==================== design 1
design_1/placed.png
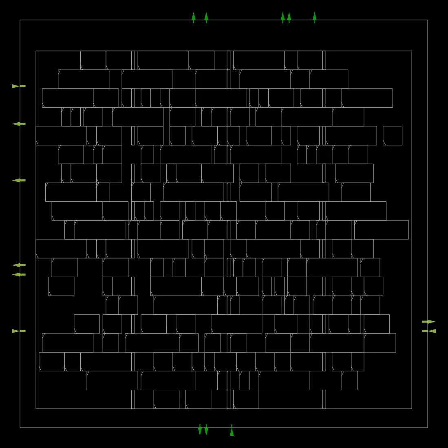

<file path="src/rtl/uart_rx_frontend.sv">
// uart_rx_frontend
//   Oversampling UART receive front end feeding the RX FIFO. The raw rx pin is
//   synchronised, the start bit is validated at its midpoint, data bits are
//   sampled mid-bit (LSB first) and the stop bit is checked. A good frame
//   produces a one-cycle data_valid strobe that pushes data_out into the FIFO.
//   A low stop bit produces a one-cycle frame_err strobe. An all-zero frame
//   with a low stop bit also raises break_det until the line returns high.
//
// Ports
//   clk        system clock
//   reset      synchronous, active-high
//   rx_in      asynchronous serial line, idle high
//   tick16     one-clk pulse at OVERSAMPLE x baud
//   data_out   last received byte (bits above DATA_BITS read 0)
//   data_valid one-clk strobe, data_out updated (FIFO push)
//   frame_err  one-clk strobe, stop bit sampled low
//   break_det  level, line held low through a whole frame
//   busy       high whenever the receiver is not idle
module uart_rx_frontend #(
  parameter int DATA_BITS  = 8,
  parameter int OVERSAMPLE = 16
) (
  input  logic       clk,
  input  logic       reset,
  input  logic       rx_in,
  input  logic       tick16,
  output logic [7:0] data_out,
  output logic       data_valid,
  output logic       frame_err,
  output logic       break_det,
  output logic       busy
);

  localparam int CW = $clog2(OVERSAMPLE);
  localparam logic [CW-1:0] HALF_LAST = CW'(OVERSAMPLE / 2 - 1);
  localparam logic [CW-1:0] BIT_LAST  = CW'(OVERSAMPLE - 1);
  localparam logic [2:0]    IDX_LAST  = 3'(DATA_BITS - 1);

  typedef enum logic [2:0] {
    S_IDLE,
    S_START,
    S_DATA,
    S_STOP,
    S_BREAK
  } state_t;

  state_t          state_q, state_d;
  logic [1:0]      sync_q;
  logic            rx_s;
  logic [CW-1:0]   cnt_q, cnt_d;
  logic [2:0]      bit_idx_q, bit_idx_d;
  logic [7:0]      shift_q, shift_d;
  logic [7:0]      data_q, data_d;
  logic            dv_q, dv_d;
  logic            fe_q, fe_d;
  logic            brk_q, brk_d;

  // Two-flop synchroniser; primed high so reset never looks like a start bit.
  always_ff @(posedge clk) begin
    if (reset) begin
      sync_q <= 2'b11;
    end else begin
      sync_q <= {sync_q[0], rx_in};
    end
  end

  assign rx_s = sync_q[1];

  // State register
  always_ff @(posedge clk) begin
    if (reset) begin
      state_q   <= S_IDLE;
      cnt_q     <= '0;
      bit_idx_q <= '0;
      shift_q   <= '0;
      data_q    <= '0;
      dv_q      <= 1'b0;
      fe_q      <= 1'b0;
      brk_q     <= 1'b0;
    end else begin
      state_q   <= state_d;
      cnt_q     <= cnt_d;
      bit_idx_q <= bit_idx_d;
      shift_q   <= shift_d;
      data_q    <= data_d;
      dv_q      <= dv_d;
      fe_q      <= fe_d;
      brk_q     <= brk_d;
    end
  end

  // Next-state logic. Everything except the break exit advances on ticks only.
  always_comb begin
    state_d   = state_q;
    cnt_d     = cnt_q;
    bit_idx_d = bit_idx_q;
    shift_d   = shift_q;
    data_d    = data_q;
    dv_d      = 1'b0;
    fe_d      = 1'b0;
    brk_d     = brk_q;
    case (state_q)
      S_IDLE: begin
        if (tick16 && !rx_s) begin
          state_d = S_START;
          cnt_d   = '0;
        end
      end
      S_START: begin
        if (tick16) begin
          if (cnt_q == HALF_LAST) begin
            // Line high again at mid start bit: a glitch, not a frame.
            if (rx_s) begin
              state_d = S_IDLE;
            end else begin
              state_d   = S_DATA;
              cnt_d     = '0;
              bit_idx_d = '0;
            end
          end else begin
            cnt_d = cnt_q + CW'(1);
          end
        end
      end
      S_DATA: begin
        if (tick16) begin
          if (cnt_q == BIT_LAST) begin
            shift_d[bit_idx_q] = rx_s;
            cnt_d              = '0;
            if (bit_idx_q == IDX_LAST) begin
              state_d = S_STOP;
            end else begin
              bit_idx_d = bit_idx_q + 3'd1;
            end
          end else begin
            cnt_d = cnt_q + CW'(1);
          end
        end
      end
      S_STOP: begin
        if (tick16) begin
          if (cnt_q == BIT_LAST) begin
            cnt_d = '0;
            if (rx_s) begin
              data_d  = shift_q;
              dv_d    = 1'b1;
              state_d = S_IDLE;
            end else begin
              fe_d = 1'b1;
              // All data bits and the stop bit low: the line is in break.
              if (shift_q == 8'h00) begin
                brk_d = 1'b1;
              end
              state_d = S_BREAK;
            end
          end else begin
            cnt_d = cnt_q + CW'(1);
          end
        end
      end
      S_BREAK: begin
        // Hold off start detection until the line has been seen high.
        if (rx_s) begin
          brk_d   = 1'b0;
          state_d = S_IDLE;
        end
      end
      default: begin
        state_d = S_IDLE;
      end
    endcase
  end

  // Outputs
  always_comb begin
    data_out   = data_q;
    data_valid = dv_q;
    frame_err  = fe_q;
    break_det  = brk_q;
    busy       = (state_q != S_IDLE);
  end

endmodule

</file>
<file path="config.mk">
export PLATFORM = sky130hd
export DESIGN_NAME = uart_rx_frontend
export DESIGN_NICKNAME = d
export VERILOG_FILES = /design/src/rtl/uart_rx_frontend.sv
export SDC_FILE = /design/constraint.sdc
export NUM_CORES = 1
export LEC_CHECK = 0
export CORE_MARGIN = 2
export CORE_UTILIZATION = 49
export CTS_CLUSTER_DIAMETER = 100
export DETAILED_ROUTE_END_ITERATION = 6
export PLACE_DENSITY = 0.74
export SKIP_CTS_REPAIR_TIMING = 1
export SYNTH_ARGS = -nofsm -noshare
export SYNTH_HDL_FRONTEND = slang
export SYNTH_SLANG_ARGS = --single-unit
</file>
<file path="constraint.sdc">
create_clock -name clk -period 1.7 [get_ports clk]
set_input_delay 0.34 -clock clk [delete_from_list [all_inputs] [get_ports clk]]
set_output_delay 0.34 -clock clk [all_outputs]
set_load 0.005 [all_outputs]
</file>
==================== design 2
[config.mk]
export PLATFORM = sky130hd
export DESIGN_NAME = seg7_scan_driver
export DESIGN_NICKNAME = d
export VERILOG_FILES = /design/src/rtl/seg7_scan_driver.sv
export SDC_FILE = /design/constraint.sdc
export NUM_CORES = 1
export LEC_CHECK = 0
export CAP_MARGIN = 25
export CELL_PAD_IN_SITES_DETAIL_PLACEMENT = 2
export CELL_PAD_IN_SITES_GLOBAL_PLACEMENT = 2
export CORE_ASPECT_RATIO = 0.75
export CORE_MARGIN = 4
export CORE_UTILIZATION = 37
export CTS_BUF_LIST = sky130_fd_sc_hd__clkbuf_16
export CTS_CLUSTER_SIZE = 40
export DETAILED_ROUTE_END_ITERATION = 8
export PLACE_DENSITY = 0.85
export RECOVER_POWER = 100
export SLEW_MARGIN = 20
export SYNTH_ARGS = -nofsm -noshare
export SYNTH_HDL_FRONTEND = slang
export SYNTH_SLANG_ARGS = --single-unit
export TNS_END_PERCENT = 20
[constraint.sdc]
create_clock -name clk -period 2.7 [get_ports clk]
set_input_delay 0.405 -clock clk [delete_from_list [all_inputs] [get_ports clk]]
set_output_delay 0.405 -clock clk [all_outputs]
set_load 0.005 [all_outputs]
[src/rtl/seg7_scan_driver.sv]
// Time-multiplexed seven-segment scan driver. Each digit slot is a blanking
// interval followed by a lit interval. Display data is double-buffered and only
// committed at frame boundaries.
module seg7_scan_driver #(
    parameter int NUM_DIGITS   = 4,
    parameter int CLK_DIV      = 50000,
    parameter int BLANK_CYCLES = 500,
    parameter int SEG_ACT_HIGH = 1,
    parameter int DIG_ACT_LOW  = 1
) (
    input  logic                    clk,
    input  logic                    rst_n,
    input  logic                    enable,
    input  logic [7*NUM_DIGITS-1:0] seg_in,
    input  logic [NUM_DIGITS-1:0]   dp_in,
    input  logic                    load,
    output logic                    load_ack,
    output logic [6:0]              seg_out,
    output logic                    dp_out,
    output logic [NUM_DIGITS-1:0]   dig_sel,
    output logic                    frame_tick
);

    localparam int CW = $clog2(CLK_DIV);
    localparam int IW = (NUM_DIGITS > 2) ? $clog2(NUM_DIGITS) : 1;

    localparam logic [CW-1:0] BLANK_LAST = CW'(BLANK_CYCLES - 1);
    localparam logic [CW-1:0] SLOT_LAST  = CW'(CLK_DIV - 1);
    localparam logic [IW-1:0] IDX_LAST   = IW'(NUM_DIGITS - 1);

    localparam logic [6:0]            SEG_OFF = (SEG_ACT_HIGH != 0) ? 7'h00 : 7'h7F;
    localparam logic                  DP_OFF  = (SEG_ACT_HIGH != 0) ? 1'b0 : 1'b1;
    localparam logic [NUM_DIGITS-1:0] DIG_OFF = (DIG_ACT_LOW != 0) ? {NUM_DIGITS{1'b1}}
                                                                   : {NUM_DIGITS{1'b0}};

    typedef enum logic [1:0] {
        IDLE  = 2'd0,
        BLANK = 2'd1,
        SHOW  = 2'd2
    } state_t;

    state_t                  state_q, state_d;
    logic [CW-1:0]           cnt_q, cnt_d;
    logic [IW-1:0]           idx_q, idx_d;
    logic                    frame_end;
    logic                    commit;

    logic [7*NUM_DIGITS-1:0] disp_seg_q, pend_seg_q;
    logic [NUM_DIGITS-1:0]   disp_dp_q, pend_dp_q;
    logic                    pend_vld_q;

    logic [6:0]              seg_q, seg_d;
    logic                    dp_q, dp_d;
    logic [NUM_DIGITS-1:0]   dig_q, dig_d;
    logic                    ack_q, tick_q;

    logic [6:0]              sel_seg;
    logic                    sel_dp;
    logic [NUM_DIGITS-1:0]   dig_onehot;
    logic                    lit;

    // Scan sequencer: the slot counter runs 0..CLK_DIV-1 across BLANK then SHOW.
    always_comb begin
        // NOTE: every combinational output gets a default first, so no path can infer a latch.
        state_d   = state_q;
        cnt_d     = cnt_q;
        idx_d     = idx_q;
        frame_end = 1'b0;
        if (!enable) begin
            state_d = IDLE;
            cnt_d   = '0;
            idx_d   = '0;
        end else begin
            unique case (state_q)
                IDLE: begin
                    state_d = BLANK;
                    cnt_d   = '0;
                    idx_d   = '0;
                end
                BLANK: begin
                    cnt_d = cnt_q + CW'(1);
                    if (cnt_q == BLANK_LAST) state_d = SHOW;
                end
                SHOW: begin
                    if (cnt_q == SLOT_LAST) begin
                        state_d = BLANK;
                        cnt_d   = '0;
                        if (idx_q == IDX_LAST) begin
                            idx_d     = '0;
                            frame_end = 1'b1;
                        end else begin
                            idx_d = idx_q + IW'(1);
                        end
                    end else begin
                        cnt_d = cnt_q + CW'(1);
                    end
                end
                default: state_d = IDLE;
            endcase
        end
    end

    // With no scan running there is no frame boundary to wait for.
    assign commit = pend_vld_q && (frame_end || (state_q == IDLE) || !enable);

    always_comb begin
        sel_seg    = '0;
        sel_dp     = 1'b0;
        dig_onehot = '0;
        for (int k = 0; k < NUM_DIGITS; k++) begin
            if (idx_q == IW'(k)) begin
                sel_seg       = disp_seg_q[7*k +: 7];
                sel_dp        = disp_dp_q[k];
                dig_onehot[k] = 1'b1;
            end
        end
        lit   = enable && (state_q == SHOW);
        seg_d = lit ? sel_seg : 7'h00;
        dp_d  = lit ? sel_dp : 1'b0;
        dig_d = lit ? dig_onehot : '0;
        if (SEG_ACT_HIGH == 0) begin
            seg_d = ~seg_d;
            dp_d  = ~dp_d;
        end
        if (DIG_ACT_LOW != 0) dig_d = ~dig_d;
    end

    always_ff @(posedge clk or negedge rst_n) begin
        if (!rst_n) begin
            state_q    <= IDLE;
            cnt_q      <= '0;
            idx_q      <= '0;
            disp_seg_q <= '0;
            disp_dp_q  <= '0;
            pend_seg_q <= '0;
            pend_dp_q  <= '0;
            pend_vld_q <= 1'b0;
            seg_q      <= SEG_OFF;
            dp_q       <= DP_OFF;
            dig_q      <= DIG_OFF;
            ack_q      <= 1'b0;
            tick_q     <= 1'b0;
        end else begin
            // NOTE: non-blocking updates let a load on the commit cycle capture new
            // pending data while the display takes the previously held pending data.
            state_q    <= state_d;
            cnt_q      <= cnt_d;
            idx_q      <= idx_d;
            if (commit) begin
                disp_seg_q <= pend_seg_q;
                disp_dp_q  <= pend_dp_q;
            end
            if (load) begin
                pend_seg_q <= seg_in;
                pend_dp_q  <= dp_in;
            end
            pend_vld_q <= load || (pend_vld_q && !commit);
            seg_q      <= seg_d;
            dp_q       <= dp_d;
            dig_q      <= dig_d;
            ack_q      <= commit;
            tick_q     <= frame_end;
        end
    end

    assign seg_out    = seg_q;
    assign dp_out     = dp_q;
    assign dig_sel    = dig_q;
    assign load_ack   = ack_q;
    assign frame_tick = tick_q;

endmodule

==================== design 3
`src/rtl/alu_seq_ctrl_if.sv`:
```
// rtl/alu_seq_ctrl_if.sv - pad-side and ALU-side signal bundle for alu_seq_ctrl
interface alu_seq_ctrl_if;
  logic       ena;
  logic [7:0] din;
  logic       load;
  logic [1:0] op_sel;
  logic       clr;
  logic [7:0] alu_a;
  logic [7:0] alu_b;
  logic [1:0] alu_s;
  logic [7:0] alu_result;
  logic [7:0] result;
  logic       valid;
  logic       busy;
  logic [1:0] state;

  modport slave (
    input  ena, din, load, op_sel, clr, alu_result,
    output alu_a, alu_b, alu_s, result, valid, busy, state
  );

  modport master (
    output ena, din, load, op_sel, clr, alu_result,
    input  alu_a, alu_b, alu_s, result, valid, busy, state
  );
endinterface

```
`src/rtl/alu_seq_ctrl.sv`:
```
// rtl/alu_seq_ctrl.sv - operand sequencer for the 8-bit ALU on a shared data bus
// Optional accumulator chaining from DONE is enabled by defining ALU_SEQ_CHAIN_EN.
module alu_seq_ctrl (
  input  logic           clk,
  input  logic           rst_n,
  alu_seq_ctrl_if.slave  bus
);

  typedef enum logic [1:0] {
    IDLE   = 2'b00,
    HAVE_A = 2'b01,
    EXEC   = 2'b10,
    DONE   = 2'b11
  } state_t;

  state_t     state_q, state_d;
  logic [7:0] alu_a_q, alu_a_d;
  logic [7:0] alu_b_q, alu_b_d;
  logic [1:0] alu_s_q, alu_s_d;
  logic [7:0] result_q, result_d;
  logic       valid_q, valid_d;
  logic       load_q;
  logic       load_evt;

  // load_q tracks even when disabled so edges seen during ena=0 are dropped
  always_ff @(posedge clk or negedge rst_n) begin
    if (!rst_n) begin
      load_q <= 1'b1;
    end else begin
      load_q <= bus.load;
    end
  end

  assign load_evt = bus.load & ~load_q;

  always_ff @(posedge clk or negedge rst_n) begin
    if (!rst_n) begin
      state_q  <= IDLE;
      alu_a_q  <= 8'h00;
      alu_b_q  <= 8'h00;
      alu_s_q  <= 2'b00;
      result_q <= 8'h00;
      valid_q  <= 1'b0;
    end else begin
      state_q  <= state_d;
      alu_a_q  <= alu_a_d;
      alu_b_q  <= alu_b_d;
      alu_s_q  <= alu_s_d;
      result_q <= result_d;
      valid_q  <= valid_d;
    end
  end

  always_comb begin
    state_d  = state_q;
    alu_a_d  = alu_a_q;
    alu_b_d  = alu_b_q;
    alu_s_d  = alu_s_q;
    result_d = result_q;
    valid_d  = valid_q;
    if (bus.ena) begin
      if (bus.clr) begin
        state_d = IDLE;
        valid_d = 1'b0;
      end else begin
        case (state_q)
          IDLE: begin
            if (load_evt) begin
              alu_a_d = bus.din;
              state_d = HAVE_A;
            end
          end
          HAVE_A: begin
            if (load_evt) begin
              alu_b_d = bus.din;
              alu_s_d = bus.op_sel;
              state_d = EXEC;
            end
          end
          EXEC: begin
            result_d = bus.alu_result;
            valid_d  = 1'b1;
            state_d  = DONE;
          end
          DONE: begin
            if (load_evt) begin
              valid_d = 1'b0;
`ifdef ALU_SEQ_CHAIN_EN
              alu_a_d = result_q;
              alu_b_d = bus.din;
              alu_s_d = bus.op_sel;
              state_d = EXEC;
`else
              alu_a_d = bus.din;
              state_d = HAVE_A;
`endif
            end
          end
          default: state_d = IDLE;
        endcase
      end
    end
  end

  assign bus.alu_a  = alu_a_q;
  assign bus.alu_b  = alu_b_q;
  assign bus.alu_s  = alu_s_q;
  assign bus.result = result_q;
  assign bus.valid  = valid_q;
  assign bus.busy   = (state_q == EXEC);
  assign bus.state  = state_q;

endmodule

```
`src/flat_wrapper.sv`:
```
// flat-port wrapper written by rule: the top's interface ports become plain ports
module alu_seq_ctrl_flat 
  (clk, rst_n, bus_ena, bus_din, bus_load, bus_op_sel, bus_clr, bus_alu_result, bus_alu_a, bus_alu_b, bus_alu_s, bus_result, bus_valid, bus_busy, bus_state);
  alu_seq_ctrl_if bus_i ();
  input  logic clk;
  input  logic rst_n;
  input wire logic [$bits(bus_i.ena)-1:0] bus_ena;
  input wire logic [$bits(bus_i.din)-1:0] bus_din;
  input wire logic [$bits(bus_i.load)-1:0] bus_load;
  input wire logic [$bits(bus_i.op_sel)-1:0] bus_op_sel;
  input wire logic [$bits(bus_i.clr)-1:0] bus_clr;
  input wire logic [$bits(bus_i.alu_result)-1:0] bus_alu_result;
  output wire logic [$bits(bus_i.alu_a)-1:0] bus_alu_a;
  output wire logic [$bits(bus_i.alu_b)-1:0] bus_alu_b;
  output wire logic [$bits(bus_i.alu_s)-1:0] bus_alu_s;
  output wire logic [$bits(bus_i.result)-1:0] bus_result;
  output wire logic [$bits(bus_i.valid)-1:0] bus_valid;
  output wire logic [$bits(bus_i.busy)-1:0] bus_busy;
  output wire logic [$bits(bus_i.state)-1:0] bus_state;
  assign bus_i.ena = bus_ena;
  assign bus_i.din = bus_din;
  assign bus_i.load = bus_load;
  assign bus_i.op_sel = bus_op_sel;
  assign bus_i.clr = bus_clr;
  assign bus_i.alu_result = bus_alu_result;
  assign bus_alu_a = bus_i.alu_a;
  assign bus_alu_b = bus_i.alu_b;
  assign bus_alu_s = bus_i.alu_s;
  assign bus_result = bus_i.result;
  assign bus_valid = bus_i.valid;
  assign bus_busy = bus_i.busy;
  assign bus_state = bus_i.state;
  alu_seq_ctrl u_core (.clk(clk), .rst_n(rst_n), .bus(bus_i));
endmodule
```
`config.mk`:
```
export PLATFORM = sky130hd
export DESIGN_NAME = alu_seq_ctrl_flat
export DESIGN_NICKNAME = d
export VERILOG_FILES = /design/src/rtl/alu_seq_ctrl_if.sv /design/src/rtl/alu_seq_ctrl.sv /design/src/flat_wrapper.sv
export SDC_FILE = /design/constraint.sdc
export NUM_CORES = 1
export LEC_CHECK = 0
export CORE_MARGIN = 4
export CORE_UTILIZATION = 25
export DETAILED_ROUTE_END_ITERATION = 16
export MAX_ROUTING_LAYER = met4
export PLACE_DENSITY = 0.63
export SYNTH_ARGS = -nofsm -noshare
export SYNTH_HDL_FRONTEND = slang
export SYNTH_SLANG_ARGS = --single-unit
```
`constraint.sdc`:
```
create_clock -name clk -period 2 [get_ports clk]
set_clock_uncertainty 0.1 [all_clocks]
set_input_delay 0.3 -clock clk [delete_from_list [all_inputs] [get_ports clk]]
set_output_delay 0.3 -clock clk [all_outputs]
set_load 0.01 [all_outputs]
```
==================== design 4
$ cat src/rtl/mc_pkg.sv
`default_nettype none
// ============================================================================
//  Module   : mc_pkg
//  Purpose  : Shared encodings for the multi-cycle controller: FSM states,
//             opcode/funct values, ALU codes, select encodings and the
//             instruction class produced by the decoder.
//  Revision : 1.0  initial release
// ============================================================================
package mc_pkg;

  // FSM state encoding
  localparam logic [2:0] ST_FETCH  = 3'd0;
  localparam logic [2:0] ST_DECODE = 3'd1;
  localparam logic [2:0] ST_EXEC   = 3'd2;
  localparam logic [2:0] ST_MEM    = 3'd3;
  localparam logic [2:0] ST_WB     = 3'd4;

  // Primary opcodes (inst[31:26])
  localparam logic [5:0] OP_RTYPE = 6'h00;
  localparam logic [5:0] OP_J     = 6'h02;
  localparam logic [5:0] OP_JAL   = 6'h03;
  localparam logic [5:0] OP_BEQ   = 6'h04;
  localparam logic [5:0] OP_BNE   = 6'h05;
  localparam logic [5:0] OP_ADDI  = 6'h08;
  localparam logic [5:0] OP_SLTI  = 6'h0a;
  localparam logic [5:0] OP_LW    = 6'h23;
  localparam logic [5:0] OP_SW    = 6'h2b;

  // R-type funct codes (inst[5:0]); ALU functions share these values
  localparam logic [5:0] FN_SLL = 6'h00;
  localparam logic [5:0] FN_SRL = 6'h02;
  localparam logic [5:0] FN_JR  = 6'h08;
  localparam logic [5:0] FN_ADD = 6'h20;
  localparam logic [5:0] FN_SUB = 6'h22;
  localparam logic [5:0] FN_SLT = 6'h2a;

  localparam logic [5:0] ALU_ADD = 6'h20;
  localparam logic [5:0] ALU_SUB = 6'h22;
  localparam logic [5:0] ALU_SLT = 6'h2a;

  // Select encodings
  localparam logic [1:0] PC_PLUS4  = 2'd0;
  localparam logic [1:0] PC_BRANCH = 2'd1;
  localparam logic [1:0] PC_JUMP   = 2'd2;
  localparam logic [1:0] PC_RS     = 2'd3;

  localparam logic       ADDR_PC   = 1'b0;
  localparam logic       ADDR_ALU  = 1'b1;
  localparam logic       OPA_RS    = 1'b0;
  localparam logic       OPA_SHAMT = 1'b1;
  localparam logic [1:0] OPB_RT    = 2'd0;
  localparam logic [1:0] OPB_IMM   = 2'd1;
  localparam logic [1:0] DEST_RT   = 2'd0;
  localparam logic [1:0] DEST_RD   = 2'd1;
  localparam logic [1:0] DEST_RA   = 2'd2;
  localparam logic [1:0] DATA_ALU  = 2'd0;
  localparam logic [1:0] DATA_MEM  = 2'd1;
  localparam logic [1:0] DATA_PC   = 2'd2;

  // Instruction classes seen by the FSM
  typedef enum logic [3:0] {
    CL_NONE, CL_RALU, CL_ADDI, CL_SLTI, CL_LW, CL_SW,
    CL_BEQ, CL_BNE, CL_J, CL_JAL, CL_JR
  } inst_class_e;

endpackage
`default_nettype wire

$ cat src/rtl/mc_if.sv
`default_nettype none
// ============================================================================
//  Module   : mc_if
//  Purpose  : Controller <-> datapath/memory bundle. master = controller,
//             slave = datapath side.
//  Revision : 1.0  initial release
// ============================================================================
interface mc_if;
  logic [31:0] inst;
  logic        zero;
  logic        mem_ack;
  logic        mem_req;
  logic        mem_we;
  logic        sel_addr;
  logic        ir_wr;
  logic        pc_wr;
  logic [1:0]  pc_src;
  logic        sel_opA;
  logic [1:0]  sel_opB;
  logic [1:0]  sel_dest;
  logic [1:0]  sel_data;
  logic [5:0]  alu_op;
  logic        wr_en;
  logic        illegal;
  logic [31:0] instret;

  modport master (
    input  inst, zero, mem_ack,
    output mem_req, mem_we, sel_addr, ir_wr, pc_wr, pc_src, sel_opA, sel_opB,
           sel_dest, sel_data, alu_op, wr_en, illegal, instret
  );

  modport slave (
    output inst, zero, mem_ack,
    input  mem_req, mem_we, sel_addr, ir_wr, pc_wr, pc_src, sel_opA, sel_opB,
           sel_dest, sel_data, alu_op, wr_en, illegal, instret
  );
endinterface
`default_nettype wire

$ cat src/rtl/mc_decode.sv
`default_nettype none
// ============================================================================
//  Module   : mc_decode
//  Purpose  : Purely combinational classifier: opcode/funct -> instruction
//             class, legal flag, and shift flag (shamt as ALU A operand).
//  Revision : 1.0  initial release
// ============================================================================
module mc_decode
  import mc_pkg::*;
(
  input  logic [5:0]  i_opcode,
  input  logic [5:0]  i_funct,
  output inst_class_e o_class,
  output logic        o_legal,
  output logic        o_shift
);

  // Map opcode (and funct for R-type) onto a class; anything else is CL_NONE
  always_comb begin
    o_class = CL_NONE;
    o_shift = 1'b0;
    case (i_opcode)
      OP_RTYPE: begin
        case (i_funct)
          FN_ADD, FN_SUB, FN_SLT: o_class = CL_RALU;
          FN_SLL, FN_SRL: begin
            o_class = CL_RALU;
            o_shift = 1'b1;
          end
          FN_JR:   o_class = CL_JR;
          default: o_class = CL_NONE;
        endcase
      end
      OP_ADDI: o_class = CL_ADDI;
      OP_SLTI: o_class = CL_SLTI;
      OP_LW:   o_class = CL_LW;
      OP_SW:   o_class = CL_SW;
      OP_BEQ:  o_class = CL_BEQ;
      OP_BNE:  o_class = CL_BNE;
      OP_J:    o_class = CL_J;
      OP_JAL:  o_class = CL_JAL;
      default: o_class = CL_NONE;
    endcase
  end

  assign o_legal = (o_class != CL_NONE);

endmodule
`default_nettype wire

$ cat src/rtl/mc_control.sv
`default_nettype none
// ============================================================================
//  Module   : mc_control
//  Purpose  : Multi-cycle FETCH/DECODE/EXEC/MEM/WB controller. All strobes
//             and selects are combinational from state, inst, zero and
//             mem_ack; reset forces every output low.
//  Revision : 1.0  initial release
// ============================================================================
module mc_control
  import mc_pkg::*;
(
  input  logic clk,
  input  logic rst,
  mc_if.master bus
);

  logic [2:0]  r_state;
  logic [31:0] r_instret;

  logic [2:0]  w_next;
  logic        w_retire;
  logic        w_mem_req, w_mem_we, w_sel_addr, w_ir_wr, w_pc_wr;
  logic [1:0]  w_pc_src;
  logic        w_sel_opA;
  logic [1:0]  w_sel_opB, w_sel_dest, w_sel_data;
  logic [5:0]  w_alu_op;
  logic        w_wr_en, w_illegal;

  inst_class_e w_class;
  logic        w_legal;
  logic        w_shift;

  mc_decode u_decode (
    .i_opcode (bus.inst[31:26]),
    .i_funct  (bus.inst[5:0]),
    .o_class  (w_class),
    .o_legal  (w_legal),
    .o_shift  (w_shift)
  );

  // Next-state, retire and output decode for the current state
  always_comb begin
    w_next     = r_state;
    w_retire   = 1'b0;
    w_mem_req  = 1'b0;
    w_mem_we   = 1'b0;
    w_sel_addr = ADDR_PC;
    w_ir_wr    = 1'b0;
    w_pc_wr    = 1'b0;
    w_pc_src   = PC_PLUS4;
    w_sel_opA  = OPA_RS;
    w_sel_opB  = OPB_RT;
    w_sel_dest = DEST_RT;
    w_sel_data = DATA_ALU;
    w_alu_op   = 6'h00;
    w_wr_en    = 1'b0;
    w_illegal  = 1'b0;
    case (r_state)
      ST_FETCH: begin
        w_mem_req = 1'b1;
        if (bus.mem_ack) begin
          w_ir_wr = 1'b1;
          w_pc_wr = 1'b1;
          w_next  = ST_DECODE;
        end
      end
      ST_DECODE: begin
        if (w_legal) begin
          w_next = ST_EXEC;
        end else begin
          w_illegal = 1'b1;
          w_next    = ST_FETCH;
        end
      end
      ST_EXEC: begin
        w_next = ST_FETCH;
        case (w_class)
          CL_RALU: begin
            // R-type ALU ops pass funct straight through as the ALU code
            w_alu_op  = bus.inst[5:0];
            w_sel_opA = w_shift ? OPA_SHAMT : OPA_RS;
            w_next    = ST_WB;
          end
          CL_ADDI: begin
            w_alu_op  = ALU_ADD;
            w_sel_opB = OPB_IMM;
            w_next    = ST_WB;
          end
          CL_SLTI: begin
            w_alu_op  = ALU_SLT;
            w_sel_opB = OPB_IMM;
            w_next    = ST_WB;
          end
          CL_LW, CL_SW: begin
            w_alu_op  = ALU_ADD;
            w_sel_opB = OPB_IMM;
            w_next    = ST_MEM;
          end
          CL_BEQ, CL_BNE: begin
            w_alu_op = ALU_SUB;
            w_retire = 1'b1;
            // BEQ takes on zero, BNE on not-zero
            if ((w_class == CL_BEQ) == bus.zero) begin
              w_pc_wr  = 1'b1;
              w_pc_src = PC_BRANCH;
            end
          end
          CL_J: begin
            w_pc_wr  = 1'b1;
            w_pc_src = PC_JUMP;
            w_retire = 1'b1;
          end
          CL_JAL: begin
            w_pc_wr    = 1'b1;
            w_pc_src   = PC_JUMP;
            w_wr_en    = 1'b1;
            w_sel_dest = DEST_RA;
            w_sel_data = DATA_PC;
            w_retire   = 1'b1;
          end
          CL_JR: begin
            w_pc_wr  = 1'b1;
            w_pc_src = PC_RS;
            w_retire = 1'b1;
          end
          default: w_next = ST_FETCH;
        endcase
      end
      ST_MEM: begin
        w_mem_req  = 1'b1;
        w_sel_addr = ADDR_ALU;
        w_mem_we   = (w_class == CL_SW);
        if (bus.mem_ack) begin
          if (w_class == CL_SW) begin
            w_retire = 1'b1;
            w_next   = ST_FETCH;
          end else begin
            w_next = ST_WB;
          end
        end
      end
      ST_WB: begin
        w_wr_en    = 1'b1;
        w_sel_dest = (w_class == CL_RALU) ? DEST_RD : DEST_RT;
        w_sel_data = (w_class == CL_LW) ? DATA_MEM : DATA_ALU;
        w_retire   = 1'b1;
        w_next     = ST_FETCH;
      end
      default: w_next = ST_FETCH;
    endcase
  end

  // State register and retired-instruction counter (wraps naturally)
  always_ff @(posedge clk) begin
    if (rst) begin
      r_state   <= ST_FETCH;
      r_instret <= 32'd0;
    end else begin
      r_state <= w_next;
      if (w_retire) begin
        r_instret <= r_instret + 32'd1;
      end
    end
  end

  // Reset masks every output, so an abandoned access issues no strobe
  assign bus.mem_req  = w_mem_req  & ~rst;
  assign bus.mem_we   = w_mem_we   & ~rst;
  assign bus.sel_addr = w_sel_addr & ~rst;
  assign bus.ir_wr    = w_ir_wr    & ~rst;
  assign bus.pc_wr    = w_pc_wr    & ~rst;
  assign bus.pc_src   = rst ? 2'd0 : w_pc_src;
  assign bus.sel_opA  = w_sel_opA  & ~rst;
  assign bus.sel_opB  = rst ? 2'd0 : w_sel_opB;
  assign bus.sel_dest = rst ? 2'd0 : w_sel_dest;
  assign bus.sel_data = rst ? 2'd0 : w_sel_data;
  assign bus.alu_op   = rst ? 6'd0 : w_alu_op;
  assign bus.wr_en    = w_wr_en    & ~rst;
  assign bus.illegal  = w_illegal  & ~rst;
  assign bus.instret  = rst ? 32'd0 : r_instret;

endmodule
`default_nettype wire

$ cat src/flat_wrapper.sv
// flat-port wrapper written by rule: the top's interface ports become plain ports
module mc_control_flat import mc_pkg::*;
  (clk, rst, bus_inst, bus_zero, bus_mem_ack, bus_mem_req, bus_mem_we, bus_sel_addr, bus_ir_wr, bus_pc_wr, bus_pc_src, bus_sel_opA, bus_sel_opB, bus_sel_dest, bus_sel_data, bus_alu_op, bus_wr_en, bus_illegal, bus_instret);
  mc_if bus_i ();
  input  logic clk;
  input  logic rst;
  input wire logic [$bits(bus_i.inst)-1:0] bus_inst;
  input wire logic [$bits(bus_i.zero)-1:0] bus_zero;
  input wire logic [$bits(bus_i.mem_ack)-1:0] bus_mem_ack;
  output wire logic [$bits(bus_i.mem_req)-1:0] bus_mem_req;
  output wire logic [$bits(bus_i.mem_we)-1:0] bus_mem_we;
  output wire logic [$bits(bus_i.sel_addr)-1:0] bus_sel_addr;
  output wire logic [$bits(bus_i.ir_wr)-1:0] bus_ir_wr;
  output wire logic [$bits(bus_i.pc_wr)-1:0] bus_pc_wr;
  output wire logic [$bits(bus_i.pc_src)-1:0] bus_pc_src;
  output wire logic [$bits(bus_i.sel_opA)-1:0] bus_sel_opA;
  output wire logic [$bits(bus_i.sel_opB)-1:0] bus_sel_opB;
  output wire logic [$bits(bus_i.sel_dest)-1:0] bus_sel_dest;
  output wire logic [$bits(bus_i.sel_data)-1:0] bus_sel_data;
  output wire logic [$bits(bus_i.alu_op)-1:0] bus_alu_op;
  output wire logic [$bits(bus_i.wr_en)-1:0] bus_wr_en;
  output wire logic [$bits(bus_i.illegal)-1:0] bus_illegal;
  output wire logic [$bits(bus_i.instret)-1:0] bus_instret;
  assign bus_i.inst = bus_inst;
  assign bus_i.zero = bus_zero;
  assign bus_i.mem_ack = bus_mem_ack;
  assign bus_mem_req = bus_i.mem_req;
  assign bus_mem_we = bus_i.mem_we;
  assign bus_sel_addr = bus_i.sel_addr;
  assign bus_ir_wr = bus_i.ir_wr;
  assign bus_pc_wr = bus_i.pc_wr;
  assign bus_pc_src = bus_i.pc_src;
  assign bus_sel_opA = bus_i.sel_opA;
  assign bus_sel_opB = bus_i.sel_opB;
  assign bus_sel_dest = bus_i.sel_dest;
  assign bus_sel_data = bus_i.sel_data;
  assign bus_alu_op = bus_i.alu_op;
  assign bus_wr_en = bus_i.wr_en;
  assign bus_illegal = bus_i.illegal;
  assign bus_instret = bus_i.instret;
  mc_control u_core (.clk(clk), .rst(rst), .bus(bus_i));
endmodule
$ cat config.mk
export PLATFORM = sky130hd
export DESIGN_NAME = mc_control_flat
export DESIGN_NICKNAME = d
export VERILOG_FILES = /design/src/rtl/mc_pkg.sv /design/src/rtl/mc_if.sv /design/src/rtl/mc_decode.sv /design/src/rtl/mc_control.sv /design/src/flat_wrapper.sv
export SDC_FILE = /design/constraint.sdc
export NUM_CORES = 1
export LEC_CHECK = 0
export CAP_MARGIN = 20
export CORE_MARGIN = 3
export CORE_UTILIZATION = 30
export CTS_CLUSTER_DIAMETER = 150
export DETAILED_ROUTE_END_ITERATION = 10
export PLACE_DENSITY = 0.69
export SLEW_MARGIN = 0
export SYNTH_ARGS = -nofsm -noshare
export SYNTH_HDL_FRONTEND = slang
export SYNTH_SLANG_ARGS = --single-unit
$ cat constraint.sdc
create_clock -name clk -period 7.63 [get_ports clk]
set_input_delay 0.763 -clock clk [delete_from_list [all_inputs] [get_ports clk]]
set_output_delay 0.763 -clock clk [all_outputs]
set_load 0.01 [all_outputs]
design_1/m2.png
Scale bar: 20 um.
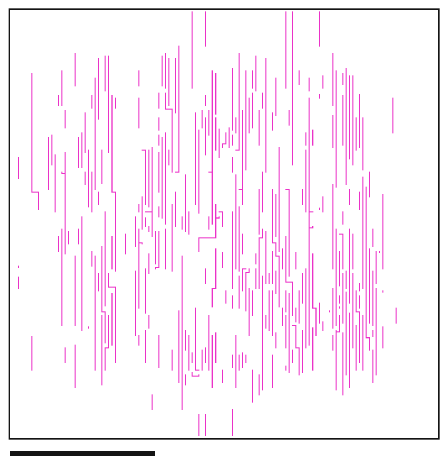
main direction: vertical
wire length on this layer: 1600 um
routed vias: 1296
met2 Use GR: 33.49%
WL final: 3306 um

## Picture notes: design_1/placed.png
Seq/total area: 33.31%
Layout Cells excl Fill: 223

==> results.sh, design 1 <==
# flow metrics
export IMPL_status="finished clean"
export IMPL_crit_slowest_cell="dfxtp_2"
export IMPL_clk_pin_slew_ns=0.10
export IMPL_finalCoreUtilization_pct=67.62
export IMPL_hold_ws_ns=0.4300
export IMPL_edf_count=0
export IMPL_yosysSeqAreaShare_pct=42.07
export IMPL_seqPwrFrac_pct=46.6
export IMPL_clock_skew_ns=0.003580
export IMPL_drt_iter0_markers=37
export IMPL_leakage_uw=0.0008281
export IMPL_power_uw=1670
export IMPL_fp_util_pct=52.59
export IMPL_fillers=240
export IMPL_power_top_group="registers"
export IMPL_flops=31
export IMPL_worstPathArrival_ns=1.34
export IMPL_slew_headroom_pct=75.53
export IMPL_rrSetupSlack_ns=0.04
export IMPL_finalClockPeriodUsage_pct=98.94
export IMPL_swShare_pct=31.60
export IMPL_placed_cell_area_um2=1765
export IMPL_wl_per_cell_um=14.83
export IMPL_slowest_delay_ns=0.36
export IMPL_pwr_share_clk_pct=25.3
export IMPL_vias_per_cell=5.812
export IMPL_fin_setup_tns_ns=0
export IMPL_antenna_cells=0
export IMPL_grt_overflow=0
export IMPL_inverters=2
export IMPL_gp_congestion=0.8239
export IMPL_cts_buffers=5
export IMPL_reg2reg_depth=5
export IMPL_tightest_slew_ns=0.3664
export IMPL_dominant_cell_class="multi-input combinational cells"
export IMPL_endpoint="busy"
export IMPL_pg_seq_uw=779
export IMPL_syn_area_per_cell_um2=9.336
export IMPL_drive_gt1_share_pct=26.56
==> design 1: kinds of logic after synthesis <==
group                    Yosys count  share of synthesized area (%)
AND/OR/NAND/NOR                   70                          26.80
buffers and inverters             12                          3.817
AND-OR/OR-AND                     26                          14.00
adder cells (fa/ha/maj)            3                          2.545
multiplexers                      15                          10.18
XOR/XNOR                           1                         0.5938
flip-flops                        31                          42.07
==> design 1: routing by layer <==
layer / part of all wire, % / track usage [%] / vias up
met2: 48 / 33.49 / 38
met1: 43 / 24.52 / 607
met4: 3.4 / 12.66 / 0
met3: 5.1 / 5.055 / 13
met5: 0 / 0 / -
li1: - / - / 638
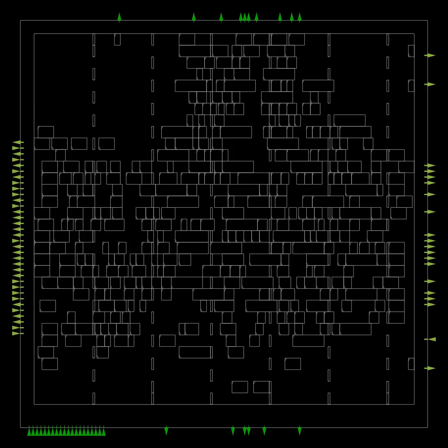
design_4/placed.png
Seq/total area: 21.87%
Util after Layout: 41.25%

==> results.sh, design 4 <==
# flow metrics
export IMPL_top_area_share_pct=29.09
export IMPL_numSynthFlops=35
export IMPL_die_h_um=95.60
export IMPL_ctsRootBufferMaster="clkbuf_8"
export IMPL_slew_headroom_pct=49.45
export IMPL_syn_area_um2=2409
export IMPL_synthArstFlopShare_pct=0
export IMPL_comb_share_pct=49.55
export IMPL_ant_nets=0
export IMPL_layout_top_cells="64 x clkdlybuf4s50_1, 36 x nor2b_1, 35 x dfxtp_1, 25 x nand2_1"
export IMPL_adder_share_pct=0.5195
export IMPL_max_freq_mhz=216.9
export IMPL_fin_nets=415
export IMPL_cts_buffers=5
export IMPL_edf_count=0
export IMPL_hp_start="u_core.r_instret[31]$_SDFFE_PP0P_"
export IMPL_grt_first_pass_wirelength_um=10500
export IMPL_inverters=4
export IMPL_status="finished clean"
export IMPL_port_buffers=65
export IMPL_fillers=810
export IMPL_buffers=67
export IMPL_die_area_um2=9139
export IMPL_reg2reg_to="u_core.r_instret[24]$_SDFFE_PP0P_"
export IMPL_vias_per_cell=5.141
export IMPL_grt_usage_pct=14.07
export IMPL_cts_hold_buffers=0
export IMPL_slowest_delay_ns=0.68
export IMPL_top_logic_kind="simple AND/OR/NAND/NOR gates"
export IMPL_vias=2473
export IMPL_wl_per_cell_um=13.08
export IMPL_layout_top_cell="clkdlybuf4s50_1"
export IMPL_rows=32
export IMPL_top_cells_by_area="dfxtp_1 29%, nor2b_1 9.4%, or3_1 5.7%, a21oi_1 5.0%, o21ai_0 4.2%"
export IMPL_finalNonFillerCells=481
export IMPL_clkCellAreaFrac_pct=3.124
export IMPL_gp_congestion=0.8889
export IMPL_synth_top_cell_by_area="dfxtp_1"
export IMPL_endpoint="bus_pc_src[0]"
export IMPL_antenna_found_initial=0
export IMPL_die_w_um=95.60
export IMPL_top_register="u_core.r_instret"
export IMPL_min_period_ns=4.610
export IMPL_h_tree_depth=2
## design 4: metal layers
layer / global-route usage [%] / up-vias / wire [um]
li1: - / 1271 / -
met2: 21.13 / 79 / 2726
met5: 0 / - / 0
met4: 5.213 / 0 / 104
met1: 19.01 / 1114 / 2945
met3: 4.025 / 9 / 515
## design 4: report_power, final
| group | switching [uW] | internal, uW | total (uW) |
|---|---|---|---|
| Sequential | 0.877 | 183 | 184 |
| Clock | 66.4 | 82.4 | 149 |
| Combinational | 20.0 | 15.1 | 35.0 |
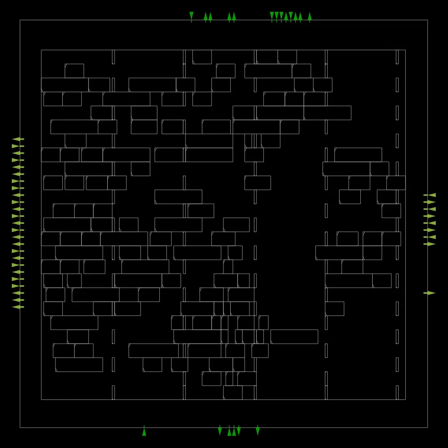
design_3/placed.png
n_taps: 67
core area: 4817 um2

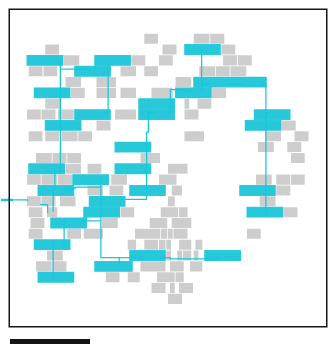
design_3/port_trees.png
Scale bar: 20 um.
| colour | port | direction | edge | end cells | buffers | wire |
|---|---|---|---|---|---|---|
| cyan | rst_n | input | left | 30 | 2 | 247 um |
Port-buffer cells: 52
# IOs: 53

==> results.sh, design 3 <==
# flow metrics
export IMPL_rrSetupSlack_ns=0.40
export IMPL_grt_max_degree=31
export IMPL_min_period_ns=1.730
export IMPL_dp_cells=201
export IMPL_routed_wirelength_um=2948
export IMPL_ys_sh_simple_pct=7.389
export IMPL_grt_first_pass_wirelength_um=4781
export IMPL_critPathTopFamily="flip-flops"
export IMPL_status="finished clean"
export IMPL_finalClockPeriodUsage_pct=86.50
export IMPL_edf_count=0
export IMPL_swShare_pct=30.02
export IMPL_fillers=484
export IMPL_max_freq_mhz=578.0
export IMPL_crit_start="u_core.bus.state[0]$_DFFE_PN0P_"
export IMPL_clock_path_buffers=2
export IMPL_top_cells_by_area="dfrtp_1 57%, mux2_2 21%, ha_1 3.9%, nand3_4 2.8%, mux2_4 2.4%"
export IMPL_wl_per_cell_um=14.11
export IMPL_finalHoldViolCount=0
export IMPL_cts_resized=1
export IMPL_crit_type="flop to output pin"
export IMPL_buffers=53
==> design 3: power by group through the flow <==
| stage | clock (uW) | sequential [uW] | combinational [uW] |
|---|---|---|---|
| floorplan | 0 | 1130 | 394 |
| global placement | 0 | 1010 | 1160 |
| detailed placement | 0 | 1010 | 1190 |
| CTS | 526 | 1010 | 1190 |
| global route | 548 | 1040 | 1260 |
| finish | 503 | 1000 | 1170 |
==> design 3: metal layers <==
layer / track usage, % / up-vias
li1: - / 405
met1: 11.84 / 440
met3: 5.329 / 3
met4: 3.093 / 0
met2: 16.41 / 43
met5: - / -
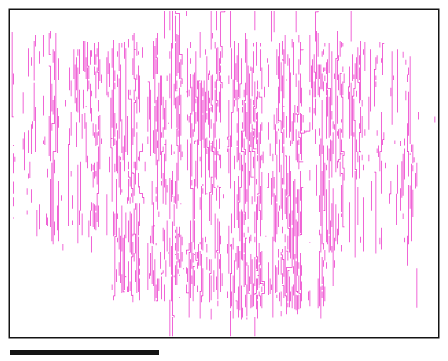
design_2/m2.png
Scale bar: 50 um.
share of all routed wire: 49%
nets with wire on the layer: 533
longest straight run: 51.3 um
met2 Use GR: 35.19%
WL final: 15830 um
routed vias: 4295

==> results.sh, design 2 <==
# flow metrics
export IMPL_max_vdd_ir_drop_v=0.0004140
export IMPL_met2_length_um=7728
export IMPL_grt_usage_pct=21.02
export IMPL_drive_gt1_share_pct=13.44
export IMPL_seqPwrFrac_pct=41.8
export IMPL_status="complete, but fails checks"
export IMPL_syn_area_um2=5091
export IMPL_top_regs="disp_seg_q (28), pend_seg_q (28), cnt_q (16)"
export IMPL_clock_path_buffers=2
export IMPL_violations="max-capacitance violations, max-slew violations"
export IMPL_cp_end_kind="flop"
export IMPL_slew_violations=29
export IMPL_maxCapViolCount=1
export IMPL_ys_warn_count=0
export IMPL_power_density_nw_per_um2=839.3
export IMPL_edf_count=0
export IMPL_finalClockPeriodUsage_pct=87.79
export IMPL_drt_iter0_markers=247
export IMPL_cts_setup_buffers=0
export IMPL_startpoint_type="flop"
export IMPL_pwr_share_clk_pct=25.7
export IMPL_yosysSeqAreaShare_pct=48.76
export IMPL_p_comb_share_pct=32.5
export IMPL_leakage_uw=0.002464
export IMPL_crit_slowest_cell="dfrtp_1"
export IMPL_cts_resized=0
export IMPL_worstPathArrival_ns=2.61
export IMPL_synth_cell_types=45
export IMPL_syn2layout_area_growth_pct=18.58
export IMPL_hp_start="pend_seg_q[27]$_DFFE_PN0P_"
export IMPL_path_cells="ha_1 > and3_1 > and4_1 > nand2b_1 > buf_4 > a311o_1"
export IMPL_vias_per_cell=6.015
export IMPL_hold_depth=1
export IMPL_h_tree_depth=3
export IMPL_fin_setup_tns_ns=0
export IMPL_die_h_um=109.6
export IMPL_log_warning_count=32
export IMPL_rows=36
export IMPL_first_pass_iters=4
export IMPL_grt_pass1_vias=4559
export IMPL_pin_count=50
==> design 2: logic make-up (layout without fill, tap and decap cells) <==
| family | after synthesis | after routing | share of synthesized area [%] |
|---|---|---|---|
| AND/OR/NAND/NOR | 150 | 150 | 15.56 |
| adder cells (fa/ha/maj) | 9 | 9 | 2.212 |
| flip-flops | 99 | 99 | 48.76 |
| buffers and inverters | 85 | 123 | 7.078 |
| AND-OR/OR-AND | 127 | 127 | 18.73 |
| multiplexers | 35 | 35 | 7.668 |

==================== design 5
design_5/m2.png
Scale bar: 50 um.
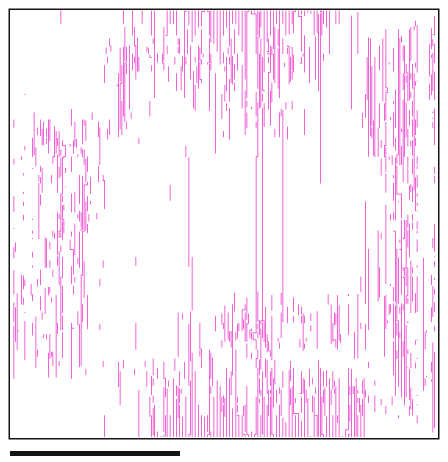

**config.mk**
```make
export PLATFORM = sky130hd
export DESIGN_NAME = ram_port_arbiter
export DESIGN_NICKNAME = d
export VERILOG_FILES = /design/src/rtl/ram_port_arbiter.sv
export SDC_FILE = /design/constraint.sdc
export NUM_CORES = 1
export LEC_CHECK = 0
export CAP_MARGIN = 0
export CELL_PAD_IN_SITES_DETAIL_PLACEMENT = 0
export CELL_PAD_IN_SITES_GLOBAL_PLACEMENT = 1
export CORE_MARGIN = 3
export CORE_UTILIZATION = 20
export DETAILED_ROUTE_END_ITERATION = 10
export HOLD_SLACK_MARGIN = 0.08
export PLACE_DENSITY = 0.91
export SKIP_CTS_REPAIR_TIMING = 1
export SYNTH_ARGS = -nofsm -noshare
export SYNTH_HDL_FRONTEND = slang
export SYNTH_SLANG_ARGS = --single-unit
```
**constraint.sdc**
```tcl
create_clock -name clk -period 2 [get_ports clk]
set_input_delay 0.2 -clock clk [delete_from_list [all_inputs] [get_ports clk]]
set_output_delay 0.2 -clock clk [all_outputs]
set_load 0.01 [all_outputs]
```
**src/rtl/ram_port_arbiter.sv**
```systemverilog
// rtl/ram_port_arbiter.sv - two-master round-robin arbiter in front of a single-port word RAM
//
// Shares one single-port 32-bit x 2**ADDR_W word RAM (1-cycle registered read)
// between the CPU instruction-fetch port (read-only) and the data port
// (read/write). Every access takes exactly three cycles: IDLE (arbitrate and
// latch), ISSUE (RAM strobe), RESP (completion towards the owning master).
//
// Ports
//   clk, rst_n                       clock, asynchronous active-low reset
//   i_address/i_read                 instruction byte address / read request
//   i_waitrequest/i_readdata/i_err   instruction handshake, data, bad-address flag
//   d_address/d_read/d_write         data byte address / read / write request
//   d_writedata                      data write value
//   d_waitrequest/d_readdata/d_err   data handshake, data, bad-address flag
//   ram_address                      RAM word address (zero-extended)
//   ram_read/ram_write               RAM strobes, one ISSUE cycle each
//   ram_writedata                    RAM write data
//   ram_readdata                     RAM read data, valid the cycle after the strobe edge
module ram_port_arbiter #(
  parameter int ADDR_W = 11
) (
  input  logic        clk,
  input  logic        rst_n,
  input  logic [31:0] i_address,
  input  logic        i_read,
  output logic        i_waitrequest,
  output logic [31:0] i_readdata,
  output logic        i_err,
  input  logic [31:0] d_address,
  input  logic        d_read,
  input  logic        d_write,
  input  logic [31:0] d_writedata,
  output logic        d_waitrequest,
  output logic [31:0] d_readdata,
  output logic        d_err,
  output logic [31:0] ram_address,
  output logic        ram_read,
  output logic        ram_write,
  output logic [31:0] ram_writedata,
  input  logic [31:0] ram_readdata
);

  typedef enum logic [1:0] {
    S_IDLE  = 2'd0,
    S_ISSUE = 2'd1,
    S_RESP  = 2'd2
  } state_t;

  localparam logic OWN_I = 1'b0;
  localparam logic OWN_D = 1'b1;

  state_t      state;
  logic        owner;
  logic        last_grant;
  logic        op_write;
  logic        acc_err;
  logic        i_wait_q;
  logic        d_wait_q;

  logic        i_req;
  logic        d_req;
  logic        grant_d;
  logic        sel_write;
  logic        sel_err;
  logic [31:0] sel_addr;

  // Arbitration: a lone requester wins; on a tie the port that did not win
  // last time goes next.
  always_comb begin
    i_req     = i_read;
    d_req     = d_read | d_write;
    grant_d   = d_req & (~i_req | (last_grant == OWN_I));
    sel_addr  = grant_d ? d_address : i_address;
    sel_write = grant_d & d_write;
    sel_err   = (sel_addr[1:0] != 2'b00) | (|sel_addr[31:ADDR_W+2]);
  end

  always_ff @(posedge clk or negedge rst_n) begin
    if (!rst_n) begin
      state         <= S_IDLE;
      owner         <= OWN_I;
      last_grant    <= OWN_D;
      op_write      <= 1'b0;
      acc_err       <= 1'b0;
      ram_address   <= 32'd0;
      ram_writedata <= 32'd0;
      ram_read      <= 1'b0;
      ram_write     <= 1'b0;
      i_wait_q      <= 1'b1;
      d_wait_q      <= 1'b1;
    end else begin
      case (state)
        S_IDLE: begin
          if (i_req | d_req) begin
            owner         <= grant_d;
            last_grant    <= grant_d;
            op_write      <= sel_write;
            acc_err       <= sel_err;
            ram_address   <= {{(32-ADDR_W){1'b0}}, sel_addr[ADDR_W+1:2]};
            ram_writedata <= sel_write ? d_writedata : 32'd0;
            // A bad address never reaches the RAM.
            ram_read      <= ~sel_err & ~sel_write;
            ram_write     <= ~sel_err & sel_write;
            state         <= S_ISSUE;
          end
        end
        S_ISSUE: begin
          ram_read  <= 1'b0;
          ram_write <= 1'b0;
          i_wait_q  <= (owner != OWN_I);
          d_wait_q  <= (owner != OWN_D);
          state     <= S_RESP;
        end
        S_RESP: begin
          i_wait_q <= 1'b1;
          d_wait_q <= 1'b1;
          state    <= S_IDLE;
        end
        default: begin
          ram_read  <= 1'b0;
          ram_write <= 1'b0;
          i_wait_q  <= 1'b1;
          d_wait_q  <= 1'b1;
          state     <= S_IDLE;
        end
      endcase
    end
  end

  // Read data is only forwarded to the owner during its RESP cycle, and only
  // for a successful read; RAM output is valid exactly in that cycle.
  assign i_waitrequest = i_wait_q;
  assign d_waitrequest = d_wait_q;
  assign i_readdata    = (!i_wait_q && !op_write && !acc_err) ? ram_readdata : 32'd0;
  assign d_readdata    = (!d_wait_q && !op_write && !acc_err) ? ram_readdata : 32'd0;
  assign i_err         = ~i_wait_q & acc_err;
  assign d_err         = ~d_wait_q & acc_err;

endmodule

```
==================== design 6
File: src/rtl/add_rs_unit_pkg.sv
// Shared types and constants for the adder reservation-station unit.
// The entry and operand structs are sized by the core's standard widths.
// add_rs_unit keeps its DW/TW/RW parameters equal to these widths.
package add_rs_unit_pkg;

    localparam int RS_DW = 16;
    localparam int RS_TW = 4;
    localparam int RS_RW = 4;

    localparam logic [3:0] OP_ADD  = 4'd1;
    localparam logic [3:0] OP_ADDI = 4'd5;
    localparam logic [3:0] OP_SUB  = 4'd2;
    localparam logic [3:0] OP_JEQ  = 4'd6;

    // All-ones tag: the operand has no outstanding producer.
    localparam logic [RS_TW-1:0] TAG_NONE = {RS_TW{1'b1}};

    typedef struct packed {
        logic             busy;
        logic [3:0]       op;
        logic [RS_RW-1:0] dest;
        logic [RS_DW-1:0] v0;
        logic             rdy0;
        logic [RS_TW-1:0] src0;
        logic [RS_DW-1:0] v1;
        logic             rdy1;
        logic [RS_TW-1:0] src1;
    } rs_entry_t;

    typedef struct packed {
        logic             rdy;
        logic [RS_TW-1:0] src;
        logic [RS_DW-1:0] val;
    } rs_operand_t;

    // Resolve one waiting operand against both broadcast buses.
    // The result bus wins a tag collision; an entry ignores its own tag.
    function automatic rs_operand_t snoop_operand(
        input rs_operand_t      cur,
        input logic [RS_TW-1:0] own_tag,
        input logic             rb_valid,
        input logic [RS_TW-1:0] rb_tag,
        input logic [RS_DW-1:0] rb_data,
        input logic             lb_valid,
        input logic [RS_TW-1:0] lb_tag,
        input logic [RS_DW-1:0] lb_data
    );
        rs_operand_t nxt;
        if (cur.rdy || (cur.src == own_tag)) begin
            nxt = cur;
        end else if (rb_valid && (cur.src == rb_tag)) begin
            nxt = '{rdy: 1'b1, src: TAG_NONE, val: rb_data};
        end else if (lb_valid && (cur.src == lb_tag)) begin
            nxt = '{rdy: 1'b1, src: TAG_NONE, val: lb_data};
        end else begin
            nxt = cur;
        end
        return nxt;
    endfunction

endpackage

File: src/rtl/add_rs_age_matrix.sv
// Allocation-order matrix: older_r[i][j] set means entry i was allocated
// before entry j. Picks the single oldest entry among the ready ones.
module add_rs_age_matrix #(
    parameter int DEPTH = 4
) (
    input  logic             clk,
    input  logic             reset,
    input  logic             clear,
    input  logic [DEPTH-1:0] alloc,
    input  logic [DEPTH-1:0] free,
    input  logic [DEPTH-1:0] ready,
    output logic [DEPTH-1:0] oldest
);

    logic [DEPTH-1:0] older_r [DEPTH];
    logic [DEPTH-1:0] older_n [DEPTH];

    // Next matrix: a new entry is younger than everyone; a freed entry drops all relations.
    always_comb begin
        for (int i = 0; i < DEPTH; i++) begin
            for (int j = 0; j < DEPTH; j++) begin
                if (i == j) begin
                    older_n[i][j] = 1'b0;
                end else if (free[i] || free[j]) begin
                    older_n[i][j] = 1'b0;
                end else if (alloc[i]) begin
                    older_n[i][j] = 1'b0;
                end else if (alloc[j]) begin
                    older_n[i][j] = 1'b1;
                end else begin
                    older_n[i][j] = older_r[i][j];
                end
            end
        end
    end

    // Matrix state register.
    always_ff @(posedge clk) begin
        if (reset || clear) begin
            for (int i = 0; i < DEPTH; i++) begin
                older_r[i] <= '0;
            end
        end else begin
            for (int i = 0; i < DEPTH; i++) begin
                older_r[i] <= older_n[i];
            end
        end
    end

    // A ready entry is oldest when no other ready entry is older than it.
    always_comb begin
        for (int i = 0; i < DEPTH; i++) begin
            oldest[i] = ready[i];
            for (int j = 0; j < DEPTH; j++) begin
                if ((j != i) && ready[j] && older_r[j][i]) begin
                    oldest[i] = 1'b0;
                end else begin
                    oldest[i] = oldest[i];
                end
            end
        end
    end

endmodule

File: src/rtl/add_rs_unit.sv
// Adder reservation-station bank with a single-issue ADD/SUB/JEQ unit.
// Entries snoop the load bus and the unit's own result bus, the oldest
// ready entry issues into a registered result stage with valid/ready.
module add_rs_unit
    import add_rs_unit_pkg::*;
#(
    parameter  int DEPTH    = 4,
    parameter  int DW       = RS_DW,
    parameter  int TW       = RS_TW,
    parameter  int RW       = RS_RW,
    parameter  int TAG_BASE = 0,
    localparam int OW       = $clog2(DEPTH) + 1
) (
    input  logic          clk,
    input  logic          reset,
    input  logic          flush,
    input  logic          alloc_valid,
    output logic          alloc_ready,
    output logic [TW-1:0] alloc_tag,
    input  logic [3:0]    alloc_op,
    input  logic [RW-1:0] alloc_dest,
    input  logic [DW-1:0] alloc_v0,
    input  logic [DW-1:0] alloc_v1,
    input  logic          alloc_rdy0,
    input  logic          alloc_rdy1,
    input  logic [TW-1:0] alloc_src0,
    input  logic [TW-1:0] alloc_src1,
    input  logic          load_valid,
    input  logic [DW-1:0] load_data,
    input  logic [TW-1:0] load_tag,
    output logic          res_valid,
    input  logic          res_ready,
    output logic [DW-1:0] res_data,
    output logic [TW-1:0] res_tag,
    output logic [RW-1:0] res_dest,
    output logic          res_is_jeq,
    output logic          res_jeq_taken,
    output logic [OW-1:0] occupancy
);

    localparam int IW = $clog2(DEPTH);

    rs_entry_t        ent_r [DEPTH];
    rs_entry_t        ent_n [DEPTH];
    rs_entry_t        new_ent_s;
    rs_entry_t        sel_s;

    logic [DEPTH-1:0] ready_s;
    logic [DEPTH-1:0] oldest_s;
    logic [DEPTH-1:0] alloc_oh_s;
    logic [DEPTH-1:0] free_oh_s;
    logic [IW-1:0]    free_idx_s;
    logic [IW-1:0]    issue_idx_s;
    logic             have_free_s;
    logic             alloc_fire_s;
    logic             issue_s;
    logic             rb_valid_s;
    logic [TW-1:0]    alloc_tag_s;

    logic             res_valid_r;
    logic [DW-1:0]    res_data_r;
    logic [TW-1:0]    res_tag_r;
    logic [RW-1:0]    res_dest_r;
    logic             res_is_jeq_r;
    logic             res_jeq_taken_r;
    logic [OW-1:0]    occupancy_r;

    logic [DW-1:0]    res_data_n;
    logic [TW-1:0]    res_tag_n;
    logic             res_is_jeq_n;
    logic             res_jeq_taken_n;
    logic [OW-1:0]    occ_n;

    // Lowest free slot and the per-entry ready vector, from start-of-cycle state.
    always_comb begin
        have_free_s = 1'b0;
        free_idx_s  = '0;
        for (int i = DEPTH - 1; i >= 0; i--) begin
            have_free_s = have_free_s | ~ent_r[i].busy;
            free_idx_s  = ent_r[i].busy ? free_idx_s : IW'(i);
            ready_s[i]  = ent_r[i].busy & ent_r[i].rdy0 & ent_r[i].rdy1;
        end
    end

    // Handshake decode: allocation, issue permission and result-bus broadcast.
    always_comb begin
        alloc_fire_s = alloc_valid & have_free_s;
        alloc_oh_s   = alloc_fire_s ? (DEPTH'(1) << free_idx_s) : '0;
        issue_s      = (~res_valid_r | res_ready) & (|oldest_s);
        free_oh_s    = issue_s ? oldest_s : '0;
        rb_valid_s   = res_valid_r & res_ready;
        alloc_tag_s  = TW'(TAG_BASE) + TW'(free_idx_s);
        issue_idx_s  = '0;
        for (int i = 0; i < DEPTH; i++) begin
            issue_idx_s = issue_idx_s | (oldest_s[i] ? IW'(i) : '0);
        end
    end

    add_rs_age_matrix #(
        .DEPTH (DEPTH)
    ) u_age (
        .clk    (clk),
        .reset  (reset),
        .clear  (flush),
        .alloc  (alloc_oh_s),
        .free   (free_oh_s),
        .ready  (ready_s),
        .oldest (oldest_s)
    );

    // Incoming op, with operands bypassed from same-cycle broadcasts.
    always_comb begin
        rs_operand_t a0;
        rs_operand_t a1;
        a0 = snoop_operand('{rdy: alloc_rdy0, src: (alloc_rdy0 ? TAG_NONE : alloc_src0), val: alloc_v0},
                           alloc_tag_s, rb_valid_s, res_tag_r, res_data_r, load_valid, load_tag, load_data);
        a1 = snoop_operand('{rdy: alloc_rdy1, src: (alloc_rdy1 ? TAG_NONE : alloc_src1), val: alloc_v1},
                           alloc_tag_s, rb_valid_s, res_tag_r, res_data_r, load_valid, load_tag, load_data);
        new_ent_s.busy = 1'b1;
        new_ent_s.op   = alloc_op;
        new_ent_s.dest = alloc_dest;
        new_ent_s.v0   = a0.val;
        new_ent_s.rdy0 = a0.rdy;
        new_ent_s.src0 = a0.src;
        new_ent_s.v1   = a1.val;
        new_ent_s.rdy1 = a1.rdy;
        new_ent_s.src1 = a1.src;
    end

    // Per-entry next state: allocate, free on issue, or capture broadcasts.
    always_comb begin
        rs_operand_t c0;
        rs_operand_t c1;
        for (int i = 0; i < DEPTH; i++) begin
            c0 = snoop_operand('{rdy: ent_r[i].rdy0, src: ent_r[i].src0, val: ent_r[i].v0},
                               TW'(TAG_BASE + i), rb_valid_s, res_tag_r, res_data_r,
                               load_valid, load_tag, load_data);
            c1 = snoop_operand('{rdy: ent_r[i].rdy1, src: ent_r[i].src1, val: ent_r[i].v1},
                               TW'(TAG_BASE + i), rb_valid_s, res_tag_r, res_data_r,
                               load_valid, load_tag, load_data);
            ent_n[i] = ent_r[i];
            if (alloc_oh_s[i]) begin
                ent_n[i] = new_ent_s;
            end else if (free_oh_s[i]) begin
                ent_n[i].busy = 1'b0;
            end else if (ent_r[i].busy) begin
                ent_n[i].v0   = c0.val;
                ent_n[i].rdy0 = c0.rdy;
                ent_n[i].src0 = c0.src;
                ent_n[i].v1   = c1.val;
                ent_n[i].rdy1 = c1.rdy;
                ent_n[i].src1 = c1.src;
            end else begin
                ent_n[i] = ent_r[i];
            end
        end
    end

    // Busy count of the next state, registered as occupancy.
    always_comb begin
        occ_n = '0;
        for (int i = 0; i < DEPTH; i++) begin
            occ_n = occ_n + OW'(ent_n[i].busy);
        end
    end

    // Execute the selected entry: ADD/ADDI and undefined opcodes add.
    always_comb begin
        sel_s     = ent_r[issue_idx_s];
        res_tag_n = TW'(TAG_BASE) + TW'(issue_idx_s);
        case (sel_s.op)
            OP_SUB: begin
                res_data_n      = sel_s.v0 - sel_s.v1;
                res_is_jeq_n    = 1'b0;
                res_jeq_taken_n = 1'b0;
            end
            OP_JEQ: begin
                res_data_n      = DW'(sel_s.dest);
                res_is_jeq_n    = 1'b1;
                res_jeq_taken_n = (sel_s.v0 == sel_s.v1);
            end
            default: begin
                res_data_n      = sel_s.v0 + sel_s.v1;
                res_is_jeq_n    = 1'b0;
                res_jeq_taken_n = 1'b0;
            end
        endcase
    end

    // Station entries and occupancy.
    always_ff @(posedge clk) begin
        if (reset || flush) begin
            for (int i = 0; i < DEPTH; i++) begin
                ent_r[i] <= '0;
            end
            occupancy_r <= '0;
        end else begin
            for (int i = 0; i < DEPTH; i++) begin
                ent_r[i] <= ent_n[i];
            end
            occupancy_r <= occ_n;
        end
    end

    // Result stage: load on issue, empty when drained, hold under backpressure.
    always_ff @(posedge clk) begin
        if (reset || flush) begin
            res_valid_r     <= 1'b0;
            res_data_r      <= '0;
            res_tag_r       <= '0;
            res_dest_r      <= '0;
            res_is_jeq_r    <= 1'b0;
            res_jeq_taken_r <= 1'b0;
        end else if (issue_s) begin
            res_valid_r     <= 1'b1;
            res_data_r      <= res_data_n;
            res_tag_r       <= res_tag_n;
            res_dest_r      <= sel_s.dest;
            res_is_jeq_r    <= res_is_jeq_n;
            res_jeq_taken_r <= res_jeq_taken_n;
        end else if (res_ready) begin
            res_valid_r     <= 1'b0;
        end else begin
            res_valid_r     <= res_valid_r;
        end
    end

    assign alloc_ready   = have_free_s;
    assign alloc_tag     = alloc_tag_s;
    assign res_valid     = res_valid_r;
    assign res_data      = res_data_r;
    assign res_tag       = res_tag_r;
    assign res_dest      = res_dest_r;
    assign res_is_jeq    = res_is_jeq_r;
    assign res_jeq_taken = res_jeq_taken_r;
    assign occupancy     = occupancy_r;

endmodule
File: config.mk
export PLATFORM = sky130hd
export DESIGN_NAME = add_rs_unit
export DESIGN_NICKNAME = d
export VERILOG_FILES = /design/src/rtl/add_rs_unit_pkg.sv /design/src/rtl/add_rs_age_matrix.sv /design/src/rtl/add_rs_unit.sv
export SDC_FILE = /design/constraint.sdc
export NUM_CORES = 1
export LEC_CHECK = 0
export ABC_CLOCK_PERIOD_IN_PS = 6570
export CAP_MARGIN = 10
export CORE_ASPECT_RATIO = 0.7
export CORE_MARGIN = 4
export CORE_UTILIZATION = 30
export CTS_CLUSTER_SIZE = 14
export DETAILED_ROUTE_END_ITERATION = 6
export HOLD_SLACK_MARGIN = 0.03
export PLACE_DENSITY = 0.49
export REMOVE_ABC_BUFFERS = 1
export SLEW_MARGIN = 0
export SYNTH_ARGS = -nofsm -noshare
export SYNTH_HDL_FRONTEND = slang
export SYNTH_SLANG_ARGS = --single-unit
File: constraint.sdc
create_clock -name clk -period 6.57 [get_ports clk]
set_clock_uncertainty 0.1 [all_clocks]
set_input_delay 0.657 -clock clk [delete_from_list [all_inputs] [get_ports clk]]
set_output_delay 0.657 -clock clk [all_outputs]
set_load 0.01 [all_outputs]
==================== design 7
**config.mk**
```make
export PLATFORM = sky130hd
export DESIGN_NAME = ant_world
export DESIGN_NICKNAME = d
export VERILOG_FILES = /design/src/rtl/ant_world.sv
export SDC_FILE = /design/constraint.sdc
export NUM_CORES = 1
export LEC_CHECK = 0
export ABC_AREA = 1
export CAP_MARGIN = 5
export CORE_ASPECT_RATIO = 0.7
export CORE_MARGIN = 4
export CORE_UTILIZATION = 45
export DETAILED_ROUTE_END_ITERATION = 16
export HOLD_SLACK_MARGIN = 0.03
export MAX_ROUTING_LAYER = met4
export PLACE_DENSITY = 0.69
export SLEW_MARGIN = 40
export SYNTH_ARGS = -nofsm -noshare
export SYNTH_HDL_FRONTEND = slang
export SYNTH_SLANG_ARGS = --single-unit
```
**constraint.sdc**
```tcl
create_clock -name clk -period 4 [get_ports clk]
set_input_delay 0.8 -clock clk [delete_from_list [all_inputs] [get_ports clk]]
set_output_delay 0.8 -clock clk [all_outputs]
set_load 0.02 [all_outputs]
```
**src/rtl/ant_world.sv**
```systemverilog
// ant_world: maze environment for the ant controller (wall map, ant pose, step budget, run FSM).
// Optional pheromone layer (ph_drop / ph_detected) is built when WORLD_PHEROMONE_EN is defined.
`ifndef HALT
`define HALT    2'd0
`endif
`ifndef RIGHT
`define RIGHT   2'd1
`endif
`ifndef LEFT
`define LEFT    2'd2
`endif
`ifndef FORWARD
`define FORWARD 2'd3
`endif

module ant_world #(
  parameter int MAP_W     = 8,
  parameter int MAP_H     = 8,
  parameter int START_X   = 0,
  parameter int START_Y   = 0,
  parameter int START_DIR = 1,
  parameter int EXIT_X    = 7,
  parameter int EXIT_Y    = 7,
  parameter int MAX_STEPS = 1000,
  parameter int PH_WIDTH  = 2
) (
  input  logic                     clk,
  input  logic                     rst_n,
  input  logic                     map_we,
  input  logic [$clog2(MAP_W)-1:0] map_x,
  input  logic [$clog2(MAP_H)-1:0] map_y,
  input  logic                     map_wall,
  input  logic                     start,
  input  logic [1:0]               move,
`ifdef WORLD_PHEROMONE_EN
  input  logic [PH_WIDTH-1:0]      ph_drop,
  output logic [PH_WIDTH-1:0]      ph_detected,
`endif
  output logic                     ant_l,
  output logic                     ant_r,
  output logic                     hit,
  output logic                     escape,
  output logic                     timeout,
  output logic [15:0]              steps,
  output logic [$clog2(MAP_W)-1:0] pos_x,
  output logic [$clog2(MAP_H)-1:0] pos_y,
  output logic [1:0]               dir
);

  localparam int XW = $clog2(MAP_W);
  localparam int YW = $clog2(MAP_H);

  localparam logic [1:0] S_IDLE = 2'd0;
  localparam logic [1:0] S_RUN  = 2'd1;
  localparam logic [1:0] S_DONE = 2'd2;

  localparam logic [XW-1:0] SX    = XW'(START_X);
  localparam logic [YW-1:0] SY    = YW'(START_Y);
  localparam logic [1:0]    SD    = 2'(START_DIR);
  localparam logic [XW-1:0] EX    = XW'(EXIT_X);
  localparam logic [YW-1:0] EY    = YW'(EXIT_Y);
  localparam logic [XW-1:0] X_ONE = XW'(1);
  localparam logic [YW-1:0] Y_ONE = YW'(1);
  localparam logic [XW-1:0] X_MAX = XW'(MAP_W - 1);
  localparam logic [YW-1:0] Y_MAX = YW'(MAP_H - 1);

  logic [1:0] state;
  logic       map_q [MAP_H][MAP_W];

  // Neighbour of (x,y) in heading d, packed as {out_of_grid, y, x}.
  // An out-of-grid neighbour returns the current cell so map lookups stay in range.
  function automatic logic [XW+YW:0] neighbor(input logic [XW-1:0] x,
                                              input logic [YW-1:0] y,
                                              input logic [1:0]    d);
    logic          oob;
    logic [XW-1:0] nx;
    logic [YW-1:0] ny;
    oob = 1'b0;
    nx  = x;
    ny  = y;
    case (d)
      2'd0:    if (y == '0)    oob = 1'b1; else ny = y - Y_ONE;
      2'd1:    if (x == X_MAX) oob = 1'b1; else nx = x + X_ONE;
      2'd2:    if (y == Y_MAX) oob = 1'b1; else ny = y + Y_ONE;
      default: if (x == '0)    oob = 1'b1; else nx = x - X_ONE;
    endcase
    return {oob, ny, nx};
  endfunction

  logic          ah_oob, lf_oob, ah_wall, lf_wall, at_exit, wr_ok;
  logic [XW-1:0] ah_x, lf_x;
  logic [YW-1:0] ah_y, lf_y;

  always_comb begin
    {ah_oob, ah_y, ah_x} = neighbor(pos_x, pos_y, dir);
    {lf_oob, lf_y, lf_x} = neighbor(pos_x, pos_y, dir + 2'd3);
    ah_wall = ah_oob | map_q[ah_y][ah_x];
    lf_wall = lf_oob | map_q[lf_y][lf_x];
  end

  assign at_exit = (pos_x == EX) && (pos_y == EY);
  assign wr_ok   = (int'(map_x) < MAP_W) && (int'(map_y) < MAP_H) &&
                   !((map_x == SX) && (map_y == SY)) &&
                   !((map_x == EX) && (map_y == EY));

  // Sensors depend only on registered pose and map, never on move.
  assign ant_r  = (state != S_IDLE) && ah_wall;
  assign ant_l  = (state != S_IDLE) && lf_wall;
  assign escape = (state != S_IDLE) && at_exit;

  always_ff @(posedge clk or negedge rst_n) begin
    if (!rst_n) begin
      state   <= S_IDLE;
      pos_x   <= SX;
      pos_y   <= SY;
      dir     <= SD;
      hit     <= 1'b0;
      timeout <= 1'b0;
      steps   <= '0;
      for (int yy = 0; yy < MAP_H; yy++)
        for (int xx = 0; xx < MAP_W; xx++)
          map_q[yy][xx] <= 1'b0;
    end else begin
      case (state)
        S_RUN: begin
          // Exit is checked before the budget so a simultaneous finish counts as an escape.
          if (at_exit) begin
            state   <= S_DONE;
            timeout <= 1'b0;
          end else if (int'(steps) >= MAX_STEPS) begin
            state   <= S_DONE;
            timeout <= 1'b1;
          end else begin
            if ((move != `HALT) && (steps != 16'hFFFF))
              steps <= steps + 16'd1;
            case (move)
              `RIGHT: begin
                dir <= dir + 2'd1;
                hit <= 1'b0;
              end
              `LEFT: begin
                dir <= dir + 2'd3;
                hit <= 1'b0;
              end
              `FORWARD: begin
                if (ah_wall) begin
                  hit <= 1'b1;
                end else begin
                  pos_x <= ah_x;
                  pos_y <= ah_y;
                  hit   <= 1'b0;
                end
              end
              default: ;
            endcase
          end
        end
        default: begin
          if (map_we && wr_ok)
            map_q[map_y][map_x] <= map_wall;
          if (start) begin
            state   <= S_RUN;
            pos_x   <= SX;
            pos_y   <= SY;
            dir     <= SD;
            hit     <= 1'b0;
            timeout <= 1'b0;
            steps   <= '0;
          end
        end
      endcase
    end
  end

`ifdef WORLD_PHEROMONE_EN
  logic [PH_WIDTH-1:0] ph_q [MAP_H][MAP_W];

  always_ff @(posedge clk or negedge rst_n) begin
    if (!rst_n) begin
      for (int yy = 0; yy < MAP_H; yy++)
        for (int xx = 0; xx < MAP_W; xx++)
          ph_q[yy][xx] <= '0;
    end else if ((state != S_RUN) && start) begin
      for (int yy = 0; yy < MAP_H; yy++)
        for (int xx = 0; xx < MAP_W; xx++)
          ph_q[yy][xx] <= '0;
    end else if ((state == S_RUN) && (ph_drop != '0)) begin
      ph_q[pos_y][pos_x] <= ph_drop;
    end
  end

  assign ph_detected = ah_wall ? '0 : ph_q[ah_y][ah_x];
`endif

endmodule

```
==================== design 8
File: src/rtl/store_merge_rmw.sv
// -----------------------------------------------------------------------------
// store_merge_rmw
//
// Store-side lane merger. This block takes a register value and a store size
// (word, half or byte) and produces the full 32-bit word that is written to
// word-organised memory.
//   - Word stores are written straight through.
//   - Half and byte stores do a read-modify-write: the block reads the
//     containing word, merges the stored lane into it, and writes it back.
//
// Ports
//   clk         rising-edge system clock
//   reset       synchronous, active-low reset
//   start       request strobe; only accepted in IDLE
//   size        00 word, 01 half, 10 byte, 11 illegal
//   addr        byte address of the store
//   store_data  register value; the low 8/16/32 bits are stored
//   mem_rdata   memory read data, valid READ_LATENCY cycles after mem_addr
//   mem_addr    word-aligned memory address (registered)
//   mem_wr      memory write enable, one cycle per legal store (registered)
//   mem_wdata   word written to memory; holds its value outside WRITE
//   busy        high in every state except IDLE
//   done        one-cycle pulse when a store completes
//   misaligned  one-cycle pulse when a request is rejected
//
// Parameter
//   READ_LATENCY  cycles from the read address to valid mem_rdata (1..7)
// -----------------------------------------------------------------------------
module store_merge_rmw #(
    parameter int unsigned READ_LATENCY = 1
) (
    input  logic        clk,
    input  logic        reset,
    input  logic        start,
    input  logic [1:0]  size,
    input  logic [31:0] addr,
    input  logic [31:0] store_data,
    input  logic [31:0] mem_rdata,
    output logic [31:0] mem_addr,
    output logic        mem_wr,
    output logic [31:0] mem_wdata,
    output logic        busy,
    output logic        done,
    output logic        misaligned
);

    localparam logic [2:0] S_IDLE  = 3'd0;
    localparam logic [2:0] S_READ  = 3'd1;
    localparam logic [2:0] S_WAIT  = 3'd2;
    localparam logic [2:0] S_WRITE = 3'd3;
    localparam logic [2:0] S_DONE  = 3'd4;
    localparam logic [2:0] S_ERR   = 3'd5;

    localparam logic [1:0] SZ_WORD = 2'b00;
    localparam logic [1:0] SZ_HALF = 2'b01;
    localparam logic [1:0] SZ_BYTE = 2'b10;

    localparam logic [2:0] WAIT_LOAD = 3'(READ_LATENCY - 1);

    logic [2:0]  state,  state_n;
    logic [31:0] addr_q, addr_q_n;
    logic [1:0]  size_q, size_q_n;
    logic [31:0] data_q, data_q_n;
    logic [2:0]  cnt,    cnt_n;

    logic [31:0] mem_addr_n;
    logic        mem_wr_n;
    logic [31:0] mem_wdata_n;
    logic        busy_n;
    logic        done_n;
    logic        misaligned_n;

    // Returns 1 when a request cannot be performed: the size code is
    // reserved, or the address is not aligned to the access size.
    function automatic logic request_illegal(input logic [1:0]  sz,
                                             input logic [1:0]  off);
        logic bad;
        bad = 1'b0;
        case (sz)
            SZ_WORD: bad = (off != 2'b00);
            SZ_HALF: bad = off[0];
            SZ_BYTE: bad = 1'b0;
            default: bad = 1'b1;
        endcase
        return bad;
    endfunction

    // Inserts the stored lane into the word read from memory.
    // The lane order is little-endian: byte offset 0 is bits [7:0].
    function automatic logic [31:0] merge_word(input logic [1:0]  sz,
                                               input logic [1:0]  off,
                                               input logic [31:0] d,
                                               input logic [31:0] rd);
        logic [31:0] w;
        w = rd;
        case (sz)
            SZ_HALF: begin
                if (off[1]) w[31:16] = d[15:0];
                else        w[15:0]  = d[15:0];
            end
            SZ_BYTE: begin
                case (off)
                    2'd0:    w[7:0]   = d[7:0];
                    2'd1:    w[15:8]  = d[7:0];
                    2'd2:    w[23:16] = d[7:0];
                    default: w[31:24] = d[7:0];
                endcase
            end
            default: w = d;
        endcase
        return w;
    endfunction

    // Every output is registered. For this reason, the outputs are computed
    // here from the next state, and they appear in the same cycle as that
    // state. mem_wdata also serves as the merge register: the read word is
    // merged while it is captured, so that the WRITE cycle presents the
    // final word.
    always_comb begin
        state_n      = state;
        addr_q_n     = addr_q;
        size_q_n     = size_q;
        data_q_n     = data_q;
        cnt_n        = cnt;
        mem_addr_n   = mem_addr;
        mem_wdata_n  = mem_wdata;
        mem_wr_n     = 1'b0;
        done_n       = 1'b0;
        misaligned_n = 1'b0;

        case (state)
            S_IDLE: begin
                if (start) begin
                    addr_q_n   = addr;
                    size_q_n   = size;
                    data_q_n   = store_data;
                    mem_addr_n = {addr[31:2], 2'b00};
                    if (request_illegal(size, addr[1:0])) begin
                        state_n      = S_ERR;
                        misaligned_n = 1'b1;
                    end else if (size == SZ_WORD) begin
                        state_n     = S_WRITE;
                        mem_wr_n    = 1'b1;
                        mem_wdata_n = store_data;
                    end else begin
                        state_n = S_READ;
                    end
                end
            end
            S_READ: begin
                cnt_n   = WAIT_LOAD;
                state_n = S_WAIT;
            end
            S_WAIT: begin
                if (cnt != 3'd0) begin
                    cnt_n = cnt - 3'd1;
                end else begin
                    mem_wdata_n = merge_word(size_q, addr_q[1:0], data_q, mem_rdata);
                    mem_wr_n    = 1'b1;
                    state_n     = S_WRITE;
                end
            end
            S_WRITE: begin
                done_n  = 1'b1;
                state_n = S_DONE;
            end
            S_DONE:  state_n = S_IDLE;
            S_ERR:   state_n = S_IDLE;
            default: state_n = S_IDLE;
        endcase

        busy_n = (state_n != S_IDLE);
    end

    always_ff @(posedge clk) begin
        if (!reset) begin
            state      <= S_IDLE;
            addr_q     <= '0;
            size_q     <= '0;
            data_q     <= '0;
            cnt        <= '0;
            mem_addr   <= '0;
            mem_wr     <= 1'b0;
            mem_wdata  <= '0;
            busy       <= 1'b0;
            done       <= 1'b0;
            misaligned <= 1'b0;
        end else begin
            state      <= state_n;
            addr_q     <= addr_q_n;
            size_q     <= size_q_n;
            data_q     <= data_q_n;
            cnt        <= cnt_n;
            mem_addr   <= mem_addr_n;
            mem_wr     <= mem_wr_n;
            mem_wdata  <= mem_wdata_n;
            busy       <= busy_n;
            done       <= done_n;
            misaligned <= misaligned_n;
        end
    end

endmodule
File: config.mk
export PLATFORM = sky130hd
export DESIGN_NAME = store_merge_rmw
export DESIGN_NICKNAME = d
export VERILOG_FILES = /design/src/rtl/store_merge_rmw.sv
export SDC_FILE = /design/constraint.sdc
export NUM_CORES = 1
export LEC_CHECK = 0
export CORE_MARGIN = 10
export CORE_UTILIZATION = 46
export DETAILED_ROUTE_END_ITERATION = 6
export PLACE_DENSITY = 0.81
export SLEW_MARGIN = 20
export SYNTH_ARGS = -nofsm -noshare
export SYNTH_HDL_FRONTEND = slang
export SYNTH_SLANG_ARGS = --single-unit
File: constraint.sdc
create_clock -name clk -period 2.2 [get_ports clk]
set_clock_uncertainty 0.05 [all_clocks]
set_input_delay 0.44 -clock clk [delete_from_list [all_inputs] [get_ports clk]]
set_output_delay 0.44 -clock clk [all_outputs]
set_load 0.02 [all_outputs]
design_6/placed.png
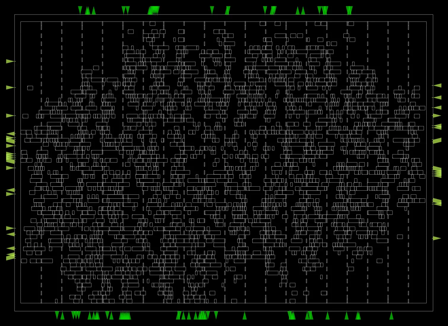
core area: 52290 um2
Layout Cells excl Fill: 2901
n_taps: 684
Util after Layout: 35.25%
Seq/total area: 26.50%

==> results.sh, design 6 <==
# flow metrics
export IMPL_fp_util_pct=30.42
export IMPL_top_logic_kind="simple AND/OR/NAND/NOR gates"
export IMPL_yosysSeqAreaShare_pct=30.71
export IMPL_grt_overflow=0
export IMPL_power_density_nw_per_um2=196.7
export IMPL_synth_cell_types=73
export IMPL_drc=0
export IMPL_cts_resized=0
export IMPL_busiest_layer="met2"
export IMPL_leakage_uw=0.007087
export IMPL_reg2reg_depth=16
export IMPL_crit_start="ent_r[1][50]$_SDFF_PP0_"
export IMPL_fin_ws_ns=1.003
export IMPL_status="finished clean"
export IMPL_drt_met1_wl_um=31550
export IMPL_reg2reg_to="res_data[14]$_SDFFE_PP0N_"
export IMPL_grt_max_degree=202
export IMPL_syn_area_um2=15900
export IMPL_met2_length_um=28230
==> design 6: power by group <==
| part | internal [uW] | switching, uW |
|---|---|---|
| registers | 1500 | 15.2 |
| clock network | 986 | 707 |
| logic | 159 | 263 |
| total | 2640 | 984 |
==> design 6: layout make-up <==
class | count | area share (%)
sequential | 244 | 26.50
clock inverter | 10 | 0.8554
inverter | 49 | 0.9980
tap | 684 | 4.644
clock buffer | 41 | 4.447
timing repair buffer | 150 | 7.658
multi-input combinational | 1723 | 54.89
==> design 6: worst min-delay path, stage by stage, from the launching register on <==
cell	delay, ns
dfxtp_1	0.31
nand2_1	0.05
a21oi_1	0.05
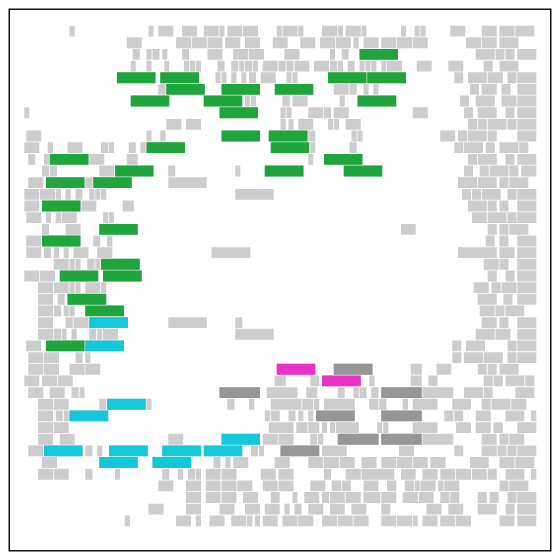
design_5/ff_map.png
Other sequential cells in the stronger grey, the rest of the logic in the fainter grey.
| colour | netlist name | sequential cells |
|---|---|---|
| cyan | ram_address | 11 |
| green | ram_writedata | 32 |
| magenta | state | 2 |
storage element area: 1333 um2
Util after Layout: 42.16%

About design_5/m2.png:
longest straight run: 62.6 um
wire length on this layer: 5550 um
main direction: vertical
nets with wire on the layer: 606

==> results.sh, design 5 <==
# flow metrics
export IMPL_synthXorXnorAreaFrac_pct=0
export IMPL_die_w_um=126.0
export IMPL_inverters=2
export IMPL_min_period_ns=1.738
export IMPL_finalNonFillerCells=762
export IMPL_seq_cell_share_pct=22.60
export IMPL_rr_startpoint="state[0]$_DFFE_PN0P_"
export IMPL_path_cells="nor3_4 > buf_4 > clkbuf_16 > and2_1 > dlymetal6s2s_1"
export IMPL_buffer_area_share_pct=47.40
export IMPL_edf_count=0
export IMPL_ys_sh_simple_pct=36.30
export IMPL_grt_first_pass_wirelength_um=16100
export IMPL_clock_skew_ns=0.003767
export IMPL_syn_area_per_cell_um2=8.539
export IMPL_synth_cells=337
export IMPL_critPathMaxFanout=16
export IMPL_rsz0062_at_grt="false"
export IMPL_top_logic_kind="simple AND/OR/NAND/NOR gates"
export IMPL_taps=180
export IMPL_grt_overflow=0
export IMPL_flops=53
export IMPL_path_depth=5
export IMPL_clk_pin_slew_ns=0.07
export IMPL_grt_max_degree=38
export IMPL_synth_top_cell_by_area="dfrtp_1"
export IMPL_dominant_cell_class="buffers"
export IMPL_cts_buffers=5
export IMPL_vias_per_cell=4.112
export IMPL_first_pass_iters=4
export IMPL_comb_share_pct=23.70
export IMPL_fin_setup_tns_ns=0
export IMPL_crit_type="flop to output pin"
export IMPL_reg2reg_to="ram_read$_DFFE_PN0P_"
export IMPL_setup_viol=0
export IMPL_die_area_um2=15860
export IMPL_h_tree_depth=2
export IMPL_status="finished clean"
export IMPL_fillers=1350
export IMPL_synth_cell_types=29
export IMPL_grt_usage_pct=12.08
export IMPL_top_register="ram_writedata"
export IMPL_cts_sinks=53
design 5: routing by layer:
metal	share of wire, %	wire (um)	global-route usage [%]	vias up
met5	0	0	0	-
met4	0.54	57	1.893	0
met3	8.1	862	3.265	4
met2	52	5554	22.91	144
met1	39	4132	13.72	1454
li1	-	-	-	1531
design 5: power breakdown:
| part | internal, uW | total (uW) | leakage (uW) | switching (uW) |
|---|---|---|---|---|
| sequential | 1590 | 1900 | 0.000674 | 310 |
| clock | 461 | 826 | 0.0000706 | 365 |
| combinational | 1390 | 2650 | 0.00292 | 1260 |
| total | 3440 | 5380 | 0.00366 | 1930 |
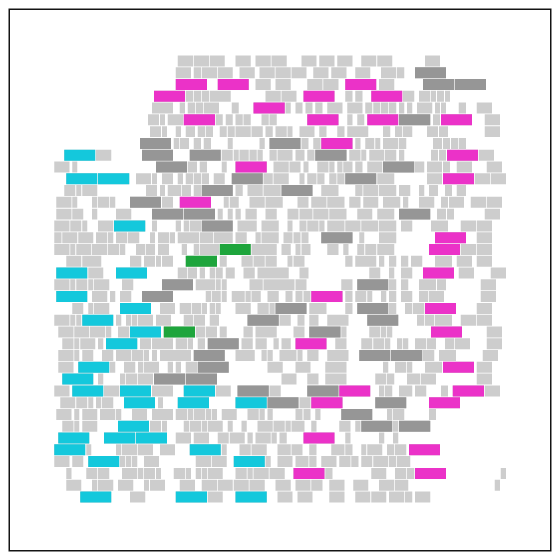
design_8/ff_map.png
Other sequential cells in the stronger grey, the rest of the logic in the fainter grey.
| colour | netlist name | sequential cells |
|---|---|---|
| magenta | mem_wdata | 32 |
| green | cnt | 3 |
| cyan | mem_addr | 30 |
not coloured: 43

==> results.sh, design 8 <==
# flow metrics
export IMPL_use_met2_pct=36.48
export IMPL_clkbuf_count=14
export IMPL_syn_area_um2=5036
export IMPL_seqPwrFrac_pct=44.5
export IMPL_grt_max_degree=39
export IMPL_synth_cell_types=41
export IMPL_port_buffers=166
export IMPL_rsz0062_at_grt="false"
export IMPL_cts_resized=0
export IMPL_synthXorXnorAreaFrac_pct=0.1739
export IMPL_synth_cells=605
export IMPL_p_switching_uw=1715
export IMPL_status="finished clean"
export IMPL_drive_gt1_share_pct=9.126
export IMPL_vias_per_cell=5.621
export IMPL_clkCellAreaFrac_pct=2.801
export IMPL_first_pass_iters=5
export IMPL_taps=140
export IMPL_met2_length_um=8459
export IMPL_fillers=930
export IMPL_edf_count=0
export IMPL_placed_cell_area_um2=6900
export IMPL_ys_area_um2=5036
export IMPL_busiest_layer="met2"
export IMPL_pwr_group_clock_uw=1220
export IMPL_fin_setup_tns_ns=0
export IMPL_top_logic_kind="AND-OR/OR-AND gates"
export IMPL_finalInstanceArea_um2=7103
export IMPL_maxCapViolCount=0
export IMPL_slew_violations=0
export IMPL_ys_flop_type="dfxtp_1"
export IMPL_clock_path_buffers=2
export IMPL_p_comb_uw=1660
==> design 8: path summary, 6_finish.rpt <==
check                            from                         end  slack [ns]  cells past startpoint
max            size_q[0]$_SDFFE_PN0P_  mem_wdata[16]$_SDFFE_PN0P_        0.17                      7
min                             reset       misaligned$_SDFF_PN0_        0.40                      3
max reg2reg    size_q[0]$_SDFFE_PN0P_  mem_wdata[16]$_SDFFE_PN0P_        0.17                      7
min reg2reg  mem_addr[3]$_SDFFE_PN0P_    mem_addr[3]$_SDFFE_PN0P_        0.41                      2
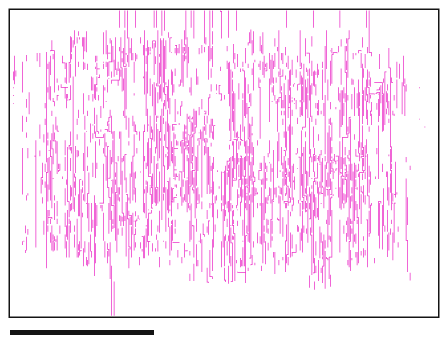
design_7/m2.png
Scale bar: 50 um.
wire length on this layer: 7440 um
main direction: vertical
nets with wire on the layer: 731
share of all routed wire: 41%
longest straight run: 45.9 um
met2 Use GR: 33.60%
WL final: 18120 um

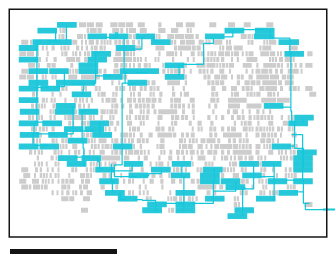
design_7/port_trees.png
Scale bar: 50 um.
| colour | port | direction | edge | end cells | buffers | wire |
|---|---|---|---|---|---|---|
| cyan | rst_n | input | right | 92 | 3 | 755 um |
# IOs: 42
Port-buffer cells: 41

==> results.sh, design 7 <==
# flow metrics
export IMPL_status="finished clean"
export IMPL_layout_top_cell="nand2_1"
export IMPL_finalNonFillerCells=1129
export IMPL_cp_end_kind="output pin"
export IMPL_antenna_found_initial=0
export IMPL_drt_met1_wl_um=9169
export IMPL_hold_class="flop to flop"
export IMPL_dominant_cell_class="multi-input combinational cells"
export IMPL_inverters=137
export IMPL_max_vdd_ir_drop_v=0.0003341
export IMPL_slowest_delay_ns=0.45
export IMPL_top_cells_by_area="dfrtp_1 37%, nand2_1 12%, nand3_1 8.1%, inv_1 7.3%, o21ai_0 4.4%"
export IMPL_seq_cell_share_pct=31.43
export IMPL_log_warning_count=40
export IMPL_ys_warn_count=0
export IMPL_top_logic_kind="simple AND/OR/NAND/NOR gates"
export IMPL_synth_cells=886
export IMPL_grt_max_degree=69
export IMPL_critPathTopFamily="simple AND/OR/NAND/NOR gates"
export IMPL_ys_flop_type="dfrtp_1"
export IMPL_syn_area_um2=6203
export IMPL_die_area_um2=15760
export IMPL_leakage_uw=0.003315
export IMPL_placed_cell_area_um2=6960
export IMPL_path_cells="ha_1 > nand2_2 > nand2_1 > nand3_1 > nand3_4 > buf_12 > o211ai_1 > nand3_1 > nand3_1 > nand3_1 > nand3b_1 > nand3_1 > nand2_1 > inv_1 > dlymetal6s2s_1"
export IMPL_p_switching_uw=3165
export IMPL_pre_cts_ws_ns=-0.005721
export IMPL_critPathBufInv=3
export IMPL_startpoint_type="flop"
export IMPL_internal_power_uw=3099
export IMPL_finalHoldViolCount=0
export IMPL_slew_violations=0
export IMPL_hold_depth=0
export IMPL_reg2reg_depth=17
export IMPL_fin_ws_ns=0.1678
export IMPL_p_comb_share_pct=65.2
## design 7: power groups by stage
stage | combinational (uW) | sequential [uW] | clock (uW)
6_report | 4090 | 1310 | 865
5_1_grt | 4520 | 1340 | 925
4_1_cts | 3950 | 1310 | 888
3_5_place_dp | 3930 | 1320 | 0
3_3_place_gp | 3910 | 1320 | 0
2_1_floorplan | 2670 | 1340 | 0

## Gallery

Wiring by layer.
Only two layers are drawn.
(a)
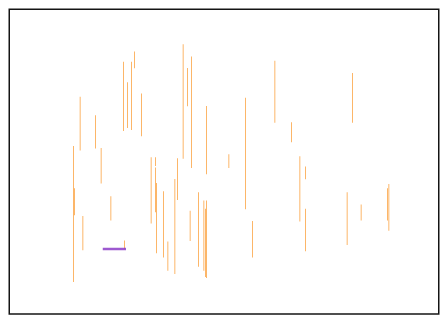
(b)
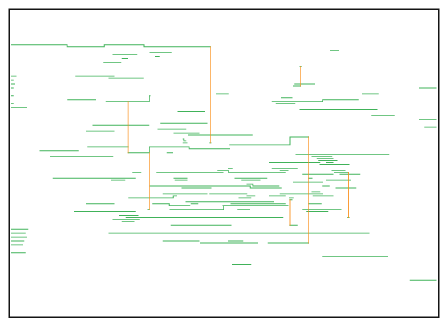
(c)
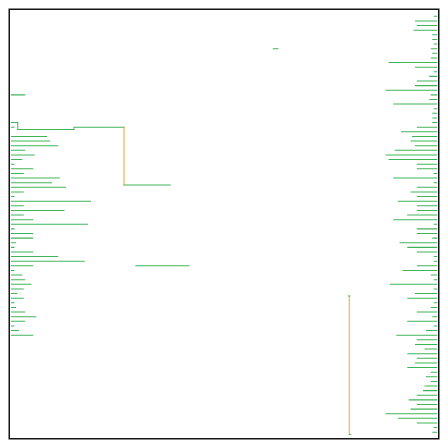
(d)
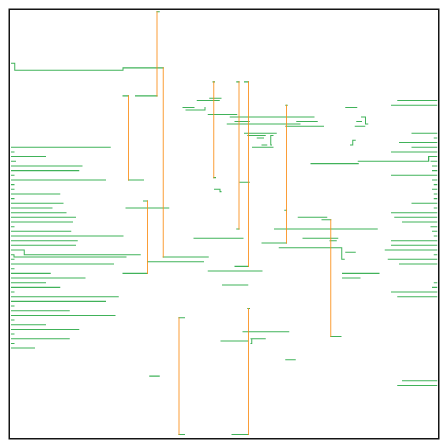
- most wire: (a)
(c) is design 5.
(d) is design 8.
(b) is design 7.
(a) is design 6.



==> gallery <==
Placement view.
panel A
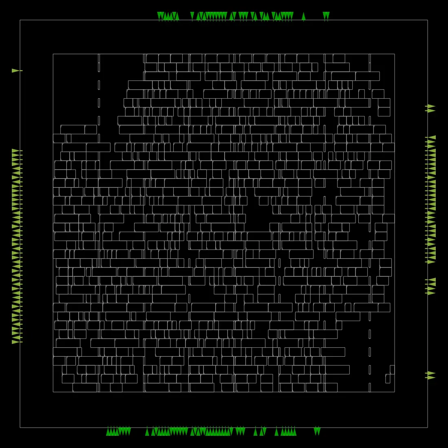
panel B
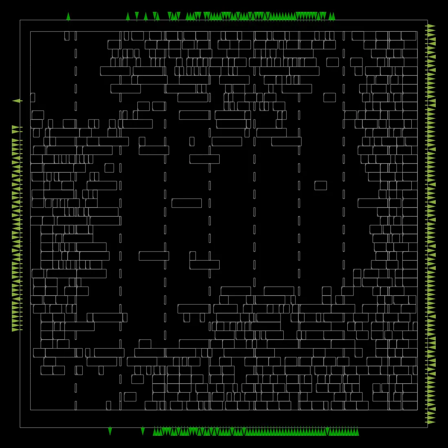
panel C
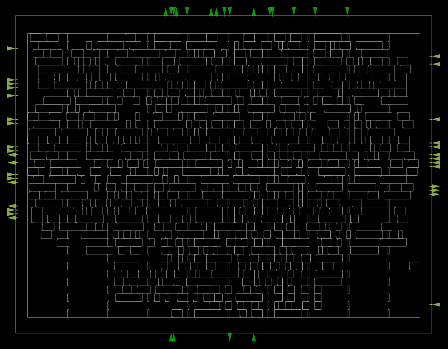
panel D
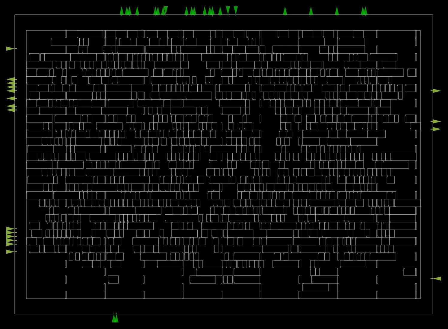
The one with the most cells is panel D.
The one with the highest utilization is panel A.
| from | picture |
|---|---|
| design 7 | panel D |
| design 8 | panel A |
| design 2 | panel C |
| design 5 | panel B |


==> layout pictures side by side <==
The metal 2 layer.
picture 1
Scale bar: 20 um.
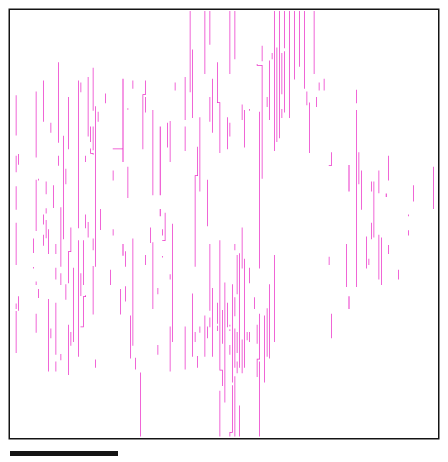
picture 2
Scale bar: 100 um.
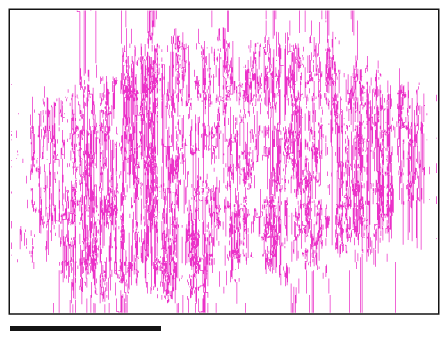
picture 3
Scale bar: 20 um.
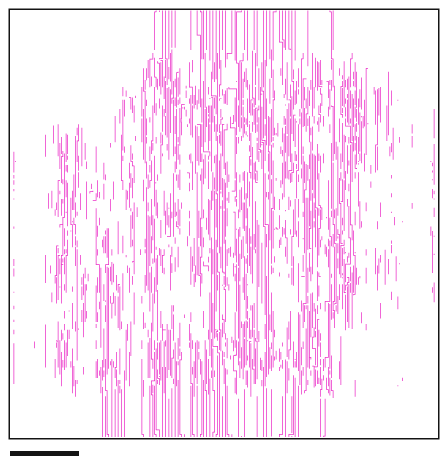
picture 4
Scale bar: 20 um.
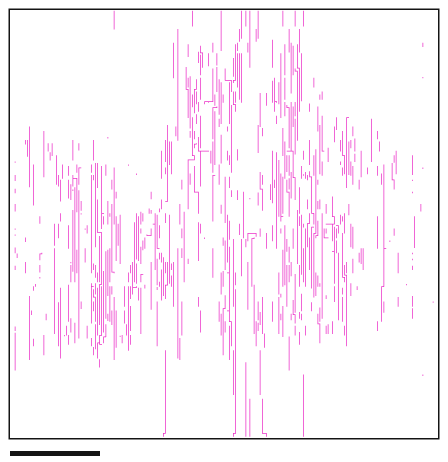
design 6: picture 2
design 4: picture 4
design 8: picture 3
design 3: picture 1
Of these, smallest die: picture 1

Key to picture 2:
wire length on this layer: 28.2 mm
share of all routed wire: 43%
nets with wire on the layer: 1728
main direction: vertical
longest straight run: 94.5 um

Power is estimated from default activity; no workload was simulated.
